==================== diff_frame_ctrl
File: src/rtl/diff_frame_ctrl.sv
// Differential (relative-code) dibit decoder with frame sync acquisition,
// flywheel tolerance of missed sync words and 180-degree ambiguity removal.
module diff_frame_ctrl #(
  parameter logic [15:0] SYNC_WORD = 16'h1ACF,
  parameter int          FRAME_LEN = 64,
  parameter int          MISS_MAX  = 3
) (
  input  logic       clk,
  input  logic       rst,
  input  logic       sym_valid,
  input  logic [1:0] cd,
  output logic [1:0] ab,
  output logic       ab_valid,
  output logic       frame_start,
  output logic       frame_end,
  output logic       locked,
  output logic       inv
);

  // cnt also counts the 8 sync dibits in CHECK, so it never shrinks below 3 bits.
  localparam int CW = ($clog2(FRAME_LEN) > 3) ? $clog2(FRAME_LEN) : 3;

  localparam logic [CW-1:0] LAST_CNT  = CW'(FRAME_LEN - 1);
  localparam logic [CW-1:0] SYNC_LAST = CW'(7);
  localparam logic [CW-1:0] CNT_ONE   = CW'(1);
  localparam logic [3:0]    MISS_LIM  = 4'(MISS_MAX);

  localparam logic [1:0] HUNT    = 2'd0;
  localparam logic [1:0] PAYLOAD = 2'd1;
  localparam logic [1:0] CHECK   = 2'd2;

  logic [1:0]    state;
  logic [1:0]    cd_prev;
  logic [15:0]   sr;
  logic [CW-1:0] cnt;
  logic [3:0]    miss;

  logic [1:0]  d;
  logic [15:0] w;
  logic        match_pos;
  logic        match_neg;
  logic [3:0]  miss_inc;

  assign d         = cd ^ cd_prev;
  assign w         = {sr[13:0], d};
  assign match_pos = (w == SYNC_WORD);
  assign match_neg = (w == ~SYNC_WORD);
  assign miss_inc  = miss + 4'd1;

  // NOTE: all state is updated with non-blocking assignments so every branch
  // below sees the pre-edge values of state, cnt, miss and inv.
  always_ff @(posedge clk) begin
    if (rst) begin
      state       <= HUNT;
      cd_prev     <= 2'b00;
      sr          <= '0;
      cnt         <= '0;
      miss        <= '0;
      ab          <= 2'b00;
      ab_valid    <= 1'b0;
      frame_start <= 1'b0;
      frame_end   <= 1'b0;
      locked      <= 1'b0;
      inv         <= 1'b0;
    end else begin
      // NOTE: strobes default low every cycle; ab itself holds across idle cycles.
      ab_valid    <= 1'b0;
      frame_start <= 1'b0;
      frame_end   <= 1'b0;
      if (sym_valid) begin
        cd_prev <= cd;
        sr      <= w;
        case (state)
          HUNT: begin
            if (match_pos || match_neg) begin
              state  <= PAYLOAD;
              inv    <= match_neg;
              locked <= 1'b1;
              cnt    <= '0;
              miss   <= '0;
            end
          end
          PAYLOAD: begin
            ab          <= d ^ {inv, inv};
            ab_valid    <= 1'b1;
            frame_start <= (cnt == '0);
            frame_end   <= (cnt == LAST_CNT);
            if (cnt == LAST_CNT) begin
              state <= CHECK;
              cnt   <= '0;
            end else begin
              cnt <= cnt + CNT_ONE;
            end
          end
          CHECK: begin
            if (cnt == SYNC_LAST) begin
              cnt <= '0;
              if (match_pos || match_neg) begin
                state <= PAYLOAD;
                miss  <= '0;
                inv   <= match_neg;
              end else begin
                miss <= miss_inc;
                // Flywheel through the frame unless the miss budget is spent.
                if (miss_inc == MISS_LIM) begin
                  state  <= HUNT;
                  locked <= 1'b0;
                end else begin
                  state <= PAYLOAD;
                end
              end
            end else begin
              cnt <= cnt + CNT_ONE;
            end
          end
          default: state <= HUNT;
        endcase
      end
    end
  end

endmodule

File: config.mk
export PLATFORM = sky130hd
export DESIGN_NAME = diff_frame_ctrl
export DESIGN_NICKNAME = d
export VERILOG_FILES = /design/src/rtl/diff_frame_ctrl.sv
export SDC_FILE = /design/constraint.sdc
export NUM_CORES = 1
export LEC_CHECK = 0
export ABC_CLOCK_PERIOD_IN_PS = 1900
export CAP_MARGIN = 10
export CORE_ASPECT_RATIO = 1.2
export CORE_MARGIN = 8
export CORE_UTILIZATION = 35
export CTS_BUF_LIST = sky130_fd_sc_hd__clkbuf_8
export DETAILED_ROUTE_END_ITERATION = 6
export DONT_BUFFER_PORTS = 1
export HOLD_SLACK_MARGIN = 0.06
export SLEW_MARGIN = 20
export SYNTH_ARGS = -nofsm -noshare
export SYNTH_HDL_FRONTEND = slang
export SYNTH_SLANG_ARGS = --single-unit
File: constraint.sdc
create_clock -name clk -period 1.9 [get_ports clk]
set_input_delay 0.38 -clock clk [delete_from_list [all_inputs] [get_ports clk]]
set_output_delay 0.38 -clock clk [all_outputs]
set_load 0.02 [all_outputs]
==================== sobel_window_gen
`src/rtl/sobel_window_gen.sv`:
```
`timescale 1ns/1ps
`default_nettype none
// ============================================================================
//  Module      : sobel_window_gen
//  Description : Pixel-stream front end for the Sobel edge detector.
//                Accepts one 8-bit grey pixel per handshake. Each pixel is
//                written, together with the previous line's pixel in the same
//                column, into an external line-delay memory at a wrapping
//                column address. The two older lines come back from the
//                memory's registered read port. A 3x3 neighbourhood is
//                assembled, and one registered window is emitted per pixel
//                that has a full neighbourhood. The output has backpressure.
//
//  Ports       : clk        - sole clock, rising edge
//                rst_n      - synchronous, active-low reset
//                pix_valid  - input pixel present
//                pix_data   - input pixel (8 bits)
//                pix_ready  - pixel accepted when pix_valid && pix_ready
//                mem_we     - line-delay memory write enable
//                mem_addr   - line-delay memory write address (column)
//                mem_wdata  - {16'h0, line row-1 pixel, current pixel}
//                mem_rdata  - registered read data; [7:0] holds line row-1,
//                             [15:8] holds line row-2, for column mem_addr
//                win_valid  - window present
//                win_ready  - downstream accepts the window
//                win_data   - 3x3 window; pixel (r,c) at [8*(3r+c) +: 8],
//                             r=0 top row, c=0 left column
//                win_last   - window belongs to the last pixel of the frame
//
//  Parameters  : LINE_LEN   - pixels per line (3..128); equals memory depth
//                FRAME_ROWS - lines per frame (3..1023)
//
//  Revision    : 1.0 - initial release
// ============================================================================
module sobel_window_gen #(
    parameter int LINE_LEN   = 78,
    parameter int FRAME_ROWS = 58
) (
    input  logic        clk,
    input  logic        rst_n,
    input  logic        pix_valid,
    input  logic [7:0]  pix_data,
    output logic        pix_ready,
    output logic        mem_we,
    output logic [6:0]  mem_addr,
    output logic [31:0] mem_wdata,
    input  logic [31:0] mem_rdata,
    output logic        win_valid,
    input  logic        win_ready,
    output logic [71:0] win_data,
    output logic        win_last
);

    // ------------------------------------------------------------------------
    // Constants
    // ------------------------------------------------------------------------
    localparam logic [6:0] c_COL_LAST = 7'(LINE_LEN - 1);
    localparam logic [9:0] c_ROW_LAST = 10'(FRAME_ROWS - 1);
    localparam logic [6:0] c_COL_MIN  = 7'd2;
    localparam logic [9:0] c_ROW_MIN  = 10'd2;

    // ------------------------------------------------------------------------
    // State
    // ------------------------------------------------------------------------
    logic [6:0]            r_col;
    logic [9:0]            r_row;
    // r_win[r][c]: row r (0 = top), column c (0 = left), one byte each.
    logic [2:0][2:0][7:0]  r_win;
    logic                  r_win_valid;
    logic                  r_win_last;

    // ------------------------------------------------------------------------
    // Combinational
    // ------------------------------------------------------------------------
    logic                  w_acc;
    logic                  w_col_last;
    logic                  w_row_last;
    logic                  w_emit;
    logic [2:0][7:0]       w_right;
    logic                  w_unused_rdata;

    // The only thing that can block input is an unretired window. Keeping
    // pix_ready independent of pix_valid avoids a combinational loop upstream.
    assign pix_ready  = !r_win_valid || win_ready;
    assign w_acc      = pix_valid && pix_ready;

    assign w_col_last = (r_col == c_COL_LAST);
    assign w_row_last = (r_row == c_ROW_LAST);

    // Columns 0-1 still hold the tail of the previous line after the shift.
    // Rows 0-1 read memory that was not written in this frame. Neither can
    // form a true neighbourhood.
    assign w_emit     = (r_row >= c_ROW_MIN) && (r_col >= c_COL_MIN);

    // New right-hand column. The oldest line is on top; the live pixel is on
    // the bottom.
    assign w_right[0] = mem_rdata[15:8];
    assign w_right[1] = mem_rdata[7:0];
    assign w_right[2] = pix_data;

    // The upper half of the read word is never written with live data.
    assign w_unused_rdata = ^mem_rdata[31:16];

    // ------------------------------------------------------------------------
    // Line-delay memory drive
    // ------------------------------------------------------------------------
    // The address holds through stalls. The memory's registered read word
    // therefore keeps describing the current column until the next accept.
    assign mem_addr  = r_col;
    assign mem_we    = w_acc;
    // The previous line's pixel is pushed one slot up. When this column is
    // next read, it appears as the line two rows back.
    assign mem_wdata = {16'h0000, mem_rdata[7:0], pix_data};

    // ------------------------------------------------------------------------
    // Column / row counters
    // ------------------------------------------------------------------------
    always_ff @(posedge clk) begin
        if (!rst_n) begin
            r_col <= '0;
            r_row <= '0;
        end else if (w_acc) begin
            if (w_col_last) begin
                r_col <= '0;
                r_row <= w_row_last ? 10'd0 : (r_row + 10'd1);
            end else begin
                r_col <= r_col + 7'd1;
            end
        end
    end

    // ------------------------------------------------------------------------
    // Window shift register
    // ------------------------------------------------------------------------
    // The window register is also the output data register. It changes only
    // on accept, so it is stable whenever a window is held for backpressure.
    always_ff @(posedge clk) begin
        if (!rst_n) begin
            r_win <= '0;
        end else if (w_acc) begin
            for (int r = 0; r < 3; r++) begin
                r_win[r][0] <= r_win[r][1];
                r_win[r][1] <= r_win[r][2];
                r_win[r][2] <= w_right[r];
            end
        end
    end

    // ------------------------------------------------------------------------
    // Output valid / last
    // ------------------------------------------------------------------------
    // An accept always reloads the output stage. Any window that retires in
    // the same cycle is replaced without a bubble.
    always_ff @(posedge clk) begin
        if (!rst_n) begin
            r_win_valid <= 1'b0;
            r_win_last  <= 1'b0;
        end else if (w_acc) begin
            r_win_valid <= w_emit;
            r_win_last  <= w_row_last && w_col_last;
        end else if (r_win_valid && win_ready) begin
            r_win_valid <= 1'b0;
        end
    end

    // ------------------------------------------------------------------------
    // Output packing: pixel (r,c) -> win_data[8*(3r+c) +: 8]
    // ------------------------------------------------------------------------
    for (genvar gr = 0; gr < 3; gr++) begin : g_pack_row
        for (genvar gc = 0; gc < 3; gc++) begin : g_pack_col
            assign win_data[8*(3*gr+gc) +: 8] = r_win[gr][gc];
        end
    end

    assign win_valid = r_win_valid;
    assign win_last  = r_win_last;

endmodule
`default_nettype wire
```
`config.mk`:
```
export PLATFORM = sky130hd
export DESIGN_NAME = sobel_window_gen
export DESIGN_NICKNAME = d
export VERILOG_FILES = /design/src/rtl/sobel_window_gen.sv
export SDC_FILE = /design/constraint.sdc
export NUM_CORES = 1
export LEC_CHECK = 0
export ABC_AREA = 1
export ABC_CLOCK_PERIOD_IN_PS = 1500
export CORE_MARGIN = 4
export CORE_UTILIZATION = 39
export DETAILED_ROUTE_END_ITERATION = 12
export PLACE_DENSITY = 0.74
export RECOVER_POWER = 100
export SYNTH_ARGS = -nofsm -noshare
export SYNTH_HDL_FRONTEND = slang
export SYNTH_SLANG_ARGS = --single-unit
```
`constraint.sdc`:
```
create_clock -name clk -period 1.5 [get_ports clk]
set_clock_uncertainty 0.05 [all_clocks]
set_input_delay 0.15 -clock clk [delete_from_list [all_inputs] [get_ports clk]]
set_output_delay 0.15 -clock clk [all_outputs]
set_load 0.02 [all_outputs]
```
==================== bus_handshakes_reg_slice
===== src/rtl/bus_handshakes_pkg.sv =====
// rtl/bus_handshakes_pkg.sv - shared constants for the valid/ready register slice family
// Purpose: MODE encodings, stage-count limits and the occupancy-width helper shared by the
//          slice top, its stage sub-module and the source/destination benches around it.
// Ports:   none (package)
package bus_handshakes_pkg;

  localparam int MODE_BYPASS   = 0;
  localparam int MODE_FORWARD  = 1;
  localparam int MODE_BACKWARD = 2;
  localparam int MODE_FULL     = 3;

  localparam int MIN_STAGES = 1;
  localparam int MAX_STAGES = 8;

  // Beats held by one stage: 0..2 (main + skid in FULL mode).
  typedef logic [1:0] stage_count_t;

  // Each stage holds at most two beats, so a chain has 2*stages+1 distinct counts.
  function automatic int occ_width(input int stages);
    return $clog2(2 * stages + 1);
  endfunction

endpackage


===== src/rtl/bus_handshakes_slice_stage.sv =====
// rtl/bus_handshakes_slice_stage.sv - one valid/ready register stage (forward, backward or skid)
// Purpose: single link of the slice chain; MODE picks which side of the handshake is registered.
// Ports:
//   clk                          rising-edge clock
//   clear                        synchronous clear of every held beat (reset or flush)
//   up_valid/up_data/up_ready    upstream handshake (beats enter here)
//   dn_valid/dn_data/dn_ready    downstream handshake (beats leave here)
//   count                        beats currently held by this stage, 0..2
module bus_handshakes_slice_stage
  import bus_handshakes_pkg::*;
#(
  parameter int WIDTH = 9,
  parameter int MODE  = MODE_FULL
) (
  input  logic             clk,
  input  logic             clear,
  input  logic             up_valid,
  input  logic [WIDTH-1:0] up_data,
  output logic             up_ready,
  output logic             dn_valid,
  output logic [WIDTH-1:0] dn_data,
  input  logic             dn_ready,
  output stage_count_t     count
);

  generate
    if (MODE == MODE_FORWARD) begin : g_forward
      logic             full_q;
      logic [WIDTH-1:0] data_q;

      // Ready looks through to downstream so a full register still streams 1 beat/cycle.
      assign up_ready = !full_q || dn_ready;
      assign dn_valid = full_q;
      assign dn_data  = data_q;
      assign count    = {1'b0, full_q};

      always_ff @(posedge clk) begin
        if (clear) begin
          full_q <= 1'b0;
          data_q <= '0;
        end else if (up_ready) begin
          full_q <= up_valid;
          if (up_valid) begin
            data_q <= up_data;
          end
        end
      end

    end else if (MODE == MODE_BACKWARD) begin : g_backward
      logic             skid_q;
      logic [WIDTH-1:0] skid_data_q;

      // Ready comes straight from a flop; data bypasses the skid while it is empty.
      assign up_ready = !skid_q;
      assign dn_valid = skid_q || up_valid;
      assign dn_data  = skid_q ? skid_data_q : up_data;
      assign count    = {1'b0, skid_q};

      always_ff @(posedge clk) begin
        if (clear) begin
          skid_q      <= 1'b0;
          skid_data_q <= '0;
        end else if (skid_q) begin
          if (dn_ready) begin
            skid_q <= 1'b0;
          end
        end else if (up_valid && !dn_ready) begin
          // Beat was accepted (ready high) but downstream stalled: park it.
          skid_q      <= 1'b1;
          skid_data_q <= up_data;
        end
      end

    end else if (MODE == MODE_FULL) begin : g_full
      logic             main_q;
      logic             skid_q;
      logic [WIDTH-1:0] main_data_q;
      logic [WIDTH-1:0] skid_data_q;

      // Both handshake outputs come from flops; skid is only ever occupied while main is.
      assign up_ready = !skid_q;
      assign dn_valid = main_q;
      assign dn_data  = main_data_q;
      assign count    = stage_count_t'({1'b0, main_q}) + stage_count_t'({1'b0, skid_q});

      always_ff @(posedge clk) begin
        if (clear) begin
          main_q      <= 1'b0;
          skid_q      <= 1'b0;
          main_data_q <= '0;
          skid_data_q <= '0;
        end else if (skid_q) begin
          // Upstream is blocked; on release the skid beat moves into main.
          if (dn_ready) begin
            main_data_q <= skid_data_q;
            skid_q      <= 1'b0;
          end
        end else if (!main_q || dn_ready) begin
          main_q <= up_valid;
          if (up_valid) begin
            main_data_q <= up_data;
          end
        end else if (up_valid) begin
          skid_q      <= 1'b1;
          skid_data_q <= up_data;
        end
      end

    end else begin : g_passthrough
      assign up_ready = dn_ready;
      assign dn_valid = up_valid;
      assign dn_data  = up_data;
      assign count    = '0;
    end
  endgenerate

endmodule


===== src/rtl/bus_handshakes_reg_slice.sv =====
// rtl/bus_handshakes_reg_slice.sv - parametrised valid/ready register slice with flush and occupancy
// Purpose: chain of STAGES register stages between a source and a destination; MODE selects
//          bypass, forward, backward or fully-registered (skid) timing for every stage.
// Ports:
//   clk           rising-edge clock
//   s_rst_n       synchronous active-low reset
//   flush         synchronous clear of all held beats, active-high
//   src_vaild     upstream beat valid
//   src_data_in   upstream payload
//   src_ready     slice accepts a beat this cycle
//   dst_vaild     downstream beat valid
//   dst_data_out  downstream payload
//   dst_ready     downstream accepts a beat this cycle
//   occupancy     beats currently held in all stage registers
module bus_handshakes_reg_slice
  import bus_handshakes_pkg::*;
#(
  parameter int WIDTH  = 9,
  parameter int DEPTH  = 256,
  parameter int MODE   = MODE_FULL,
  parameter int STAGES = 1
) (
  input  logic                         clk,
  input  logic                         s_rst_n,
  input  logic                         flush,
  input  logic                         src_vaild,
  input  logic [WIDTH-1:0]             src_data_in,
  output logic                         src_ready,
  output logic                         dst_vaild,
  output logic [WIDTH-1:0]             dst_data_out,
  input  logic                         dst_ready,
  output logic [occ_width(STAGES)-1:0] occupancy
);

  localparam int OCC_W = occ_width(STAGES);

  generate
    if (STAGES < MIN_STAGES || STAGES > MAX_STAGES) begin : g_bad_stages
      $error("bus_handshakes_reg_slice: STAGES must be 1..8");
    end
    if (MODE < MODE_BYPASS || MODE > MODE_FULL) begin : g_bad_mode
      $error("bus_handshakes_reg_slice: MODE must be 0..3");
    end
    if (DEPTH < 1) begin : g_bad_depth
      $error("bus_handshakes_reg_slice: DEPTH must be positive");
    end
  endgenerate

  // Reset and flush both block the ports combinationally so no beat can transfer
  // on an edge that also clears the registers.
  logic enable;
  logic clear;
  assign enable = s_rst_n && !flush;
  assign clear  = !enable;

  logic             core_src_ready;
  logic             core_dst_vaild;
  logic [WIDTH-1:0] core_dst_data;

  assign src_ready    = core_src_ready && enable;
  assign dst_vaild    = core_dst_vaild && enable;
  assign dst_data_out = core_dst_data;

  generate
    if (MODE == MODE_BYPASS) begin : g_bypass
      assign core_dst_vaild = src_vaild;
      assign core_dst_data  = src_data_in;
      assign core_src_ready = dst_ready;
      assign occupancy      = '0;

    end else begin : g_chain
      logic             valid [STAGES+1];
      logic             ready [STAGES+1];
      logic [WIDTH-1:0] data  [STAGES+1];
      stage_count_t     count [STAGES];
      logic [OCC_W-1:0] total;

      assign valid[0]       = src_vaild && enable;
      assign data[0]        = src_data_in;
      assign core_src_ready = ready[0];

      assign ready[STAGES]  = dst_ready && enable;
      assign core_dst_vaild = valid[STAGES];
      assign core_dst_data  = data[STAGES];

      for (genvar i = 0; i < STAGES; i++) begin : g_stage
        bus_handshakes_slice_stage #(
          .WIDTH (WIDTH),
          .MODE  (MODE)
        ) u_stage (
          .clk      (clk),
          .clear    (clear),
          .up_valid (valid[i]),
          .up_data  (data[i]),
          .up_ready (ready[i]),
          .dn_valid (valid[i+1]),
          .dn_data  (data[i+1]),
          .dn_ready (ready[i+1]),
          .count    (count[i])
        );
      end

      // Occupancy is the sum of per-stage flop-held counts: it only moves on a clock
      // edge, by +1 per accepted and -1 per delivered beat, and clears with the stages.
      always_comb begin
        total = '0;
        for (int i = 0; i < STAGES; i++) begin
          total = total + OCC_W'(count[i]);
        end
      end

      assign occupancy = total;
    end
  endgenerate

endmodule


===== config.mk =====
export PLATFORM = sky130hd
export DESIGN_NAME = bus_handshakes_reg_slice
export DESIGN_NICKNAME = d
export VERILOG_FILES = /design/src/rtl/bus_handshakes_pkg.sv /design/src/rtl/bus_handshakes_slice_stage.sv /design/src/rtl/bus_handshakes_reg_slice.sv
export SDC_FILE = /design/constraint.sdc
export NUM_CORES = 1
export LEC_CHECK = 0
export CAP_MARGIN = 40
export CORE_MARGIN = 1.5
export CORE_UTILIZATION = 43
export CTS_BUF_LIST = sky130_fd_sc_hd__clkbuf_4
export DETAILED_ROUTE_END_ITERATION = 6
export HOLD_SLACK_MARGIN = 0.06
export PLACE_DENSITY = 0.83
export SLEW_MARGIN = 40
export SYNTH_ARGS = -nofsm -noshare
export SYNTH_HDL_FRONTEND = slang
export SYNTH_SLANG_ARGS = --single-unit

===== constraint.sdc =====
create_clock -name clk -period 1.2 [get_ports clk]
set_input_delay 0.24 -clock clk [delete_from_list [all_inputs] [get_ports clk]]
set_output_delay 0.24 -clock clk [all_outputs]
set_load 0.05 [all_outputs]

==================== lcd_multiline_feed
[config.mk]
export PLATFORM = sky130hd
export DESIGN_NAME = lcd_multiline_feed
export DESIGN_NICKNAME = d
export VERILOG_FILES = /design/src/rtl/lcd_multiline_feed.sv
export SDC_FILE = /design/constraint.sdc
export NUM_CORES = 1
export LEC_CHECK = 0
export ABC_AREA = 1
export CAP_MARGIN = 0
export CELL_PAD_IN_SITES_DETAIL_PLACEMENT = 1
export CELL_PAD_IN_SITES_GLOBAL_PLACEMENT = 1
export CORE_MARGIN = 8
export CORE_UTILIZATION = 30
export CTS_CLUSTER_DIAMETER = 30
export DETAILED_ROUTE_END_ITERATION = 8
export HOLD_SLACK_MARGIN = 0.1
export MAX_ROUTING_LAYER = met4
export PLACE_DENSITY_LB_ADDON = 0.1
export SYNTH_ARGS = -nofsm -noshare
export SYNTH_HDL_FRONTEND = slang
export SYNTH_SLANG_ARGS = --single-unit
[constraint.sdc]
create_clock -name i_clk_20mhz -period 2.5 [get_ports i_clk_20mhz]
set_input_delay 0.5 -clock i_clk_20mhz [delete_from_list [all_inputs] [get_ports i_clk_20mhz]]
set_output_delay 0.5 -clock i_clk_20mhz [all_outputs]
set_load 0.02 [all_outputs]
[src/rtl/lcd_multiline_feed.sv]
// Sequences LCD refresh commands: clear display, then each text line, then a refresh pause.
// Every step is paced by the driver's ready handshake and guarded by an acknowledge timeout.
module lcd_multiline_feed #(
  parameter int unsigned parm_fast_simulation   = 0,
  parameter int unsigned parm_line_count        = 2,
  parameter int unsigned parm_step_delay_ticks  = 2500,
  parameter int unsigned parm_refresh_ticks     = 495000,
  parameter int unsigned parm_ack_timeout_ticks = 25000
) (
  input  logic                       i_clk_20mhz,
  input  logic                       i_rst_20mhz,
  input  logic                       i_ce_2_5mhz,
  input  logic                       i_lcd_command_ready,
  input  logic                       i_enable,
  input  logic                       i_refresh_now,
  output logic                       o_lcd_wr_clear_display,
  output logic [parm_line_count-1:0] o_lcd_wr_text_line,
  output logic                       o_lcd_feed_is_idle,
  output logic                       o_ack_timeout,
  output logic [15:0]                o_refresh_count
);

  localparam int unsigned FastTicks    = (parm_refresh_ticks / 25 < 1) ? 1 :
                                         parm_refresh_ticks / 25;
  localparam int unsigned RefreshTicks = (parm_fast_simulation != 0) ? FastTicks :
                                         parm_refresh_ticks;
  localparam logic [23:0] StepLast     = 24'(parm_step_delay_ticks - 1);
  localparam logic [23:0] RefreshLast  = 24'(RefreshTicks - 1);
  localparam logic [23:0] AckLast      = 24'(parm_ack_timeout_ticks - 1);
  localparam int unsigned IdxW         = (parm_line_count > 1) ? $clog2(parm_line_count) : 1;
  localparam logic [IdxW-1:0] LastIdx  = IdxW'(parm_line_count - 1);

  typedef enum logic [2:0] {
    StPause, StClearRun, StClearDly, StClearWait,
    StLineRun, StLineDly, StLineWait, StRefreshDly
  } state_e;

  state_e            state_q, state_d;
  logic [23:0]       timer_q;
  logic [IdxW-1:0]   index_q, index_d;
  logic [15:0]       count_q;
  logic              count_inc;
  logic              abort;
  logic              ack_q;
  logic              in_run_wait;

  always_ff @(posedge i_clk_20mhz) begin
    if (i_rst_20mhz) begin
      state_q <= StPause;
      timer_q <= '0;
      index_q <= '0;
      count_q <= '0;
      ack_q   <= 1'b0;
    end else begin
      // Abort is only decided on CE cycles, so the flag is a one-clock pulse.
      ack_q <= i_ce_2_5mhz && abort;
      if (i_ce_2_5mhz) begin
        state_q <= state_d;
        index_q <= index_d;
        if (state_d != state_q) begin
          timer_q <= '0;
        end else if (timer_q != '1) begin
          timer_q <= timer_q + 1'b1;
        end
        if (count_inc) begin
          count_q <= count_q + 1'b1;
        end
      end
    end
  end

  always_comb begin
    state_d     = state_q;
    index_d     = index_q;
    count_inc   = 1'b0;
    abort       = 1'b0;
    in_run_wait = (state_q == StClearRun) || (state_q == StClearWait) ||
                  (state_q == StLineRun)  || (state_q == StLineWait);
    unique case (state_q)
      StPause: begin
        if (i_enable && i_lcd_command_ready) begin
          state_d = StClearRun;
          index_d = '0;
        end
      end
      StClearRun:   if (!i_lcd_command_ready) state_d = StClearDly;
      StClearDly:   if (timer_q == StepLast) state_d = StClearWait;
      StClearWait:  if (i_lcd_command_ready) state_d = StLineRun;
      StLineRun:    if (!i_lcd_command_ready) state_d = StLineDly;
      StLineDly:    if (timer_q == StepLast) state_d = StLineWait;
      StLineWait: begin
        if (i_lcd_command_ready) begin
          if (index_q < LastIdx) begin
            index_d = index_q + 1'b1;
            state_d = StLineRun;
          end else begin
            state_d   = StRefreshDly;
            count_inc = 1'b1;
          end
        end
      end
      StRefreshDly: if ((timer_q == RefreshLast) || i_refresh_now) state_d = StPause;
      default:      state_d = StPause;
    endcase
    // Timeout wins over any handshake transition decided on the same tick.
    if (in_run_wait && (timer_q == AckLast)) begin
      state_d   = StPause;
      index_d   = index_q;
      count_inc = 1'b0;
      abort     = 1'b1;
    end
  end

  always_comb begin
    o_lcd_wr_clear_display = (state_q == StClearRun);
    o_lcd_wr_text_line     = '0;
    for (int k = 0; k < int'(parm_line_count); k++) begin
      o_lcd_wr_text_line[k] = (state_q == StLineRun) && (int'(index_q) == k);
    end
    o_lcd_feed_is_idle = (state_q == StPause) || (state_q == StRefreshDly);
    o_ack_timeout      = ack_q;
    o_refresh_count    = count_q;
  end

endmodule


## Gallery

Register map, names as in the netlist.
panel A
Drawn at 4 px/um. Other sequential cells in the stronger grey, the rest of the logic in the fainter grey.
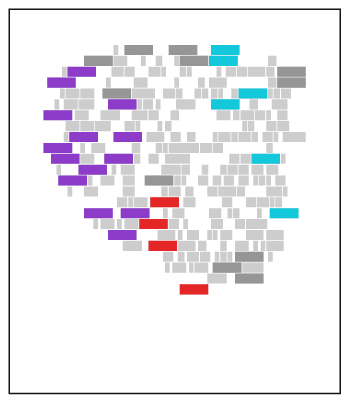
panel B
Drawn at 3 px/um. Other sequential cells in the stronger grey, the rest of the logic in the fainter grey.
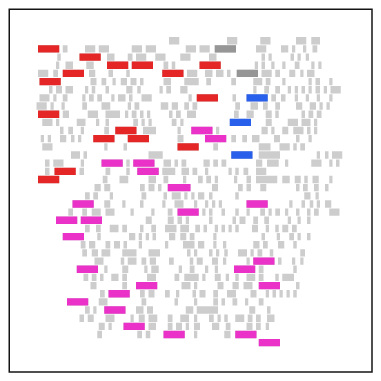
panel C
Drawn at 3 px/um. Other sequential cells in the stronger grey, the rest of the logic in the fainter grey.
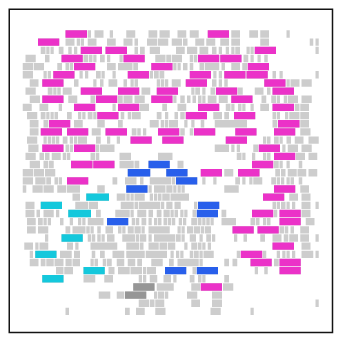
panel A: diff_frame_ctrl
panel C: sobel_window_gen
panel B: lcd_multiline_feed
- smallest die: panel A
- fewest sequential cells: panel A

==> diff_frame_ctrl/m2.png <==
Drawn at 4 px/um.
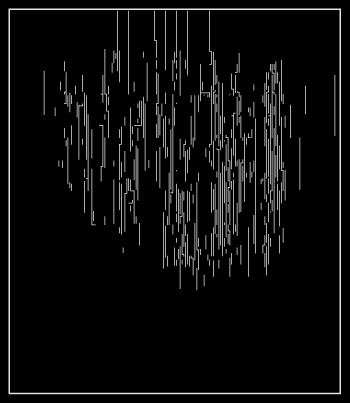
The layer holds 47% of the routed length. The wires run mostly vertical.
Global Route met2 Usage: 18.1%
routed wire length: 4000 um
vias post-DR: 1559

==> CHANGELOG.md, diff_frame_ctrl <==
### Metrics

* Placed cell area at 2030 um^2
* Synth top cells by count: dfxtp_1 (35), nor2_1 (25), mux2i_1 (17), nand2_1 (15), a21oi_1 (12)
* Synth Instances at 204
* Row cnt at 29
* Area leader, netlist: dfxtp_1
* Biggest area cells: dfxtp_1 (38%), mux2i_1 (9.2%), ha_1 (5.4%)
* Worst path slowest cell: nor4bb_1
* I/O Pins at 12
* Initial antenna violation count at 0
* # clock sinks at 35
* Initial Util at 35.7%
* Run status: completed
* CTS tree: done
* Setup TNS at 0 ns
* Top cells excl fill/tap: dfxtp_1 (35), nor2_1 (25), mux2i_1 (17), buf_4 (17), nand2_1 (15)
* First-pass GRT wire length at roughly 6800 um
* Critical path class: reg2reg
* Hold_ws at 0.149 ns
* Largest net degree at the start of global routing at 38
## diff_frame_ctrl: timing repair
action | CTS | global route
hold buffers | 0 | 0
setup endpoints to repair | 0 | 5
gates resized | 0 | 4
## diff_frame_ctrl: kinds of logic after synthesis
kind of cell | count (synthesis) | share of synthesized area (%)
compound gates | 46 | 20.0
flops | 35 | 37.8
fa+ha+maj | 8 | 5.41
buf+inv | 19 | 3.85
mux | 17 | 9.19
simple gates | 73 | 20.9
xor+xnor | 6 | 2.84
## diff_frame_ctrl: report_power, final
part	total, mW	internal [mW]	switching, mW
clock	0.547	0.255	0.292
sequential	0.764	0.749	0.0156
combinational	0.184	0.0802	0.104
## diff_frame_ctrl: area by class of cell
class | instances | area, um^2 | share of cell area [%]
Tap cell | 62 | 77.6 | 3.64
Clock inverter | 3 | 20.0 | 0.940
Multi-Input combinational cell | 150 | 1090 | 51.4
Timing Repair Buffer | 17 | 128 | 5.99
Inverter | 11 | 41.3 | 1.94
Clock buffer | 5 | 68.8 | 3.23
Sequential cell | 35 | 701 | 32.9
## diff_frame_ctrl: critical path, delay by kind of cell (launching register included)
family          cells  cell delay [ns]
compound gates      3             0.65
flops               1             0.34
simple gates        2             0.70
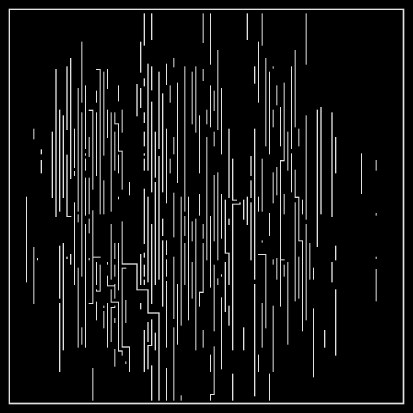
(bus_handshakes_reg_slice/m2.png)
Drawn at 8 px/um.
The layer carries 1370 um of wire. 140 nets have wire on it. The layer holds 49% of the routed length. The longest straight run is 20.4 um. The wires run mostly vertical.
routed wire length: 2810 um
vias post-DR: 953
Global Route met2 Usage: 37.8%

==> CHANGELOG.md, bus_handshakes_reg_slice <==
### Metrics

* Multi-input gate count at roughly 69
* Main logic family after synthesis: multiplexers
* # clock sinks at 20
* Clk latency late pin at about 0.30 ns
* Row cnt at 16
* Setup ws final at -0.203 ns
* Final antenna-violating net count at 0
* Chip area line of the yosys report at 913 um^2
* Failing checks: negative setup slack
* DR iter-0 viols at 31
* Max_slew headroom at 80.9%
* Setup-failing EPs final at 23
* Comb pwr at approximately 300 uW
* Seq Cell Count at 20
* Run status: finished with violations
==> bus_handshakes_reg_slice: metal layers <==
layer / global-route usage [%] / up-vias
li1: - / 432
met5: 0 / -
met4: 13.8 / 0
met1: 28.1 / 453
met2: 37.8 / 55
met3: 5.21 / 13
==> bus_handshakes_reg_slice: what timing repair did <==
| item | in CTS | in global routing |
|---|---|---|
| setup buffers | 5 | 1 |
| pin swaps | 11 | 5 |
| gates cloned | 3 | 0 |
| endpoints found under the setup margin | 21 | 23 |
| resized | 24 | 3 |
| endpoints found under the hold margin | 0 | 0 |
==> bus_handshakes_reg_slice: path summary, 6_finish.rpt <==
check / startpoint / end / slack (ns) / cells after the start
hold reg to reg: flop / flop / 0.49 / 2
setup / recovery: g_chain.g_stage[0].u_stage.g_full.skid_q$_SDFF_PN0_ / occupancy[0] / -0.20 / 3
hold / removal: flop / flop / 0.49 / 2
setup reg to reg: g_chain.g_stage[0].u_stage.g_full.skid_q$_SDFF_PN0_ / g_chain.g_stage[0].u_stage.g_full.skid_q$_SDFF_PN0_ / -0.11 / 6
==> bus_handshakes_reg_slice: critical path, stage by stage (launching register included) <==
cell and delay, ns:
dfxtp_2 0.34, buf_6 0.12, ha_4 0.26, buf_8 0.13
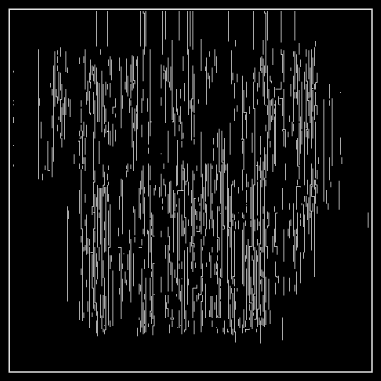
(lcd_multiline_feed/m2.png)
Drawn at 3 px/um.
The wires run mostly vertical. The layer holds 47% of the routed length. The longest straight run is 49.6 um.
Global Route met2 Usage: 24.5%
routed wire length: 10900 um

==> CHANGELOG.md, lcd_multiline_feed <==
### Metrics

* Hpwl dp at 8030 um
* # hold bufs at CTS at 0
* PortBufs at 26
* P_seq at 736 uW
* WL met2 at slightly above 5000 um
* Basic Gates by Area at approximately 42%
* Vias post-DR at 3487
* Crit path cell chain: ha_1, nand2_1, nor2_2, inv_1, nor2_1, nand3_1, nand3_2, nand3_2, nand2_2, nand2_2, nand2_2, nand2_4, nor2_2, nand4_1, a21oi_1
* Max_slew headroom at 66.8%
* Run status: completed
* Setup TNS at 0 ns
* Aoi share at 9.87%
* Drt wl/cell at 16.0 um
* Synth warn at 0
* Sequential Power Share at between 40 and 50%
* Net Switching at 486 uW
* Total gr overflow at 0
* Chip area line of the yosys report at approximately 3300 um^2
* End of the worst register-to-register path: timer_q[7]$_SDFFE_PP0P_
## lcd_multiline_feed: through the flow
stage	instance area, um^2	hold slack, ns	setup slack, ns	std cells
after detailed placement	3700	0.476	-0.144	666
after global placement	3700	0.471	-0.0565	666
after floorplan	3270	0.465	0.510	508
after CTS	3790	0.504	0.0206	674
final	3840	0.492	0.211	677
after global routing	3840	0.524	-0.0162	677
## lcd_multiline_feed: area by class of cell
class	instances	share of cell area [%]
Multi-Input combinational cell	364	51.4
Sequential cell	45	23.5
Timing Repair Buffer	45	10.8
Inverter	75	7.40
Tap cell	140	4.57
Clock buffer	5	1.79
Clock inverter	3	0.554
## lcd_multiline_feed: synth_stat cells (9+ instances only)
| cell | number |
|---|---|
| xor2_1 | 20 |
| nor3_1 | 16 |
| nand3_1 | 53 |
| nor2_1 | 58 |
| a21oi_1 | 35 |
| nand2_1 | 77 |
| buf_2 | 12 |
| inv_2 | 9 |
| o21ai_0 | 12 |
| nand4_1 | 33 |
| inv_1 | 64 |
| dfxtp_1 | 45 |
## lcd_multiline_feed: registers in the layout, summed over array words and instances (netlist names)
signal and flops:
o_refresh_count 16, index_q 1, timer_q 24, state_q 3, o_ack_timeout 1
==> sobel_window_gen/congestion_map.png <==
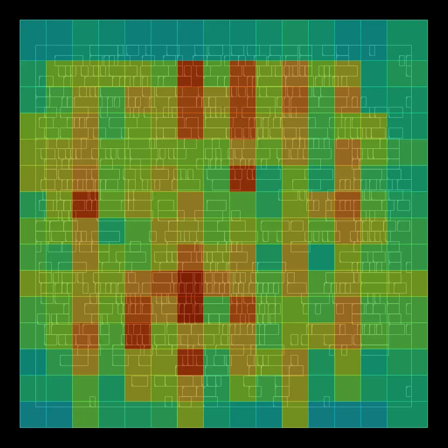
final core occ: 57.5%
GRT busiest layer: met2
drt wl/cell: 12.6 um
met1 Usage GRT: 20.4%
met3 Use GR: 5.28%

==> CHANGELOG.md, sobel_window_gen <==
### Metrics

* Worst Reg-to-Reg Cells at 10
* Comb pwr at 970 uW
* Fill cells at 914
* PortBufs at 126
* Placed cell area at 5170 um^2
* TritonCTS buffer count at 9
* Setup ws final at 0.0369 ns
* Pwr top: registers
* Worst path slowest cell: dfxtp_2
* M1 WL at 4140 um
* Most frequent cell on the critical path: nor2_4
* # clock sinks at 91
* CTS max path bufs at 2
* WL met2 at 4550 um
* Vias post-DR at 3531
* Synth Instances at 514
* Yosys Instances at about 500
* Area Overhead vs Synth at 40.9%
* Count of pins over their slew limit at 0
* Final period util at a little over nine tenths
* Worst Path Max Fanout at 6
* Run status: completed
[sobel_window_gen: final cells by class]
type / instances / share of cell area, %
sequential: 91 / 33.7
clock buffer: 10 / 2.36
timing repair buffer: 150 / 25.6
multi-input combinational: 350 / 31.9
inverter: 31 / 2.15
tap: 129 / 2.98
clock inverter: 6 / 1.32
[sobel_window_gen: cells by family (layout without fill, tap and decap cells)]
family | Yosys count | count (layout) | synth area share (%)
xor+xnor | 2 | 2 | 0.456
other cells | 1 | 16 | 0.0976
fa+ha+maj | 6 | 6 | 1.95
simple gates | 241 | 241 | 25.7
flops | 91 | 91 | 47.4
compound gates | 85 | 85 | 11.6
buf+inv | 88 | 197 | 12.8
[sobel_window_gen: flip-flops by register name (all words and copies together), names as in the netlist]
name,flops
r_row,10
win_data,72
win_valid,1
win_last,1
mem_addr,7
[sobel_window_gen: what timing repair did]
item	4_1_cts	5_1_grt
pin swaps	0	12
resized	84	44
setup endpoints to repair	89	55
endpoints found under the hold margin	0	0
buffers inserted	0	1

==================== id_ex_pipe_reg
==> id_ex_pipe_reg/ff_map.png <==
Drawn at 2 px/um. Other sequential cells in the stronger grey, the rest of the logic in the fainter grey.
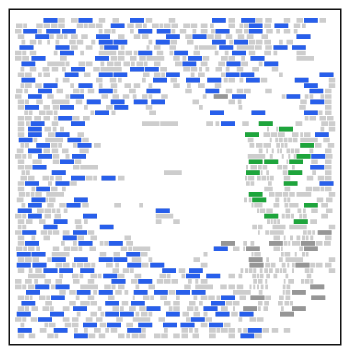

$ cat config.mk
export PLATFORM = sky130hd
export DESIGN_NAME = id_ex_pipe_reg
export DESIGN_NICKNAME = d
export VERILOG_FILES = /design/src/rtl/id_ex_pipe_reg.sv
export SDC_FILE = /design/constraint.sdc
export NUM_CORES = 1
export LEC_CHECK = 0
export CAP_MARGIN = 40
export CORE_AREA = 2 2 163 165
export DETAILED_ROUTE_END_ITERATION = 10
export DIE_AREA = 0 0 165 167
export SETUP_SLACK_MARGIN = 0.4
export SLEW_MARGIN = 5
export SYNTH_ARGS = -nofsm -noshare
export SYNTH_HDL_FRONTEND = slang
export SYNTH_SLANG_ARGS = --single-unit
$ cat constraint.sdc
create_clock -name clk -period 3.7 [get_ports clk]
set_input_delay 0.37 -clock clk [delete_from_list [all_inputs] [get_ports clk]]
set_output_delay 0.37 -clock clk [all_outputs]
set_load 0.005 [all_outputs]
$ cat src/rtl/id_ex_pipe_reg.sv
// id_ex_pipe_reg: ID/EX pipeline register with flush/bubble kill, valid tracking
// and saturating load-use bubble / flush counters.
module id_ex_pipe_reg #(
    parameter int WIDTH     = 32,
    parameter int CNT_WIDTH = 16
) (
    input  logic                 clk,
    input  logic                 reset,
    input  logic                 hazard,
    input  logic                 flush,
    input  logic                 cnt_clr,
    input  logic                 RegWriteID,
    input  logic                 MemtoRegID,
    input  logic                 ALUSrcID,
    input  logic                 MemWriteID,
    input  logic                 MemReadID,
    input  logic                 BranchID,
    input  logic                 JALID,
    input  logic                 JALRID,
    input  logic                 AUIPCID,
    input  logic [3:0]           ALU_CCID,
    input  logic [31:0]          InstrID,
    input  logic [WIDTH-1:0]     PCID,
    input  logic [WIDTH-1:0]     RD1ID,
    input  logic [WIDTH-1:0]     RD2ID,
    input  logic [WIDTH-1:0]     ImmID,
    input  logic [4:0]           Addr1ID,
    input  logic [4:0]           Addr2ID,
    input  logic [4:0]           WriteAddrID,
    output logic                 RegWriteEX,
    output logic                 MemtoRegEX,
    output logic                 ALUSrcEX,
    output logic                 MemWriteEX,
    output logic                 MemReadEX,
    output logic                 BranchEX,
    output logic                 JALEX,
    output logic                 JALREX,
    output logic                 AUIPCEX,
    output logic [3:0]           ALU_CCEX,
    output logic [31:0]          InstrEX,
    output logic [WIDTH-1:0]     PCEX,
    output logic [WIDTH-1:0]     RD1EX,
    output logic [WIDTH-1:0]     RD2EX,
    output logic [WIDTH-1:0]     ImmEX,
    output logic [4:0]           Addr1EX,
    output logic [4:0]           Addr2EX,
    output logic [4:0]           WriteAddrEX,
    output logic                 ValidEX,
    output logic [CNT_WIDTH-1:0] bubble_cnt,
    output logic [CNT_WIDTH-1:0] flush_cnt
);
    localparam int BW = 60 + 4 * WIDTH;
    logic [BW-1:0]        bus_d, bus_q;
    logic                 valid_d, valid_q, kill;
    logic [CNT_WIDTH-1:0] bubble_d, bubble_q, flush_d, flush_q;
    always_comb begin
        kill     = flush || !hazard;
        bus_d    = kill ? '0 : {RegWriteID, MemtoRegID, ALUSrcID, MemWriteID, MemReadID, BranchID,
                                JALID, JALRID, AUIPCID, ALU_CCID, InstrID, PCID, RD1ID, RD2ID, ImmID,
                                Addr1ID, Addr2ID, WriteAddrID};
        valid_d  = !kill;
        // a flush that coincides with a bubble counts only as a flush
        bubble_d = cnt_clr ? '0 : (!hazard && !flush && bubble_q != '1) ? bubble_q + CNT_WIDTH'(1) : bubble_q;
        flush_d  = cnt_clr ? '0 : (flush && flush_q != '1) ? flush_q + CNT_WIDTH'(1) : flush_q;
    end
    always_ff @(posedge clk) begin
        if (reset) begin
            bus_q    <= '0;
            valid_q  <= 1'b0;
            bubble_q <= '0;
            flush_q  <= '0;
        end else begin
            bus_q    <= bus_d;
            valid_q  <= valid_d;
            bubble_q <= bubble_d;
            flush_q  <= flush_d;
        end
    end
    assign {RegWriteEX, MemtoRegEX, ALUSrcEX, MemWriteEX, MemReadEX, BranchEX, JALEX, JALREX, AUIPCEX,
            ALU_CCEX, InstrEX, PCEX, RD1EX, RD2EX, ImmEX, Addr1EX, Addr2EX, WriteAddrEX} = bus_q;
    assign ValidEX    = valid_q;
    assign bubble_cnt = bubble_q;
    assign flush_cnt  = flush_q;
endmodule

==================== led_pattern_ctrl
[src/rtl/led_pattern_ctrl_pkg.sv]
// led_pattern_ctrl_pkg: mode, FSM state and colour codes shared by the LED pattern sequencer
package led_pattern_ctrl_pkg;
    localparam logic [1:0] MODE_ROT_L  = 2'd0;
    localparam logic [1:0] MODE_ROT_R  = 2'd1;
    localparam logic [1:0] MODE_BOUNCE = 2'd2;
    localparam logic [1:0] MODE_FLASH  = 2'd3;
    localparam logic [1:0] COLOR_RED   = 2'd0;
    localparam logic [1:0] COLOR_GREEN = 2'd2;
    typedef enum logic [1:0] {ST_LOAD = 2'd0, ST_RUN = 2'd1, ST_HOLD = 2'd2} state_e;
    function automatic logic [1:0] next_color(input logic [1:0] c);
        return (c == COLOR_GREEN) ? COLOR_RED : c + 2'd1;
    endfunction
endpackage

[src/rtl/led_pattern_ctrl_sync_2ff.sv]
// sync_2ff: two-flop synchroniser for asynchronous switch inputs
module sync_2ff #(
    parameter int WIDTH = 1
) (
    input  logic             clk,
    input  logic             rst,
    input  logic [WIDTH-1:0] d,
    output logic [WIDTH-1:0] q
);
    logic [WIDTH-1:0] meta;
    always_ff @(posedge clk) begin
        if (rst) begin
            meta <= '0;
            q    <= '0;
        end else begin
            meta <= d;
            q    <= meta;
        end
    end
endmodule

[src/rtl/led_pattern_ctrl.sv]
// led_pattern_ctrl: sequencer issuing shift/load commands and colour select to the LED shift register
module led_pattern_ctrl
    import led_pattern_ctrl_pkg::*;
#(
    parameter int NB_LEDS  = 4,
    parameter int NB_MODE  = 2,
    parameter int NB_COLOR = 2
) (
    input  logic                clock,
    input  logic                i_reset,
    input  logic                i_tick,
    input  logic [NB_MODE-1:0]  i_mode,
    input  logic                i_enable,
    output logic                o_shift,
    output logic                o_dir,
    output logic                o_load,
    output logic [NB_LEDS-1:0]  o_load_data,
    output logic [NB_COLOR-1:0] o_color,
    output logic [1:0]          o_state
);
    localparam int PW = $clog2(NB_LEDS);
    localparam logic [PW-1:0] LAST = PW'(NB_LEDS - 1);
    state_e state, state_n;
    logic [NB_MODE-1:0] mode_s, mode_q, mode_n;
    logic [PW-1:0] pos, pos_n;
    logic [NB_COLOR-1:0] color_n, color_adv;
    logic [NB_LEDS-1:0] data_n;
    logic en_s, dir_q, dir_n, flash_q, flash_n, shift_n, sdir_n, load_n, seed_flash;
    sync_2ff #(.WIDTH(NB_MODE + 1)) u_sync (
        .clk(clock),
        .rst(i_reset),
        .d  ({i_enable, i_mode}),
        .q  ({en_s, mode_s})
    );
    assign color_adv  = NB_COLOR'(next_color(o_color[1:0]));
    assign seed_flash = (mode_s == NB_MODE'(MODE_FLASH));
    assign o_state    = state;
    always_comb begin
        state_n = state;
        mode_n  = mode_q;
        pos_n   = pos;
        dir_n   = dir_q;
        color_n = o_color;
        flash_n = flash_q;
        shift_n = 1'b0;
        sdir_n  = 1'b0;
        load_n  = 1'b0;
        data_n  = '0;
        case (state)
            ST_LOAD: if (i_tick && en_s) begin
                state_n = ST_RUN;
                mode_n  = mode_s;
                load_n  = 1'b1;
                data_n  = seed_flash ? '1 : NB_LEDS'(1);
                pos_n   = '0;
                dir_n   = 1'b0;
                flash_n = seed_flash;
                color_n = seed_flash ? color_adv : o_color;
            end
            ST_RUN: begin
                if (mode_s != mode_q) state_n = ST_LOAD;
                else if (!en_s) state_n = ST_HOLD;
                else if (i_tick) begin
                    case (mode_q)
                        NB_MODE'(MODE_ROT_L): begin
                            shift_n = 1'b1;
                            pos_n   = (pos == LAST) ? '0 : pos + PW'(1);
                            color_n = (pos == LAST) ? color_adv : o_color;
                        end
                        NB_MODE'(MODE_ROT_R): begin
                            shift_n = 1'b1;
                            sdir_n  = 1'b1;
                            pos_n   = (pos == '0) ? LAST : pos - PW'(1);
                            color_n = (pos == '0) ? color_adv : o_color;
                        end
                        NB_MODE'(MODE_BOUNCE): begin
                            shift_n = 1'b1;
                            if (!dir_q && pos == LAST) begin
                                dir_n  = 1'b1;
                                sdir_n = 1'b1;
                                pos_n  = LAST - PW'(1);
                            end else if (dir_q && pos == '0) begin
                                dir_n   = 1'b0;
                                pos_n   = PW'(1);
                                color_n = color_adv;
                            end else begin
                                sdir_n = dir_q;
                                pos_n  = dir_q ? pos - PW'(1) : pos + PW'(1);
                            end
                        end
                        default: begin
                            load_n  = 1'b1;
                            data_n  = flash_q ? '0 : '1;
                            flash_n = !flash_q;
                            color_n = flash_q ? o_color : color_adv;
                        end
                    endcase
                end
            end
            ST_HOLD: state_n = (mode_s != mode_q) ? ST_LOAD : (en_s ? ST_RUN : ST_HOLD);
            default: state_n = ST_LOAD;
        endcase
    end
    always_ff @(posedge clock) begin
        if (i_reset) begin
            state       <= ST_LOAD;
            mode_q      <= '0;
            pos         <= '0;
            dir_q       <= 1'b0;
            flash_q     <= 1'b0;
            o_color     <= NB_COLOR'(COLOR_RED);
            o_shift     <= 1'b0;
            o_dir       <= 1'b0;
            o_load      <= 1'b0;
            o_load_data <= '0;
        end else begin
            state       <= state_n;
            mode_q      <= mode_n;
            pos         <= pos_n;
            dir_q       <= dir_n;
            flash_q     <= flash_n;
            o_color     <= color_n;
            o_shift     <= shift_n;
            o_dir       <= sdir_n;
            o_load      <= load_n;
            o_load_data <= data_n;
        end
    end
endmodule
[config.mk]
export PLATFORM = sky130hd
export DESIGN_NAME = led_pattern_ctrl
export DESIGN_NICKNAME = d
export VERILOG_FILES = /design/src/rtl/led_pattern_ctrl_pkg.sv /design/src/rtl/led_pattern_ctrl_sync_2ff.sv /design/src/rtl/led_pattern_ctrl.sv
export SDC_FILE = /design/constraint.sdc
export NUM_CORES = 1
export LEC_CHECK = 0
export CORE_AREA = 2 2 50 87
export CTS_CLUSTER_SIZE = 14
export DETAILED_ROUTE_END_ITERATION = 6
export DIE_AREA = 0 0 52 89
export DONT_BUFFER_PORTS = 1
export PLACE_DENSITY = 0.5
export SLEW_MARGIN = 10
export SYNTH_ARGS = -nofsm -noshare
export SYNTH_HDL_FRONTEND = slang
export SYNTH_SLANG_ARGS = --single-unit
[constraint.sdc]
create_clock -name clock -period 4.4 [get_ports clock]
set_clock_uncertainty 0.15 [all_clocks]
set_input_delay 0.66 -clock clock [delete_from_list [all_inputs] [get_ports clock]]
set_output_delay 0.66 -clock clock [all_outputs]
set_load 0.05 [all_outputs]
==================== bin_to_bcd_converter
===== config.mk =====
export PLATFORM = sky130hd
export DESIGN_NAME = bin_to_bcd_converter
export DESIGN_NICKNAME = d
export VERILOG_FILES = /design/src/rtl/bin_to_bcd_pkg.sv /design/src/rtl/bcd_digit_adjust.sv /design/src/rtl/bin_to_bcd_converter.sv
export SDC_FILE = /design/constraint.sdc
export NUM_CORES = 1
export LEC_CHECK = 0
export CORE_UTILIZATION = 25
export DETAILED_ROUTE_END_ITERATION = 16
export PLACE_DENSITY_LB_ADDON = 0.3
export SLEW_MARGIN = 20
export SYNTH_ARGS = -nofsm -noshare
export SYNTH_HDL_FRONTEND = slang
export SYNTH_HIERARCHICAL = 1
export SYNTH_SLANG_ARGS = --single-unit

===== constraint.sdc =====
create_clock -name clk -period 2.1 [get_ports clk]
set_input_delay 0.315 -clock clk [delete_from_list [all_inputs] [get_ports clk]]
set_output_delay 0.315 -clock clk [all_outputs]
set_load 0.02 [all_outputs]

===== src/rtl/bin_to_bcd_pkg.sv =====
// Shared widths, iteration count and types for the 8-bit binary to 3-digit BCD converter.
package bin_to_bcd_pkg;
  localparam int BIN_W      = 8;
  localparam int BCD_DIGITS = 3;
  localparam int DIGIT_W    = 4;
  localparam int ITER_CNT   = 8;
  localparam int CNT_W      = 4;
  localparam int SR_W       = BIN_W + BCD_DIGITS * DIGIT_W;

  typedef enum logic {IDLE, SHIFT} state_e;

  typedef struct packed {
    logic [DIGIT_W-1:0] h;
    logic [DIGIT_W-1:0] t;
    logic [DIGIT_W-1:0] o;
  } bcd_t;
endpackage


===== src/rtl/bcd_digit_adjust.sv =====
// Double-dabble nibble correction: a digit of 5 or more gets +3 so the next shift carries into the next decade.
module bcd_digit_adjust
  import bin_to_bcd_pkg::*;
(
  input  logic [DIGIT_W-1:0] din,
  output logic [DIGIT_W-1:0] dout
);
  assign dout = (din >= DIGIT_W'(5)) ? din + DIGIT_W'(3) : din;
endmodule


===== src/rtl/bin_to_bcd_converter.sv =====
// Sequential shift-and-add-3 converter: one adjust+shift per clock, result registered after ITER_CNT shifts.
module bin_to_bcd_converter
  import bin_to_bcd_pkg::*;
(
  input  logic               clk,
  input  logic               rst,
  input  logic               start,
  input  logic [BIN_W-1:0]   bin,
  output logic [DIGIT_W-1:0] H,
  output logic [DIGIT_W-1:0] T,
  output logic [DIGIT_W-1:0] O,
  output logic               busy,
  output logic               valid
);
  state_e                            state_q, state_d;
  logic [CNT_W-1:0]                  cnt_q, cnt_d;
  logic [SR_W-1:0]                   sr_q, sr_d, sr_adj, sr_shift;
  bcd_t                              res_q, res_d;
  logic                              valid_q, valid_d;
  logic [BCD_DIGITS-1:0][DIGIT_W-1:0] nib_adj;

  // Digit g (0 = ones) sits just above the binary field of the working register.
  for (genvar g = 0; g < BCD_DIGITS; g++) begin : g_adj
    bcd_digit_adjust u_adj (
      .din  (sr_q[BIN_W + g*DIGIT_W +: DIGIT_W]),
      .dout (nib_adj[g])
    );
  end

  assign sr_adj   = {nib_adj, sr_q[BIN_W-1:0]};
  assign sr_shift = {sr_adj[SR_W-2:0], 1'b0};

  always_comb begin
    state_d = state_q;
    cnt_d   = cnt_q;
    sr_d    = sr_q;
    res_d   = res_q;
    valid_d = 1'b0;
    unique case (state_q)
      IDLE: begin
        if (start) begin
          sr_d    = {{(SR_W-BIN_W){1'b0}}, bin};
          cnt_d   = '0;
          state_d = SHIFT;
        end
      end
      SHIFT: begin
        sr_d  = sr_shift;
        cnt_d = cnt_q + CNT_W'(1);
        // Last shift: capture digits straight from the shifted value, start is not looked at here.
        if (cnt_q == CNT_W'(ITER_CNT - 1)) begin
          res_d   = sr_shift[SR_W-1:BIN_W];
          valid_d = 1'b1;
          state_d = IDLE;
        end
      end
      default: state_d = IDLE;
    endcase
  end

  always_ff @(posedge clk) begin
    if (rst) begin
      state_q <= IDLE;
      cnt_q   <= '0;
      sr_q    <= '0;
      res_q   <= '0;
      valid_q <= 1'b0;
    end else begin
      state_q <= state_d;
      cnt_q   <= cnt_d;
      sr_q    <= sr_d;
      res_q   <= res_d;
      valid_q <= valid_d;
    end
  end

  assign H     = res_q.h;
  assign T     = res_q.t;
  assign O     = res_q.o;
  assign busy  = (state_q == SHIFT);
  assign valid = valid_q;
endmodule



==> layout pictures side by side <==
Signal wires on met2.
(a)
Drawn at 2 px/um.
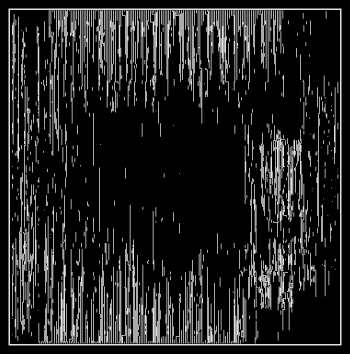
(b)
Drawn at 4 px/um.
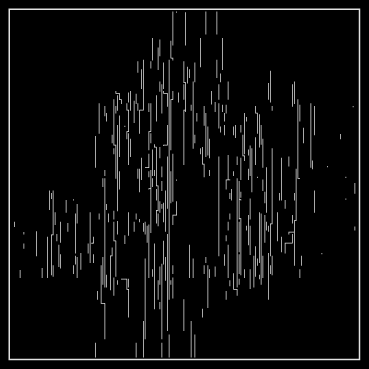
(c)
Drawn at 6 px/um.
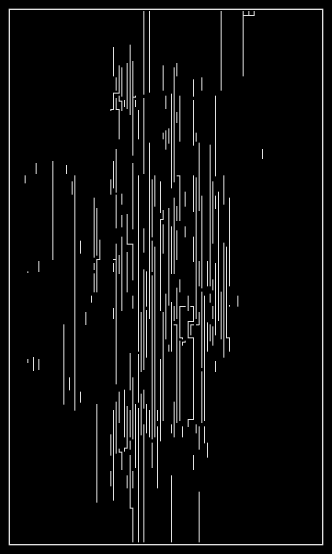
(b) is bin_to_bcd_converter.
(c) is led_pattern_ctrl.
(a) is id_ex_pipe_reg.
Of these, largest die: (a)

==> led_pattern_ctrl/closeup.png <==
Region (14, 32) to (39, 57) um. Cells in grey, sequential cells in the stronger grey; small squares are vias.
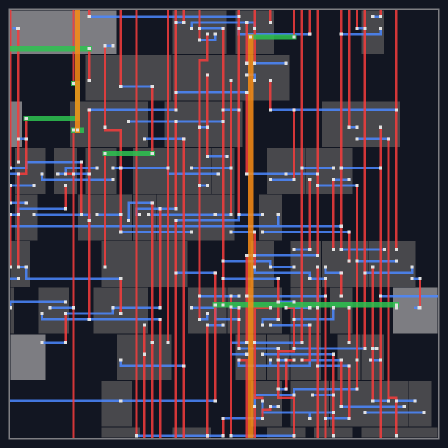
Green marks M3. Orange marks M4. Blue marks M1. Red marks M2.
Netlist names of flops here include mode_q (1). 45 logic cells have their middle in the window. Most frequent: ha_1 (7), nor2_1 (5). Sequential cells in the window: 1.

==> CHANGELOG.md, led_pattern_ctrl <==
### Metrics

* Pwr top: registers
* Post-cts repair resize count at 0
* Final instance count without filler cells at 167
* Worst EP arrival at 2.18 ns
* # hold bufs at CTS at 0
* Clk. pwr at around 120 uW
* Synth Instances at between 100 and 150
* Clk network pwr share at 36.9%
* Min-delay src: u_sync.meta[2]$_SDFF_PP0_
* Final hold vios at 0
* Comb pwr at 13.1 uW
* Crit path DRT at 4.42 ns
* Total GRT Usage at 11.0%
* Top cells excl fill/tap: dfxtp_1 (21), nor2b_1 (11), nor2_1 (11)
* Yosys xor share at approximately 1.6%
* Post-CTS Setup Bufs at 0
* Run status: completed
* Max_slew headroom at 35.0%
* Area leader share at 38.4%
* Crit end category: flop
* Hpwl dp at 1800 um
* Chip area line of the yosys report at about 1100 um^2
* Top logic cell by instance count in the layout: dfxtp_1
* Tool Warnings at 32
* Leakage at 0.421 nW
* Main flop type: dfxtp_1
* Global Route met2 Usage at 21.4%
[led_pattern_ctrl: final cells by class]
| class | instances | area [um^2] |
|---|---|---|
| inverters | 5 | 18.8 |
| well taps | 48 | 60.1 |
| repair buffers | 1 | 7.51 |
| clock buffers | 3 | 41.3 |
| multi-input cells | 88 | 619 |
| fillers | 415 | 2690 |
| flip-flops and latches | 21 | 420 |
| clock inverters | 1 | 5.00 |
[led_pattern_ctrl: worst max path at each step]
stage	from	slack, ns	to	cells past startpoint
after floorplan	mode_q[1]$_SDFFE_PP0P_	2.57	o_color[0]$_SDFFE_PP0P_	6
after global placement	o_state[0]$_SDFFE_PP0P_	2.28	dir_q$_SDFFE_PP0P_	4
after detailed placement	o_state[0]$_SDFFE_PP0P_	2.27	dir_q$_SDFFE_PP0P_	4
after CTS	o_state[0]$_SDFFE_PP0P_	2.26	pos[1]$_SDFFE_PP0P_	5
after global routing	o_state[0]$_SDFFE_PP0P_	2.10	pos[1]$_SDFFE_PP0P_	5
final	o_state[0]$_SDFFE_PP0P_	2.24	dir_q$_SDFFE_PP0P_	4
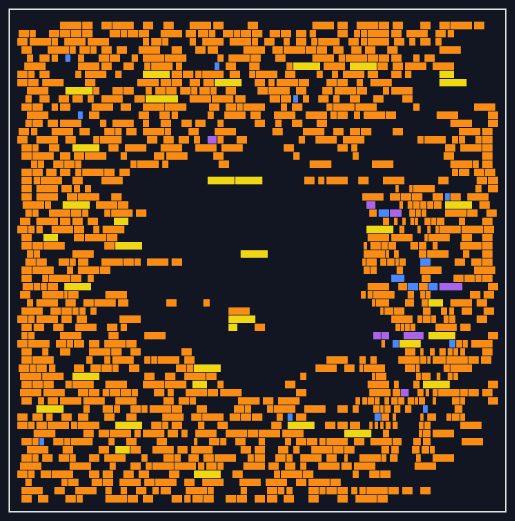
(id_ex_pipe_reg/sizing.png)
Drawn at 3 px/um.
Purple marks x3 and x4, cells 8. Orange marks x1 and smaller, cells 979. Yellow marks x6 and larger, cells 34. Blue marks x2, cells 16.
bufs w/o clock: 417
post-route cell area: 12100 um^2
Area Overhead vs Synth: 78.8%
setup ws final: 1.62 ns

Notes on id_ex_pipe_reg/ff_map.png above:
Blue marks bus_q, sequential cells 188, where spread over the die. Green marks flush_cnt, sequential cells 16, where middle right.
Another 17 sequential cells are not coloured.
FF/Latch Area: 4420 um^2
P_seq: 2.45 mW

==> CHANGELOG.md, id_ex_pipe_reg <==
### Metrics

* Vias post-DR at 5778
* Net Sw Frac at 21.0%
* Top logic cell by instance count in the layout: clkdlybuf4s50_1
* # DRC at 0
* P_int at 4.17 mW
* Post-synth regs at 221
* Run status: completed
* Met1 Usage GRT at 16.3%
* WL met3 at 2530 um
* Fa+ha+maj area frac at 0.371%
* Sequential Power Share at a little under half
* Setup TNS at 0 ns
* Internal reg-to-reg setup slack at ~1.7 ns
* DR iter-0 viols at 207
* Nets at 1213
* PortBufs at 413
* Min-delay src: MemReadID
* Tool Warnings at 28
* Die footprint at around 28000 um^2
* Hold path cells at 2
* Pwr top: registers
* Synth Instances at between 600 and 700
* CTS tree: done
* Placed cell area at 11200 um^2
* Hpwl dp at 16800 um
* Initial Util at about a quarter
* Total gr overflow at 0
* Yosys Instances at 602
* Syn avg cell area at about 11 um^2
* Routed wire length at 22100 um
==> id_ex_pipe_reg: registers in the layout, summed over array words and instances (netlist names) <==
register / count
bubble_cnt: 16
ValidEX: 1
flush_cnt: 16
bus_q: 188
==> id_ex_pipe_reg: final cells by class <==
cell class	instances	area [um^2]	area share (%)
clock buffers	34	719	5.97
clock inverters	12	96.3	0.800
inverters	3	11.3	0.0934
multi-input cells	350	2200	18.3
flip-flops and latches	221	4420	36.7
well taps	335	419	3.48
repair buffers	417	4180	34.7
==> id_ex_pipe_reg: Yosys cell counts <==
cell type and count:
dfxtp_1 221, and2_1 189, clkbuf_1 27, nand2_1 20, a21oi_1 16, nand4_1 13, nand3_1 12, nor2_1 12
o31ai_1 10, or4_1 10, or3_1 9, o21ai_0 8, mux2i_1 6, nor4_1 6, nor3_1 5, and3_1 4
inv_1 3, o41ai_1 3, or2_2 3, a211oi_1 2, a31oi_1 2, and4_1 2, ha_1 2, o311ai_0 2
a41o_1 1, and4_2 1, buf_2 1, nand2b_1 1, nand3_2 1, nand4_4 1, nor3b_2 1, nor4_2 1
nor4bb_1 1, o211ai_1 1, o21a_1 1, o31a_2 1, or3_4 1, or4_2 1, xor2_1 1
==> bin_to_bcd_converter/sizing.png <==
Drawn at 6 px/um.
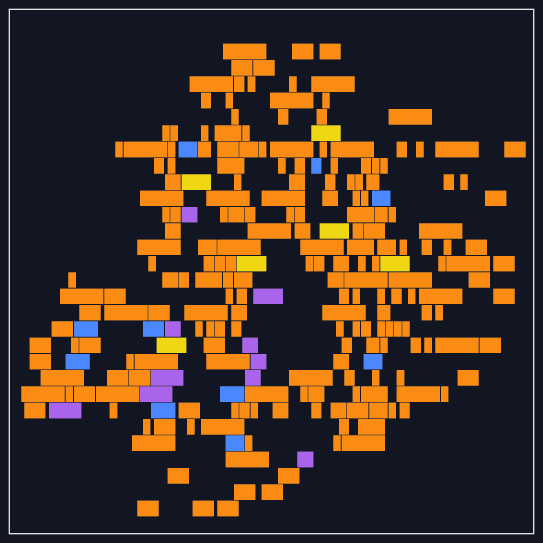
Orange marks x1 and smaller, cells 208. Yellow marks x6 and larger, cells 6. Blue marks x2, cells 10. Purple marks x3 and x4, cells 10.
Area Overhead vs Synth: 22.5%
bufs w/o clock: 29

==> CHANGELOG.md, bin_to_bcd_converter <==
### Metrics

* Run status: completed
* Share of layout cells above drive strength 1 at 11.1%
* CP peak stage delay at about 0.56 ns
* Count of pins over their slew limit at 0
* DP Worst Slack at 0.248 ns
* Setup-failing EPs final at 0
* Clk latency late pin at 0.30 ns
* Post-route cell area at 2220 um^2
* Largest net degree at the start of global routing at 39
* TritonCTS buffer count at 5
* Crit path buf inv count at 1
* Met1 Usage GRT at a little under an eighth
* Final antenna-violating net count at 0
* End of the worst register-to-register path: O[0]$_SDFFE_PP0P_
* Final instance count without filler cells at 330
* Tool Warnings at 29
* First-pass GRT wire length at 6000 um
* DR iter-0 viols at 59
* Vias in the first global route at approximately 1300
* Final period util at 78.7%
## bin_to_bcd_converter: final cells by class
cell class / count / share of cell area (%)
Inverter: 7 / 1.18
Tap cell: 96 / 5.41
Clock buffer: 6 / 3.72
Clock inverter: 2 / 0.563
Multi-Input combinational cell: 152 / 42.4
Sequential cell: 38 / 34.3
Timing Repair Buffer: 29 / 12.5
## bin_to_bcd_converter: metal layers
layer  share of wire [%]  vias up
met5                   0        -
met4                 1.8        0
met3                 3.9        8
met2                  47       19
met1                  47      655
li1                    -      745
## bin_to_bcd_converter: where the power goes
group	internal, mW	switching, mW
Sequential	0.734	0.00882
Clock	0.264	0.268
Combinational	0.0554	0.0558
## bin_to_bcd_converter: worst register-to-register path: cells and delay by family (launching register included)
kind / cells / cell delay [ns]
AND-OR/OR-AND: 1 / 0.07
flip-flops: 1 / 0.37
AND/OR/NAND/NOR: 2 / 0.83
buffers and inverters: 1 / 0.27
## bin_to_bcd_converter: flip-flops by register name, indices dropped and copies added (netlist names)
register	cells
sr_q	20
H	4
O	4
T	4
cnt_q	4
busy	1
valid	1

==================== lq_dur_mon_flat
==> lq_dur_mon_flat/sizing.png <==
Drawn at 3 px/um.
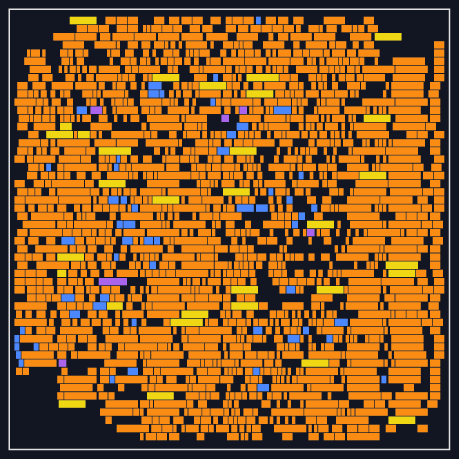

===== src/rtl/lq_dur_mon_if.sv =====
// lq_dur_mon_if: request/event inputs and measurement
// outputs of the load-queue duration monitor.
interface lq_dur_mon_if #(
    parameter int NUM_MON  = 4,
    parameter int IDX_W    = 6,
    parameter int TS_W     = 14,
    parameter int DROP_LSB = 4,
    parameter int ACC_W    = 16
);
    localparam int DUR_W = TS_W - DROP_LSB;

    logic                     sample_req;
    logic [IDX_W-1:0]         sample_idx;
    logic [TS_W-1:0]          timestamp;
    logic                     exec_vld;
    logic [IDX_W-1:0]         exec_idx;
    logic                     retire_vld;
    logic [IDX_W-1:0]         retire_idx;
    logic                     flush;
    logic [NUM_MON-1:0]       mon_busy;
    logic [NUM_MON-1:0]       mon_vld;
    logic [NUM_MON*DUR_W-1:0] dur_exec;
    logic [NUM_MON*DUR_W-1:0] dur_retire;
    logic [ACC_W-1:0]         done_cnt;
    logic [ACC_W-1:0]         sum_retire;
    logic [DUR_W-1:0]         max_retire;
    logic [ACC_W-1:0]         drop_cnt;

    modport master (
        output sample_req, sample_idx, timestamp,
        output exec_vld, exec_idx,
        output retire_vld, retire_idx, flush,
        input  mon_busy, mon_vld, dur_exec, dur_retire,
        input  done_cnt, sum_retire, max_retire, drop_cnt
    );

    modport slave (
        input  sample_req, sample_idx, timestamp,
        input  exec_vld, exec_idx,
        input  retire_vld, retire_idx, flush,
        output mon_busy, mon_vld, dur_exec, dur_retire,
        output done_cnt, sum_retire, max_retire, drop_cnt
    );
endinterface


===== src/rtl/lq_dur_mon.sv =====
// lq_dur_mon: multi-channel dispatch->exec/retire latency
// monitor with saturating durations and aggregate stats.
module lq_dur_mon #(
    parameter int NUM_MON  = 4,
    parameter int IDX_W    = 6,
    parameter int TS_W     = 14,
    parameter int DROP_LSB = 4,
    parameter int ACC_W    = 16
) (
    input  logic         clk,
    input  logic         reset_n,
    lq_dur_mon_if.slave  bus
);
    localparam int DUR_W = TS_W - DROP_LSB;

    typedef enum logic [1:0] {IDLE, ARMED, EXECD} st_e;

    st_e              st_q [NUM_MON];
    st_e              st_d [NUM_MON];
    logic [DUR_W-1:0] start_q [NUM_MON];
    logic [DUR_W-1:0] dex_q [NUM_MON];
    logic [DUR_W-1:0] dret_q [NUM_MON];
    logic [IDX_W-1:0] idx_q [NUM_MON];
    logic [NUM_MON-1:0] sat_q, vld_q;
    logic [ACC_W-1:0] done_q, sum_q, drop_q;
    logic [DUR_W-1:0] max_q;

    logic [DUR_W-1:0] ts_c;
    logic [DUR_W-1:0] elapsed [NUM_MON];
    logic [DUR_W-1:0] cap [NUM_MON];
    logic [NUM_MON-1:0] active, hit_x, hit_r, dup_v, alloc;
    logic             dup, req_ok, alloc_en, drop_ev;
    logic             ret_any;
    logic [DUR_W-1:0] ret_val;
    logic [ACC_W:0]   sum_ext;
    logic             ts_unused;

    assign ts_c      = bus.timestamp[TS_W-1:DROP_LSB];
    assign ts_unused = ^bus.timestamp[DROP_LSB-1:0];

    // Per-channel match, elapsed time and captured value
    always_comb begin
        active  = '0;
        hit_x   = '0;
        hit_r   = '0;
        dup_v   = '0;
        ret_val = '0;
        for (int n = 0; n < NUM_MON; n++) begin
            active[n]  = (st_q[n] != IDLE);
            elapsed[n] = ts_c - start_q[n];
            cap[n]     = sat_q[n] ? '1 : elapsed[n];
            hit_x[n]   = active[n] && bus.exec_vld &&
                         (bus.exec_idx == idx_q[n]);
            hit_r[n]   = active[n] && bus.retire_vld &&
                         (bus.retire_idx == idx_q[n]);
            dup_v[n]   = active[n] &&
                         (bus.sample_idx == idx_q[n]);
            if (hit_r[n]) ret_val = ret_val | cap[n];
        end
        ret_any = |hit_r;
        dup     = |dup_v;
    end

    // Lowest idle channel (start-of-cycle) wins allocation
    always_comb begin
        alloc = '0;
        for (int n = NUM_MON - 1; n >= 0; n--) begin
            if (!active[n]) alloc = NUM_MON'(1) << n;
        end
        req_ok   = bus.sample_req && !bus.flush;
        alloc_en = req_ok && !dup && !(&active);
        drop_ev  = req_ok && (dup || (&active));
        sum_ext  = {1'b0, sum_q} +
                   {{(ACC_W + 1 - DUR_W){1'b0}}, ret_val};
    end

    // Channel FSM next state
    always_comb begin
        for (int n = 0; n < NUM_MON; n++) begin
            st_d[n] = st_q[n];
            if (bus.flush) begin
                st_d[n] = IDLE;
            end else begin
                unique case (st_q[n])
                    IDLE:  if (alloc_en && alloc[n]) st_d[n] = ARMED;
                    ARMED: if (hit_r[n])      st_d[n] = IDLE;
                           else if (hit_x[n]) st_d[n] = EXECD;
                    EXECD: if (hit_r[n])      st_d[n] = IDLE;
                    default: st_d[n] = IDLE;
                endcase
            end
        end
    end

    // Channel FSM state register
    always_ff @(posedge clk) begin
        for (int n = 0; n < NUM_MON; n++) begin
            if (!reset_n) st_q[n] <= IDLE;
            else          st_q[n] <= st_d[n];
        end
    end

    // Per-channel start/index/saturation and captured durations
    always_ff @(posedge clk) begin
        if (!reset_n) begin
            sat_q <= '0;
            vld_q <= '0;
            for (int n = 0; n < NUM_MON; n++) begin
                start_q[n] <= '0;
                idx_q[n]   <= '0;
                dex_q[n]   <= '0;
                dret_q[n]  <= '0;
            end
        end else if (!bus.flush) begin
            for (int n = 0; n < NUM_MON; n++) begin
                if (alloc_en && alloc[n]) begin
                    start_q[n] <= ts_c;
                    idx_q[n]   <= bus.sample_idx;
                    sat_q[n]   <= 1'b0;
                    vld_q[n]   <= 1'b0;
                end else if (active[n]) begin
                    if (elapsed[n] == '1) sat_q[n] <= 1'b1;
                    if (hit_r[n]) begin
                        dret_q[n] <= cap[n];
                        vld_q[n]  <= 1'b1;
                        if (st_q[n] == ARMED) dex_q[n] <= cap[n];
                    end else if (hit_x[n] && st_q[n] == ARMED) begin
                        dex_q[n] <= cap[n];
                    end
                end
            end
        end
    end

    // Aggregate statistics, all saturating
    always_ff @(posedge clk) begin
        if (!reset_n) begin
            done_q <= '0;
            sum_q  <= '0;
            max_q  <= '0;
            drop_q <= '0;
        end else if (!bus.flush) begin
            if (ret_any) begin
                if (done_q != '1) done_q <= done_q + 1'b1;
                sum_q <= sum_ext[ACC_W] ? '1 : sum_ext[ACC_W-1:0];
                if (ret_val > max_q) max_q <= ret_val;
            end
            if (drop_ev && drop_q != '1) drop_q <= drop_q + 1'b1;
        end
    end

    // Output packing
    always_comb begin
        bus.dur_exec   = '0;
        bus.dur_retire = '0;
        for (int n = 0; n < NUM_MON; n++) begin
            bus.dur_exec[n*DUR_W +: DUR_W]   = dex_q[n];
            bus.dur_retire[n*DUR_W +: DUR_W] = dret_q[n];
        end
        bus.mon_busy   = active;
        bus.mon_vld    = vld_q;
        bus.done_cnt   = done_q;
        bus.sum_retire = sum_q;
        bus.max_retire = max_q;
        bus.drop_cnt   = drop_q;
    end
endmodule


===== src/flat_wrapper.sv =====
// flat-port wrapper written by rule: the top's interface ports become plain ports
module lq_dur_mon_flat 
#(
    parameter int NUM_MON  = 4,
    parameter int IDX_W    = 6,
    parameter int TS_W     = 14,
    parameter int DROP_LSB = 4,
    parameter int ACC_W    = 16
)
  (clk, reset_n, bus_sample_req, bus_sample_idx, bus_timestamp, bus_exec_vld, bus_exec_idx, bus_retire_vld, bus_retire_idx, bus_flush, bus_mon_busy, bus_mon_vld, bus_dur_exec, bus_dur_retire, bus_done_cnt, bus_sum_retire, bus_max_retire, bus_drop_cnt);
  lq_dur_mon_if #(.NUM_MON(NUM_MON), .IDX_W(IDX_W), .TS_W(TS_W), .DROP_LSB(DROP_LSB), .ACC_W(ACC_W)) bus_i ();
  input  logic clk;
  input  logic reset_n;
  input wire logic [$bits(bus_i.sample_req)-1:0] bus_sample_req;
  input wire logic [$bits(bus_i.sample_idx)-1:0] bus_sample_idx;
  input wire logic [$bits(bus_i.timestamp)-1:0] bus_timestamp;
  input wire logic [$bits(bus_i.exec_vld)-1:0] bus_exec_vld;
  input wire logic [$bits(bus_i.exec_idx)-1:0] bus_exec_idx;
  input wire logic [$bits(bus_i.retire_vld)-1:0] bus_retire_vld;
  input wire logic [$bits(bus_i.retire_idx)-1:0] bus_retire_idx;
  input wire logic [$bits(bus_i.flush)-1:0] bus_flush;
  output wire logic [$bits(bus_i.mon_busy)-1:0] bus_mon_busy;
  output wire logic [$bits(bus_i.mon_vld)-1:0] bus_mon_vld;
  output wire logic [$bits(bus_i.dur_exec)-1:0] bus_dur_exec;
  output wire logic [$bits(bus_i.dur_retire)-1:0] bus_dur_retire;
  output wire logic [$bits(bus_i.done_cnt)-1:0] bus_done_cnt;
  output wire logic [$bits(bus_i.sum_retire)-1:0] bus_sum_retire;
  output wire logic [$bits(bus_i.max_retire)-1:0] bus_max_retire;
  output wire logic [$bits(bus_i.drop_cnt)-1:0] bus_drop_cnt;
  assign bus_i.sample_req = bus_sample_req;
  assign bus_i.sample_idx = bus_sample_idx;
  assign bus_i.timestamp = bus_timestamp;
  assign bus_i.exec_vld = bus_exec_vld;
  assign bus_i.exec_idx = bus_exec_idx;
  assign bus_i.retire_vld = bus_retire_vld;
  assign bus_i.retire_idx = bus_retire_idx;
  assign bus_i.flush = bus_flush;
  assign bus_mon_busy = bus_i.mon_busy;
  assign bus_mon_vld = bus_i.mon_vld;
  assign bus_dur_exec = bus_i.dur_exec;
  assign bus_dur_retire = bus_i.dur_retire;
  assign bus_done_cnt = bus_i.done_cnt;
  assign bus_sum_retire = bus_i.sum_retire;
  assign bus_max_retire = bus_i.max_retire;
  assign bus_drop_cnt = bus_i.drop_cnt;
  lq_dur_mon #(.NUM_MON(NUM_MON), .IDX_W(IDX_W), .TS_W(TS_W), .DROP_LSB(DROP_LSB), .ACC_W(ACC_W)) u_core (.clk(clk), .reset_n(reset_n), .bus(bus_i));
endmodule

===== config.mk =====
export PLATFORM = sky130hd
export DESIGN_NAME = lq_dur_mon_flat
export DESIGN_NICKNAME = d
export VERILOG_FILES = /design/src/rtl/lq_dur_mon_if.sv /design/src/rtl/lq_dur_mon.sv /design/src/flat_wrapper.sv
export SDC_FILE = /design/constraint.sdc
export NUM_CORES = 1
export LEC_CHECK = 0
export CORE_UTILIZATION = 60
export DETAILED_ROUTE_END_ITERATION = 6
export GPL_TIMING_DRIVEN = 0
export MAX_ROUTING_LAYER = met4
export PLACE_DENSITY = 0.87
export SLEW_MARGIN = 25
export SYNTH_ARGS = -nofsm -noshare
export SYNTH_HDL_FRONTEND = slang
export SYNTH_SLANG_ARGS = --single-unit

===== constraint.sdc =====
create_clock -name clk -period 11.2 [get_ports clk]
set_input_delay 1.68 -clock clk [delete_from_list [all_inputs] [get_ports clk]]
set_output_delay 1.68 -clock clk [all_outputs]
set_load 0.02 [all_outputs]

==================== vend_credit_seq
--- config.mk ---
export PLATFORM = sky130hd
export DESIGN_NAME = vend_credit_seq
export DESIGN_NICKNAME = d
export VERILOG_FILES = /design/src/rtl/vend_credit_seq.sv
export SDC_FILE = /design/constraint.sdc
export NUM_CORES = 1
export LEC_CHECK = 0
export CORE_UTILIZATION = 25
export CTS_CLUSTER_DIAMETER = 150
export DETAILED_ROUTE_END_ITERATION = 8
export GPL_ROUTABILITY_DRIVEN = 0
export GPL_TIMING_DRIVEN = 0
export PLACE_DENSITY_LB_ADDON = 0.2
export SETUP_SLACK_MARGIN = 0.02
export SLEW_MARGIN = 25
export SYNTH_ARGS = -nofsm -noshare
export SYNTH_HDL_FRONTEND = slang
export SYNTH_SLANG_ARGS = --single-unit
--- constraint.sdc ---
create_clock -name clk -period 1.5 [get_ports clk]
set_clock_uncertainty 0.05 [all_clocks]
set_input_delay 0.45 -clock clk [delete_from_list [all_inputs] [get_ports clk]]
set_output_delay 0.45 -clock clk [all_outputs]
set_load 0.005 [all_outputs]
--- src/rtl/vend_credit_seq.sv ---
// Vending transaction sequencer: owns the credit register and time-shares an external 5-bit add/sub unit.
// Optional macro VEND_AUTO_CHANGE_EN: when defined, leftover credit after a vend is paid out as change automatically.
module vend_credit_seq #(
  parameter logic [4:0] CHANGE_UNIT = 5'd5
) (
  input  logic       clk,
  input  logic       rst_n,
  input  logic       coin_valid,
  input  logic [4:0] coin_value,
  output logic       coin_ready,
  input  logic       buy_req,
  input  logic [4:0] price,
  input  logic       cancel,
  output logic [4:0] alu_a,
  output logic [4:0] alu_b,
  output logic       alu_sub,
  input  logic [4:0] alu_result,
  input  logic       alu_cb,
  output logic [4:0] credit,
  output logic       coin_reject,
  output logic       vend,
  output logic       insufficient,
  output logic       change_valid,
  output logic [4:0] change_coin,
  input  logic       change_ack,
  output logic       busy
);

  typedef enum logic [1:0] {
    S_IDLE   = 2'd0,
    S_CHECK  = 2'd1,
    S_CHANGE = 2'd2
  } state_t;

  state_t     r_state;
  logic [4:0] r_credit;
  logic [4:0] r_price;
  logic       r_vend;
  logic       r_insufficient;
  logic       r_coin_reject;
  logic       w_change_valid;

  // Operand selection depends only on state and stored registers, never on the unit's outputs.
  always_comb begin
    alu_a   = r_credit;
    alu_b   = 5'd0;
    alu_sub = 1'b0;
    case (r_state)
      S_IDLE: begin
        alu_b   = coin_value;
        alu_sub = 1'b0;
      end
      S_CHECK: begin
        alu_b   = r_price;
        alu_sub = 1'b1;
      end
      S_CHANGE: begin
        alu_b   = CHANGE_UNIT;
        alu_sub = 1'b1;
      end
      default: begin
        alu_b   = 5'd0;
        alu_sub = 1'b0;
      end
    endcase
  end

  assign w_change_valid = (r_state == S_CHANGE) && (r_credit != 5'd0);

  // A borrow on credit - CHANGE_UNIT means only a partial coin remains, so offer the remainder.
  always_comb begin
    if (w_change_valid) begin
      change_coin = alu_cb ? CHANGE_UNIT : r_credit;
    end else begin
      change_coin = 5'd0;
    end
  end

  // Transaction state machine with credit, latched price and registered status pulses.
  always_ff @(posedge clk or negedge rst_n) begin
    if (!rst_n) begin
      r_state        <= S_IDLE;
      r_credit       <= 5'd0;
      r_price        <= 5'd0;
      r_vend         <= 1'b0;
      r_insufficient <= 1'b0;
      r_coin_reject  <= 1'b0;
    end else begin
      r_vend         <= 1'b0;
      r_insufficient <= 1'b0;
      r_coin_reject  <= 1'b0;
      case (r_state)
        S_IDLE: begin
          if (cancel) begin
            if (r_credit != 5'd0) begin
              r_state <= S_CHANGE;
            end else begin
              r_state <= S_IDLE;
            end
          end else if (buy_req) begin
            r_price <= price;
            r_state <= S_CHECK;
          end else if (coin_valid) begin
            if (alu_cb) begin
              r_coin_reject <= 1'b1;
            end else begin
              r_credit <= alu_result;
            end
          end else begin
            r_state <= S_IDLE;
          end
        end
        S_CHECK: begin
          if (alu_cb) begin
            r_credit <= alu_result;
            r_vend   <= 1'b1;
`ifdef VEND_AUTO_CHANGE_EN
            r_state  <= (alu_result != 5'd0) ? S_CHANGE : S_IDLE;
`else
            r_state  <= S_IDLE;
`endif
          end else begin
            r_insufficient <= 1'b1;
            r_state        <= S_IDLE;
          end
        end
        S_CHANGE: begin
          if (r_credit == 5'd0) begin
            r_state <= S_IDLE;
          end else if (change_ack) begin
            if (alu_cb) begin
              r_credit <= alu_result;
              r_state  <= (alu_result == 5'd0) ? S_IDLE : S_CHANGE;
            end else begin
              r_credit <= 5'd0;
              r_state  <= S_IDLE;
            end
          end else begin
            r_state <= S_CHANGE;
          end
        end
        default: begin
          r_state <= S_IDLE;
        end
      endcase
    end
  end

  assign coin_ready   = (r_state == S_IDLE) && !cancel && !buy_req;
  assign credit       = r_credit;
  assign vend         = r_vend;
  assign insufficient = r_insufficient;
  assign coin_reject  = r_coin_reject;
  assign change_valid = w_change_valid;
  assign busy         = (r_state != S_IDLE);

endmodule

==================== mips_multicycle_ctrl
==> src/rtl/mips_ctrl_pkg.sv <==
// Shared encodings for the multi-cycle MIPS main controller.
package mips_ctrl_pkg;

  // FSM state encodings (also exported on the debug state port)
  typedef enum logic [3:0] {
    IDLE     = 4'd0,
    FETCH    = 4'd1,
    DECODE   = 4'd2,
    MEM_ADDR = 4'd3,
    MEM_RD   = 4'd4,
    MEM_WB   = 4'd5,
    MEM_WR   = 4'd6,
    R_EX     = 4'd7,
    R_WB     = 4'd8,
    I_EX     = 4'd9,
    I_WB     = 4'd10,
    BRANCH   = 4'd11,
    JUMP     = 4'd12,
    EXC      = 4'd13
  } state_t;

  localparam logic [5:0] OP_RTYPE = 6'b000000;
  localparam logic [5:0] OP_ADDI  = 6'b001000;
  localparam logic [5:0] OP_SLTI  = 6'b001010;
  localparam logic [5:0] OP_LW    = 6'b100011;
  localparam logic [5:0] OP_SW    = 6'b101011;
  localparam logic [5:0] OP_BEQ   = 6'b000100;
  localparam logic [5:0] OP_J     = 6'b000010;

  typedef enum logic [1:0] {
    ALU_ADD   = 2'b00,
    ALU_SUB   = 2'b01,
    ALU_FUNCT = 2'b10,
    ALU_SLT   = 2'b11
  } alu_op_t;

  typedef enum logic [1:0] {
    SRCB_RT     = 2'b00,
    SRCB_FOUR   = 2'b01,
    SRCB_IMM    = 2'b10,
    SRCB_IMM_SH = 2'b11
  } alu_src_b_t;

  typedef enum logic [1:0] {
    PC_ALU    = 2'b00,
    PC_ALUOUT = 2'b01,
    PC_JUMP   = 2'b10
  } pc_src_t;

  typedef enum logic [1:0] {
    EXC_NONE    = 2'b00,
    EXC_ILLEGAL = 2'b01,
    EXC_TIMEOUT = 2'b10
  } exc_cause_t;

endpackage

==> src/rtl/mips_multicycle_ctrl_timer.sv <==
// Memory-wait timer: counts not-ready cycles since the last start and
// flags the cycle on which the wait budget is exhausted.
module mem_wait_timer #(
  parameter int unsigned MEM_TIMEOUT = 15,
  parameter int unsigned TIMEOUT_W   = 4
) (
  input  logic clk,
  input  logic rst,
  input  logic start,
  input  logic ready,
  output logic timeout
);

  logic [TIMEOUT_W-1:0] wait_cnt;

  // Clear on start (entry into a waiting state), otherwise count stalls
  always_ff @(posedge clk or posedge rst) begin
    if (rst)         wait_cnt <= '0;
    else if (start)  wait_cnt <= '0;
    else if (!ready) wait_cnt <= wait_cnt + 1'b1;
  end

  // Ready on the limit cycle wins; MEM_TIMEOUT of 0 disables the check
  always_comb begin
    timeout = (MEM_TIMEOUT != 0) && !ready &&
              (wait_cnt == TIMEOUT_W'(MEM_TIMEOUT));
  end

endmodule

==> src/rtl/mips_multicycle_ctrl.sv <==
// Multi-cycle MIPS main controller (Moore FSM with memory wait timeout).
// Optional: define MCTRL_PERF_CNT_EN to enable cycle/instruction counters;
// otherwise cycle_cnt and instr_cnt are tied to zero.
module mips_multicycle_ctrl
  import mips_ctrl_pkg::*;
#(
  parameter int unsigned OPCODE_W    = 6,
  parameter int unsigned MEM_TIMEOUT = 15,
  parameter int unsigned TIMEOUT_W   = 4
) (
  input  logic                clk,
  input  logic                rst,
  input  logic [OPCODE_W-1:0] opcode,
  input  logic                mem_ready,
  output logic                pc_write,
  output logic                pc_write_cond,
  output logic [1:0]          pc_src,
  output logic                i_or_d,
  output logic                mem_read,
  output logic                mem_write,
  output logic                ir_write,
  output logic                mem_to_reg,
  output logic [1:0]          alu_op,
  output logic                alu_src_a,
  output logic [1:0]          alu_src_b,
  output logic                reg_write,
  output logic                reg_dst,
  output logic                instr_done,
  output logic                exception,
  output logic [1:0]          exc_cause,
  output logic [3:0]          state,
  output logic [31:0]         cycle_cnt,
  output logic [31:0]         instr_cnt
);

  state_t              state_q, state_d;
  logic [OPCODE_W-1:0] op_q;
  logic [1:0]          cause_q, cause_d;
  logic                timeout, wait_start;

  mem_wait_timer #(
    .MEM_TIMEOUT (MEM_TIMEOUT),
    .TIMEOUT_W   (TIMEOUT_W)
  ) u_timer (
    .clk     (clk),
    .rst     (rst),
    .start   (wait_start),
    .ready   (mem_ready),
    .timeout (timeout)
  );

  // State, latched opcode and exception cause registers
  always_ff @(posedge clk or posedge rst) begin
    if (rst) begin
      state_q <= IDLE;
      op_q    <= '0;
      cause_q <= '0;
    end else begin
      state_q <= state_d;
      cause_q <= cause_d;
      if (state_q == DECODE) op_q <= opcode;
    end
  end

  // Next-state logic, including exception entry
  always_comb begin
    state_d = state_q;
    cause_d = cause_q;
    case (state_q)
      IDLE: state_d = FETCH;
      FETCH: begin
        if (mem_ready) state_d = DECODE;
        else if (timeout) begin
          state_d = EXC;
          cause_d = EXC_TIMEOUT;
        end
      end
      DECODE: begin
        if (opcode == OPCODE_W'(OP_RTYPE))     state_d = R_EX;
        else if (opcode == OPCODE_W'(OP_ADDI) ||
                 opcode == OPCODE_W'(OP_SLTI)) state_d = I_EX;
        else if (opcode == OPCODE_W'(OP_LW) ||
                 opcode == OPCODE_W'(OP_SW))   state_d = MEM_ADDR;
        else if (opcode == OPCODE_W'(OP_BEQ))  state_d = BRANCH;
        else if (opcode == OPCODE_W'(OP_J))    state_d = JUMP;
        else begin
          state_d = EXC;
          cause_d = EXC_ILLEGAL;
        end
      end
      MEM_ADDR: state_d = (op_q == OPCODE_W'(OP_SW)) ? MEM_WR : MEM_RD;
      MEM_RD, MEM_WR: begin
        if (mem_ready) state_d = (state_q == MEM_RD) ? MEM_WB : FETCH;
        else if (timeout) begin
          state_d = EXC;
          cause_d = EXC_TIMEOUT;
        end
      end
      MEM_WB, R_WB, I_WB, BRANCH, JUMP: state_d = FETCH;
      R_EX: state_d = R_WB;
      I_EX: state_d = I_WB;
      EXC:  state_d = EXC;
      default: begin
        state_d = EXC;
        cause_d = EXC_ILLEGAL;
      end
    endcase
  end

  // Timer restarts only when a waiting state is freshly entered
  always_comb begin
    wait_start = (state_d == FETCH || state_d == MEM_RD || state_d == MEM_WR) &&
                 (state_d != state_q);
  end

  // Moore output decode; a few strobes are qualified by mem_ready
  always_comb begin
    pc_write      = 1'b0;
    pc_write_cond = 1'b0;
    pc_src        = PC_ALU;
    i_or_d        = 1'b0;
    mem_read      = 1'b0;
    mem_write     = 1'b0;
    ir_write      = 1'b0;
    mem_to_reg    = 1'b0;
    alu_op        = ALU_ADD;
    alu_src_a     = 1'b0;
    alu_src_b     = SRCB_RT;
    reg_write     = 1'b0;
    reg_dst       = 1'b0;
    instr_done    = 1'b0;
    exception     = 1'b0;
    exc_cause     = EXC_NONE;
    case (state_q)
      FETCH: begin
        mem_read  = 1'b1;
        alu_src_b = SRCB_FOUR;
        ir_write  = mem_ready;
        pc_write  = mem_ready;
      end
      DECODE:   alu_src_b = SRCB_IMM_SH;
      MEM_ADDR: begin
        alu_src_a = 1'b1;
        alu_src_b = SRCB_IMM;
      end
      MEM_RD: begin
        mem_read = 1'b1;
        i_or_d   = 1'b1;
      end
      MEM_WB: begin
        reg_write  = 1'b1;
        mem_to_reg = 1'b1;
        instr_done = 1'b1;
      end
      MEM_WR: begin
        mem_write  = 1'b1;
        i_or_d     = 1'b1;
        instr_done = mem_ready;
      end
      R_EX: begin
        alu_src_a = 1'b1;
        alu_op    = ALU_FUNCT;
      end
      R_WB: begin
        reg_write  = 1'b1;
        reg_dst    = 1'b1;
        instr_done = 1'b1;
      end
      I_EX: begin
        alu_src_a = 1'b1;
        alu_src_b = SRCB_IMM;
        alu_op    = (op_q == OPCODE_W'(OP_SLTI)) ? ALU_SLT : ALU_ADD;
      end
      I_WB: begin
        reg_write  = 1'b1;
        instr_done = 1'b1;
      end
      BRANCH: begin
        alu_src_a     = 1'b1;
        alu_op        = ALU_SUB;
        pc_write_cond = 1'b1;
        pc_src        = PC_ALUOUT;
        instr_done    = 1'b1;
      end
      JUMP: begin
        pc_write   = 1'b1;
        pc_src     = PC_JUMP;
        instr_done = 1'b1;
      end
      EXC: begin
        exception = 1'b1;
        exc_cause = cause_q;
      end
      default: ;
    endcase
  end

  assign state = state_q;

`ifdef MCTRL_PERF_CNT_EN
  logic [31:0] cycle_q, instr_q;

  // Active-cycle and retired-instruction counters, wrapping at 2^32
  always_ff @(posedge clk or posedge rst) begin
    if (rst) begin
      cycle_q <= '0;
      instr_q <= '0;
    end else begin
      if (state_q != IDLE && state_q != EXC) cycle_q <= cycle_q + 32'd1;
      if (instr_done)                        instr_q <= instr_q + 32'd1;
    end
  end

  assign cycle_cnt = cycle_q;
  assign instr_cnt = instr_q;
`else
  assign cycle_cnt = '0;
  assign instr_cnt = '0;
`endif

endmodule

==> config.mk <==
export PLATFORM = sky130hd
export DESIGN_NAME = mips_multicycle_ctrl
export DESIGN_NICKNAME = d
export VERILOG_FILES = /design/src/rtl/mips_ctrl_pkg.sv /design/src/rtl/mips_multicycle_ctrl_timer.sv /design/src/rtl/mips_multicycle_ctrl.sv
export SDC_FILE = /design/constraint.sdc
export NUM_CORES = 1
export LEC_CHECK = 0
export CORE_ASPECT_RATIO = 0.9
export CORE_MARGIN = 10
export CORE_UTILIZATION = 55
export CTS_CLUSTER_DIAMETER = 100
export DETAILED_ROUTE_END_ITERATION = 6
export DONT_BUFFER_PORTS = 1
export GPL_ROUTABILITY_DRIVEN = 0
export MAX_ROUTING_LAYER = met4
export PLACE_DENSITY_LB_ADDON = 0.05
export SYNTH_ARGS = -nofsm -noshare
export SYNTH_HDL_FRONTEND = slang
export SYNTH_HIERARCHICAL = 1
export SYNTH_SLANG_ARGS = --single-unit
export TNS_END_PERCENT = 10
==> constraint.sdc <==
create_clock -name clk -period 5.2 [get_ports clk]
set_clock_uncertainty 0.1 [all_clocks]
set_input_delay 0.78 -clock clk [delete_from_list [all_inputs] [get_ports clk]]
set_output_delay 0.78 -clock clk [all_outputs]
set_load 0.05 [all_outputs]
==================== gcd_dispatch
[src/rtl/gcd_dispatch.sv]
// gcd_dispatch: operand FIFO plus START/DONE sequencer for the GCD core.
// Ports: in_* operand handshake, gcd_* core side, out_* result handshake.
//
//   clk, rst_n            clock, asynchronous active-low reset
//   in_valid/in_ready     operand pair handshake (in_ready = FIFO not full)
//   in_a, in_b            operands
//   gcd_start             one-cycle job-start pulse to the core
//   gcd_a, gcd_b          operands to the core, held for the whole job
//   gcd_y/error/done      core result, error flag, completion pulse
//   out_valid/out_ready   result handshake
//   out_y, out_err        result and error (forced 1 on timeout)
//   out_timeout           job aborted by timeout
//   job_cnt               completed jobs, wraps
module gcd_dispatch #(
    parameter int DEPTH   = 4,
    parameter int TIMEOUT = 255
) (
    input  logic       clk,
    input  logic       rst_n,
    input  logic       in_valid,
    output logic       in_ready,
    input  logic [7:0] in_a,
    input  logic [7:0] in_b,
    output logic       gcd_start,
    output logic [7:0] gcd_a,
    output logic [7:0] gcd_b,
    input  logic [7:0] gcd_y,
    input  logic       gcd_error,
    input  logic       gcd_done,
    output logic       out_valid,
    input  logic       out_ready,
    output logic [7:0] out_y,
    output logic       out_err,
    output logic       out_timeout,
    output logic [7:0] job_cnt
);

    localparam int PW = $clog2(DEPTH);
    localparam int CW = PW + 1;
    localparam logic [7:0] TLAST = 8'(TIMEOUT - 1);

    typedef enum logic [1:0] {
        IDLE,
        ISSUE,
        WAIT,
        HOLD
    } state_t;

    state_t state;

    logic [7:0]    mem_a [DEPTH];
    logic [7:0]    mem_b [DEPTH];
    logic [PW-1:0] wr_ptr;
    logic [PW-1:0] rd_ptr;
    logic [CW-1:0] count;
    logic          empty;
    logic          full;
    logic          push;
    logic          pop;
    logic [7:0]    tcnt;

    assign full     = (count == CW'(DEPTH));
    assign empty    = (count == '0);
    assign in_ready = !full;
    assign push     = in_valid && in_ready;
    // The head is consumed on the IDLE->ISSUE edge only.
    assign pop      = (state == IDLE) && !empty;

    // Storage needs no reset: the count/pointers define what is valid.
    always_ff @(posedge clk) begin
        if (push) begin
            mem_a[wr_ptr] <= in_a;
            mem_b[wr_ptr] <= in_b;
        end
    end

    always_ff @(posedge clk or negedge rst_n) begin
        if (!rst_n) begin
            wr_ptr <= '0;
            rd_ptr <= '0;
            count  <= '0;
        end else begin
            if (push) begin
                wr_ptr <= wr_ptr + PW'(1);
            end
            if (pop) begin
                rd_ptr <= rd_ptr + PW'(1);
            end
            if (push && !pop) begin
                count <= count + CW'(1);
            end else if (pop && !push) begin
                count <= count - CW'(1);
            end
        end
    end

    always_ff @(posedge clk or negedge rst_n) begin
        if (!rst_n) begin
            state       <= IDLE;
            gcd_start   <= 1'b0;
            gcd_a       <= '0;
            gcd_b       <= '0;
            tcnt        <= '0;
            out_valid   <= 1'b0;
            out_y       <= '0;
            out_err     <= 1'b0;
            out_timeout <= 1'b0;
            job_cnt     <= '0;
        end else begin
            unique case (state)
                IDLE: begin
                    if (!empty) begin
                        gcd_a     <= mem_a[rd_ptr];
                        gcd_b     <= mem_b[rd_ptr];
                        gcd_start <= 1'b1;
                        state     <= ISSUE;
                    end
                end
                ISSUE: begin
                    gcd_start <= 1'b0;
                    tcnt      <= '0;
                    state     <= WAIT;
                end
                WAIT: begin
                    // DONE is checked first so it wins a tie with the timeout.
                    if (gcd_done) begin
                        out_y       <= gcd_y;
                        out_err     <= gcd_error;
                        out_timeout <= 1'b0;
                        out_valid   <= 1'b1;
                        job_cnt     <= job_cnt + 8'd1;
                        state       <= HOLD;
                    end else if (tcnt == TLAST) begin
                        out_y       <= '0;
                        out_err     <= 1'b1;
                        out_timeout <= 1'b1;
                        out_valid   <= 1'b1;
                        job_cnt     <= job_cnt + 8'd1;
                        state       <= HOLD;
                    end else begin
                        tcnt <= tcnt + 8'd1;
                    end
                end
                HOLD: begin
                    if (out_ready) begin
                        out_valid <= 1'b0;
                        state     <= IDLE;
                    end
                end
                default: begin
                    state <= IDLE;
                end
            endcase
        end
    end

endmodule

[config.mk]
export PLATFORM = sky130hd
export DESIGN_NAME = gcd_dispatch
export DESIGN_NICKNAME = d
export VERILOG_FILES = /design/src/rtl/gcd_dispatch.sv
export SDC_FILE = /design/constraint.sdc
export NUM_CORES = 1
export LEC_CHECK = 0
export CAP_MARGIN = 5
export CORE_ASPECT_RATIO = 0.5
export CORE_MARGIN = 1.5
export CORE_UTILIZATION = 36
export CTS_CLUSTER_SIZE = 8
export DETAILED_ROUTE_END_ITERATION = 10
export PLACE_DENSITY = 0.61
export SLEW_MARGIN = 20
export SYNTH_ARGS = -nofsm -noshare
export SYNTH_HDL_FRONTEND = slang
export SYNTH_SLANG_ARGS = --single-unit
[constraint.sdc]
create_clock -name clk -period 3.1 [get_ports clk]
set_input_delay 0.31 -clock clk [delete_from_list [all_inputs] [get_ports clk]]
set_output_delay 0.31 -clock clk [all_outputs]
set_load 0.02 [all_outputs]
==> mips_multicycle_ctrl/ff_map.png <==
Drawn at 4 px/um. Other sequential cells in the stronger grey, the rest of the logic in the fainter grey.
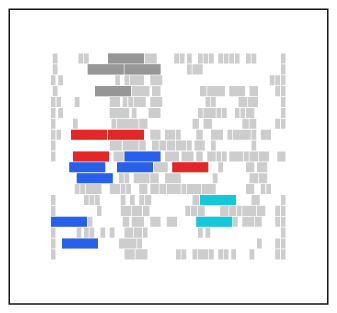
Blue marks op_q, sequential cells 6, where middle left. Cyan marks cause_q, sequential cells 2. Red marks state, sequential cells 4.
Another 4 sequential cells are not coloured.
fraction of area in registers: 25.3%
P_seq: 326 uW

==> CHANGELOG.md, mips_multicycle_ctrl <==
### Metrics

* Post-cts repair resize count at 0
* Final antenna-violating net count at 0
* Met3 Use GR at 5.49%
* Ys async rst share at 100%
* Area leader, netlist: buf_4
* Syn avg cell area at ~7.6 um^2
* Worst-Margin Slew at approximately 1.2 ns
* First-pass GRT wire length at 6230 um
* Startpoint Class: flop
* Pwr top: combinational logic
* Routed wire length at a little over 4000 um
* Final period util at approximately 72%
* Worst Path Max Fanout at 25
* FMAX at 266 MHz
* Met1 Usage GRT at 14.8%
* Initial Util at 57.1%
* Post-synth regs at 16
* Run status: completed
* Row cnt at 19
* Die height at 73.3 um
[mips_multicycle_ctrl: registers in the layout, summed over array words and instances, names as in the netlist]
signal	count
op_q	6
state	4
cause_q	2
u_timer/wait_cnt	4
[mips_multicycle_ctrl: worst paths after layout]
check | startpoint | to | slack (ns) | cells after the start
max in group asynchronous | rst | state[0]$_DFF_PP0_ | 4.40 | 1
min in group clk | op_q[2]$_DFFE_PP0P_ | op_q[2]$_DFFE_PP0P_ | 0.38 | 2
hold reg to reg | op_q[2]$_DFFE_PP0P_ | op_q[2]$_DFFE_PP0P_ | 0.38 | 2
setup reg to reg | state[1]$_DFF_PP0_ | u_timer/wait_cnt[1]$_DFFE_PP0P_ | 2.01 | 7
hold / removal | rst | u_timer/wait_cnt[2]$_DFFE_PP0P_ | 0.16 | 1
setup / recovery | state[3]$_DFF_PP0_ | pc_write | 1.44 | 3
[mips_multicycle_ctrl: layout make-up]
cell class,instances,area (um^2),share of cell area (%)
multi-input cells,194,1040,66.0
flip-flops and latches,16,400,25.3
well taps,42,52.6,3.32
clock buffers,4,36.3,2.29
inverters,7,26.3,1.66
repair buffers,3,22.5,1.42
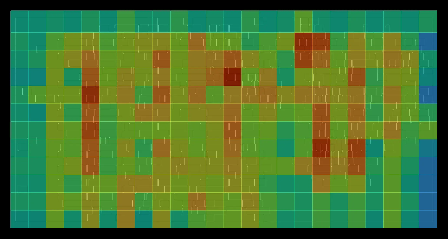
(gcd_dispatch/congestion_map.png)
met3 Use GR: 4.01%
Global Route met2 Usage: 23.4%

==> CHANGELOG.md, gcd_dispatch <==
### Metrics

* Run status: completed
* Fill cells at 1099
* FF/Latch Area at 3250 um^2
* Placed Instances at 511
* Top cells excl fill/tap: clkdlybuf4s50_1 (65), edfxtp_1 (64), dfrtp_1 (53)
* Worst Reg-to-Reg Cells at 10
* Final clock-cell share at 8.65%
* DP Worst Slack at 0.687 ns
* Area leader share at 40.3%
* Critical path class: reg2reg
* CTS max path bufs at 2
* Worst clock skew at around 0.0073 ns
* Hold path cells at 1
* Initial Util at 37.2%
* Main flop type: edfxtp_1
* Worst Hold Path EP: job_cnt[7]$_DFFE_PN0P_
* Multi-input gate count at 141
* DR iter-0 viols at 141
* Clk pin slew, worst setup/hold paths at 0.06 ns
* Vias in the first global route at 2742
* Largest net degree at the start of global routing at 31
* WL met3 at 317 um
* Worst Path Max Fanout at 4
* Gpl congestion at 0.714
* Ys async rst share at between 40% and 50%
* CTS tree: done
gcd_dispatch: power groups by stage:
stage	Combinational [mW]	Sequential (mW)	Clock, mW
after global routing	2.33	2.50	1.84
after detailed placement	2.19	2.47	0
after CTS	2.19	2.45	1.77
after floorplan	1.21	2.63	0
after global placement	2.11	2.44	0
final	2.15	2.44	1.72
gcd_dispatch: logic make-up after synthesis:
logic type	Yosys count	synth area share (%)
AND/OR/NAND/NOR	50	5.41
adder cells (fa/ha/maj)	14	3.83
multiplexers	40	14.4
AND-OR/OR-AND	24	3.81
flip-flops	117	68.1
XOR/XNOR	13	2.39
buffers and inverters	18	2.07
gcd_dispatch: stage by stage:
step | instance area, um^2 | utilization (%) | hold slack, ns | power [mW]
final | 6180 | 48.2 | 0.467 | 6.31
after global routing | 6180 | 48.2 | 0.468 | 6.68
after CTS | 6170 | 48.2 | 0.454 | 6.41
after detailed placement | 5630 | 43.9 | 0.385 | 4.66
after global placement | 5630 | 43.9 | 0.362 | 4.55
after floorplan | 4770 | - | 0.0144 | 3.84
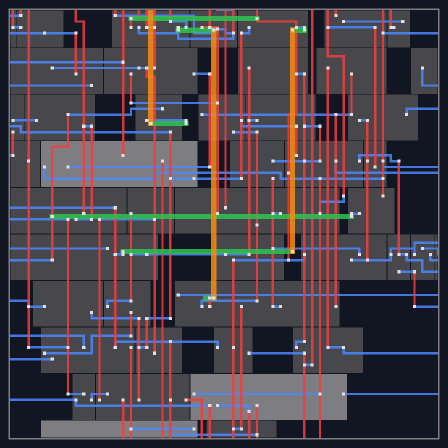
(vend_credit_seq/closeup.png)
Region (18, 18) to (43, 43) um. Cells in grey, sequential cells in the stronger grey; small squares are vias.
Blue marks M1. Orange marks M4. Red marks M2. Green marks M3.
Most frequent: buf_6 (8), buf_4 (4), nand2_1 (3). 39 logic cells have their middle in the window. Sequential cells in the window: 2. Netlist names of flops here include insufficient (1), r_state (1).

==> CHANGELOG.md, vend_credit_seq <==
### Metrics

* Core Region at ~3300 um^2
* PnR Total Power at 3.49 mW
* Failing checks: negative setup slack
* Yosys cell types at 28
* Setup-failing EPs final at 30
* Total GRT Usage at approximately 15%
* Row cnt at 21
* Setup ws final at -0.551 ns
* Final instance count without filler cells at ~220
* Synth warn at 0
* Largest net degree at the start of global routing at 16
* End of the worst register-to-register path: r_state[1]$_DFFE_PN0P_
* Post-cts repair resize count at between 100 and 150
* FF/Latch Area at 377 um^2
* Worst Reg-to-Reg Cells at 7
* Max_slew headroom at 51.5%
* Worst EP arrival at 1.55 ns
* Run status: finished with violations
* # hold bufs at CTS at 0
* M1 WL at 1060 um
* Vias post-DR at 918
-- vend_credit_seq: layout by cell type, fill, tap and decap left out, types with 2 or more instances in the layout --
master	Yosys	layout
buf_2	1	11
ha_4	0	3
inv_1	9	5
clkbuf_4	0	3
mux2_4	0	6
dlymetal6s2s_1	0	2
clkdlybuf4s50_1	0	18
mux2i_1	5	5
nand2_1	8	6
buf_6	0	32
dfrtp_1	15	14
a221oi_2	0	2
clkbuf_2	0	3
buf_4	5	12
nor2_1	13	11
inv_2	2	5
a22oi_2	0	3
dlygate4sd2_1	0	4
-- vend_credit_seq: routing by layer --
layer | track usage (%) | vias to the layer above
li1 | - | 450
met1 | 17.0 | 420
met2 | 28.3 | 42
met3 | 5.25 | 6
met4 | 2.92 | 0
met5 | 0 | -
-- vend_credit_seq: cell families after synthesis --
group | count (synthesis) | share of synthesized area, %
simple gates | 31 | 16.7
mux | 11 | 13.4
flops | 15 | 42.9
compound gates | 10 | 11.2
fa+ha+maj | 4 | 5.72
buf+inv | 18 | 10.0
-- vend_credit_seq: sequential cells by signal (all words and copies together), names as in the netlist --
name	flops
alu_a	5
r_price	5
r_state	2
coin_reject	1
insufficient	1
vend	1
==> lq_dur_mon_flat/ff_map.png <==
Drawn at 2 px/um. Other sequential cells in the stronger grey, the rest of the logic in the fainter grey.
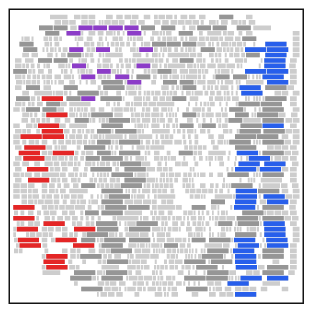
Purple marks u_core.bus.done_cnt, sequential cells 16. Red marks u_core.idx_q, sequential cells 24. Blue marks u_core.dex_q, sequential cells 40, where a column on the right.
Another 138 sequential cells are not coloured.
FF/Latch Area: 5810 um^2
P_seq: 887 uW
final core occ: 75.6%
fraction of area in registers: 37.8%

Notes on lq_dur_mon_flat/sizing.png above:
Blue marks x2, cells 55. Orange marks x1 and smaller, cells 1395. Yellow marks x6 and larger, cells 31. Purple marks x3 and x4, cells 6.
bufs w/o clock: 227
setup ws final: 4.40 ns
post-route cell area: 15300 um^2
Area Overhead vs Synth: 22.8%

==> CHANGELOG.md, lq_dur_mon_flat <==
### Metrics

* Run status: completed
* Min-Delay Path Class: reg2reg
* Yosys xor share at 8.27%
* Worst-Margin Slew at between 0.9 and 1 ns
* Vias in the first global route at 10500
* # DRC at 0
* CTS tree: done
* Final antenna-violating net count at 0
* Combinational share of cell area at 40.3%
* Clock buffers at 25
* Setup TNS at 0 ns
* Placed cell area at 14600 um^2
* Net Switching at 494 uW
* Synth warn at 0
* Main logic family after synthesis: simple AND/OR/NAND/NOR gates
* Top Metal Used: met4
* Aoi share at between 10% and 20%
* Placed Instances at 1717
* PortBufs at 172
* Max_slew headroom at a little over a third
* Vias per cell at 6.16
* Fa+ha+maj area frac at 6.61%
* Post-Syn Area at 12500 um^2
* P_int at 1.44 mW
* Yosys Instances at 1274
* PnR Total Power at between 1.5 and 2 mW
* Pwr/cell area at 126 nW/um^2
* Worst IR Drop VDD at around 0.11 mV
==> lq_dur_mon_flat: cell usage after synthesis (13+ instances only) <==
cell type	instances
inv_1	72
o21ai_0	49
clkbuf_1	34
xor2_1	82
and2_1	55
xnor2_1	36
nand3_1	36
ha_1	58
nor4_1	23
or3_1	15
nand4_1	23
a31oi_1	13
a21oi_1	45
nor3_1	31
nor2b_1	19
nand2b_1	13
edfxtp_1	144
and3_1	30
dfxtp_1	74
nor2_1	174
nand2_1	51
==> lq_dur_mon_flat: registers in the layout (all words and copies together) (netlist names) <==
name                   cells
u_core.bus.drop_cnt       16
u_core.bus.sum_retire     16
u_core.bus.done_cnt       16
u_core.st_q                8
u_core.idx_q              24
u_core.bus.mon_vld         4
u_core.bus.max_retire     10
u_core.sat_q               4
u_core.start_q            40
u_core.dret_q             40
u_core.dex_q              40
==> lq_dur_mon_flat: metal layers <==
| layer | up-vias | GRT usage (%) |
|---|---|---|
| met4 | 0 | 14.2 |
| met3 | 114 | 3.84 |
| met1 | 5134 | 42.5 |
| met5 | - | - |
| met2 | 598 | 54.3 |
| li1 | 4990 | - |

==> screenshots <==
Sizing map.
picture 1
Drawn at 4 px/um.
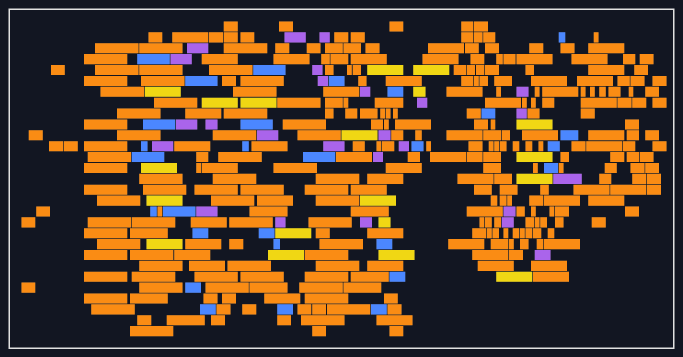
picture 2
Drawn at 8 px/um.
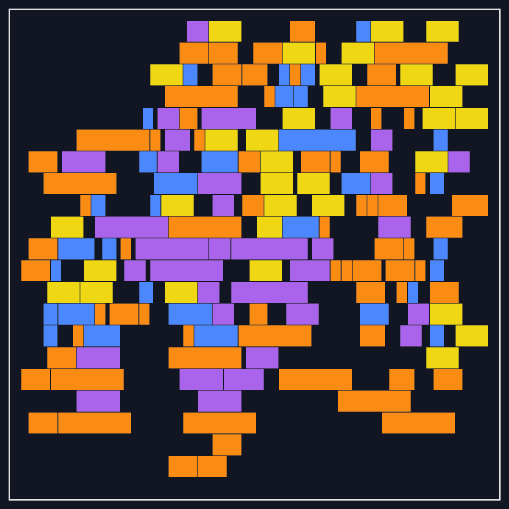
picture 3
Drawn at 6 px/um.
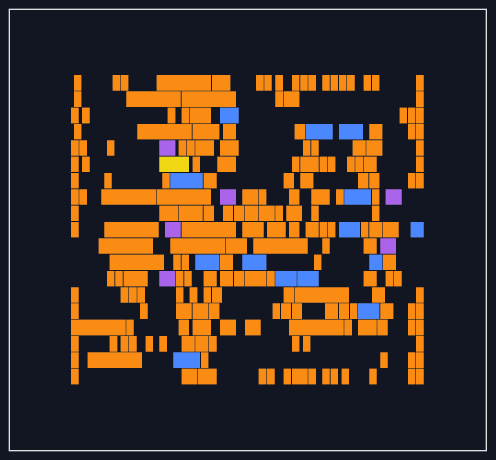
picture 1: gcd_dispatch
picture 3: mips_multicycle_ctrl
picture 2: vend_credit_seq



==> layout pictures side by side <==
Register map, names as in the netlist.
shot_01.png
Drawn at 6 px/um. Other sequential cells in the stronger grey, the rest of the logic in the fainter grey.
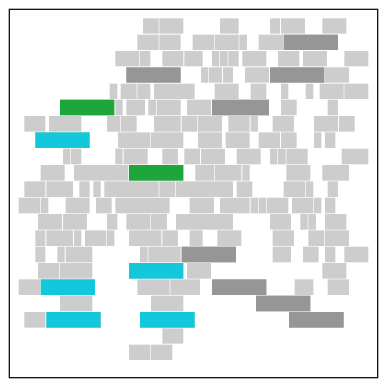
shot_02.png
Drawn at 4 px/um. Other sequential cells in the stronger grey, the rest of the logic in the fainter grey.
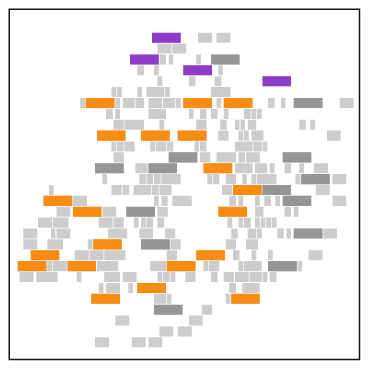
shot_03.png
Drawn at 3 px/um. Other sequential cells in the stronger grey, the rest of the logic in the fainter grey.
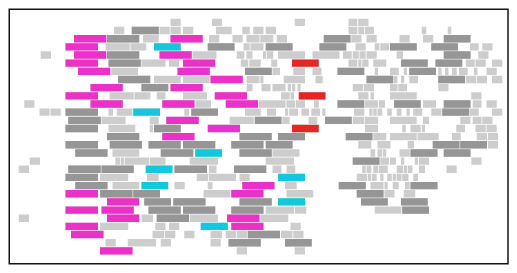
| from | picture |
|---|---|
| bin_to_bcd_converter | shot_02.png |
| gcd_dispatch | shot_03.png |
| vend_credit_seq | shot_01.png |
- largest die: shot_03.png
- fewest sequential cells: shot_01.png

Key to shot_03.png:
Red marks count, sequential cells 3. Magenta marks mem_a, sequential cells 32. Cyan marks gcd_b, sequential cells 8.


==> screenshots <==
Close-up of the layout.
image #1
Region (31, 31) to (56, 56) um. Cells in grey, sequential cells in the stronger grey; small squares are vias.
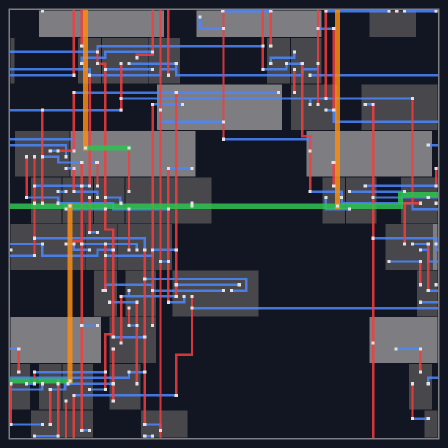
image #2
Region (41, 41) to (66, 66) um. Cells in grey, sequential cells in the stronger grey; small squares are vias.
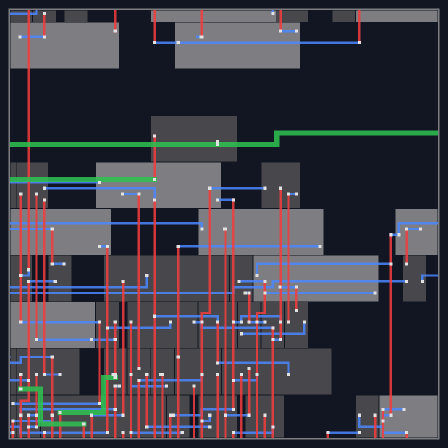
image #3
Region (27, 24) to (52, 49) um. Cells in grey, sequential cells in the stronger grey; small squares are vias.
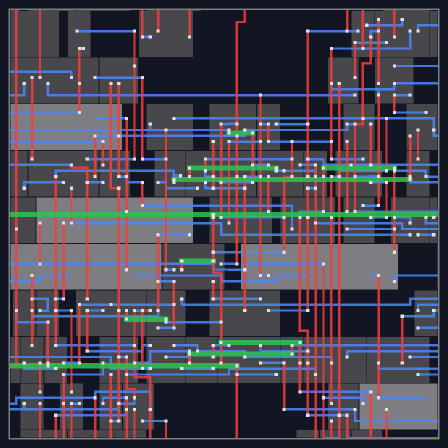
image #4
Region (29, 35) to (54, 60) um. Cells in grey, sequential cells in the stronger grey; small squares are vias.
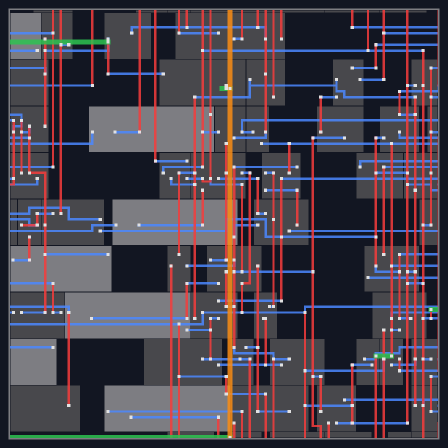
image #5
Region (12, 12) to (37, 37) um. Cells in grey, sequential cells in the stronger grey; small squares are vias.
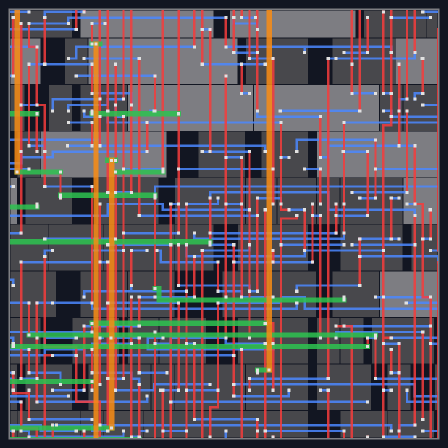
image #6
Region (61, 61) to (86, 86) um. Cells in grey, sequential cells in the stronger grey; small squares are vias.
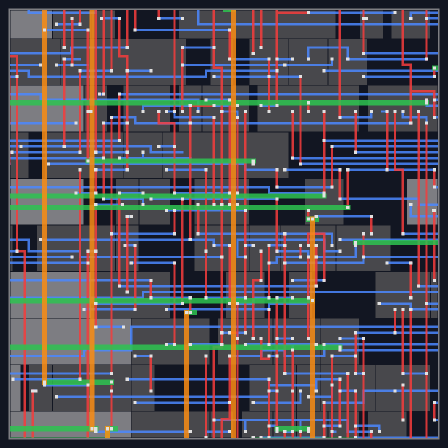
mips_multicycle_ctrl: image #3
lq_dur_mon_flat: image #6
diff_frame_ctrl: image #4
sobel_window_gen: image #2
bus_handshakes_reg_slice: image #5
bin_to_bcd_converter: image #1

Key to image #4:
Blue marks M1. Orange marks M4. Green marks M3. Red marks M2.
Netlist names of flops here include miss (3). 42 logic cells have their middle in the window. Most frequent: dfxtp_1 (5), inv_1 (4). Sequential cells in the window: 5.

No activity file was given, so power comes from the tool's default toggle rates.
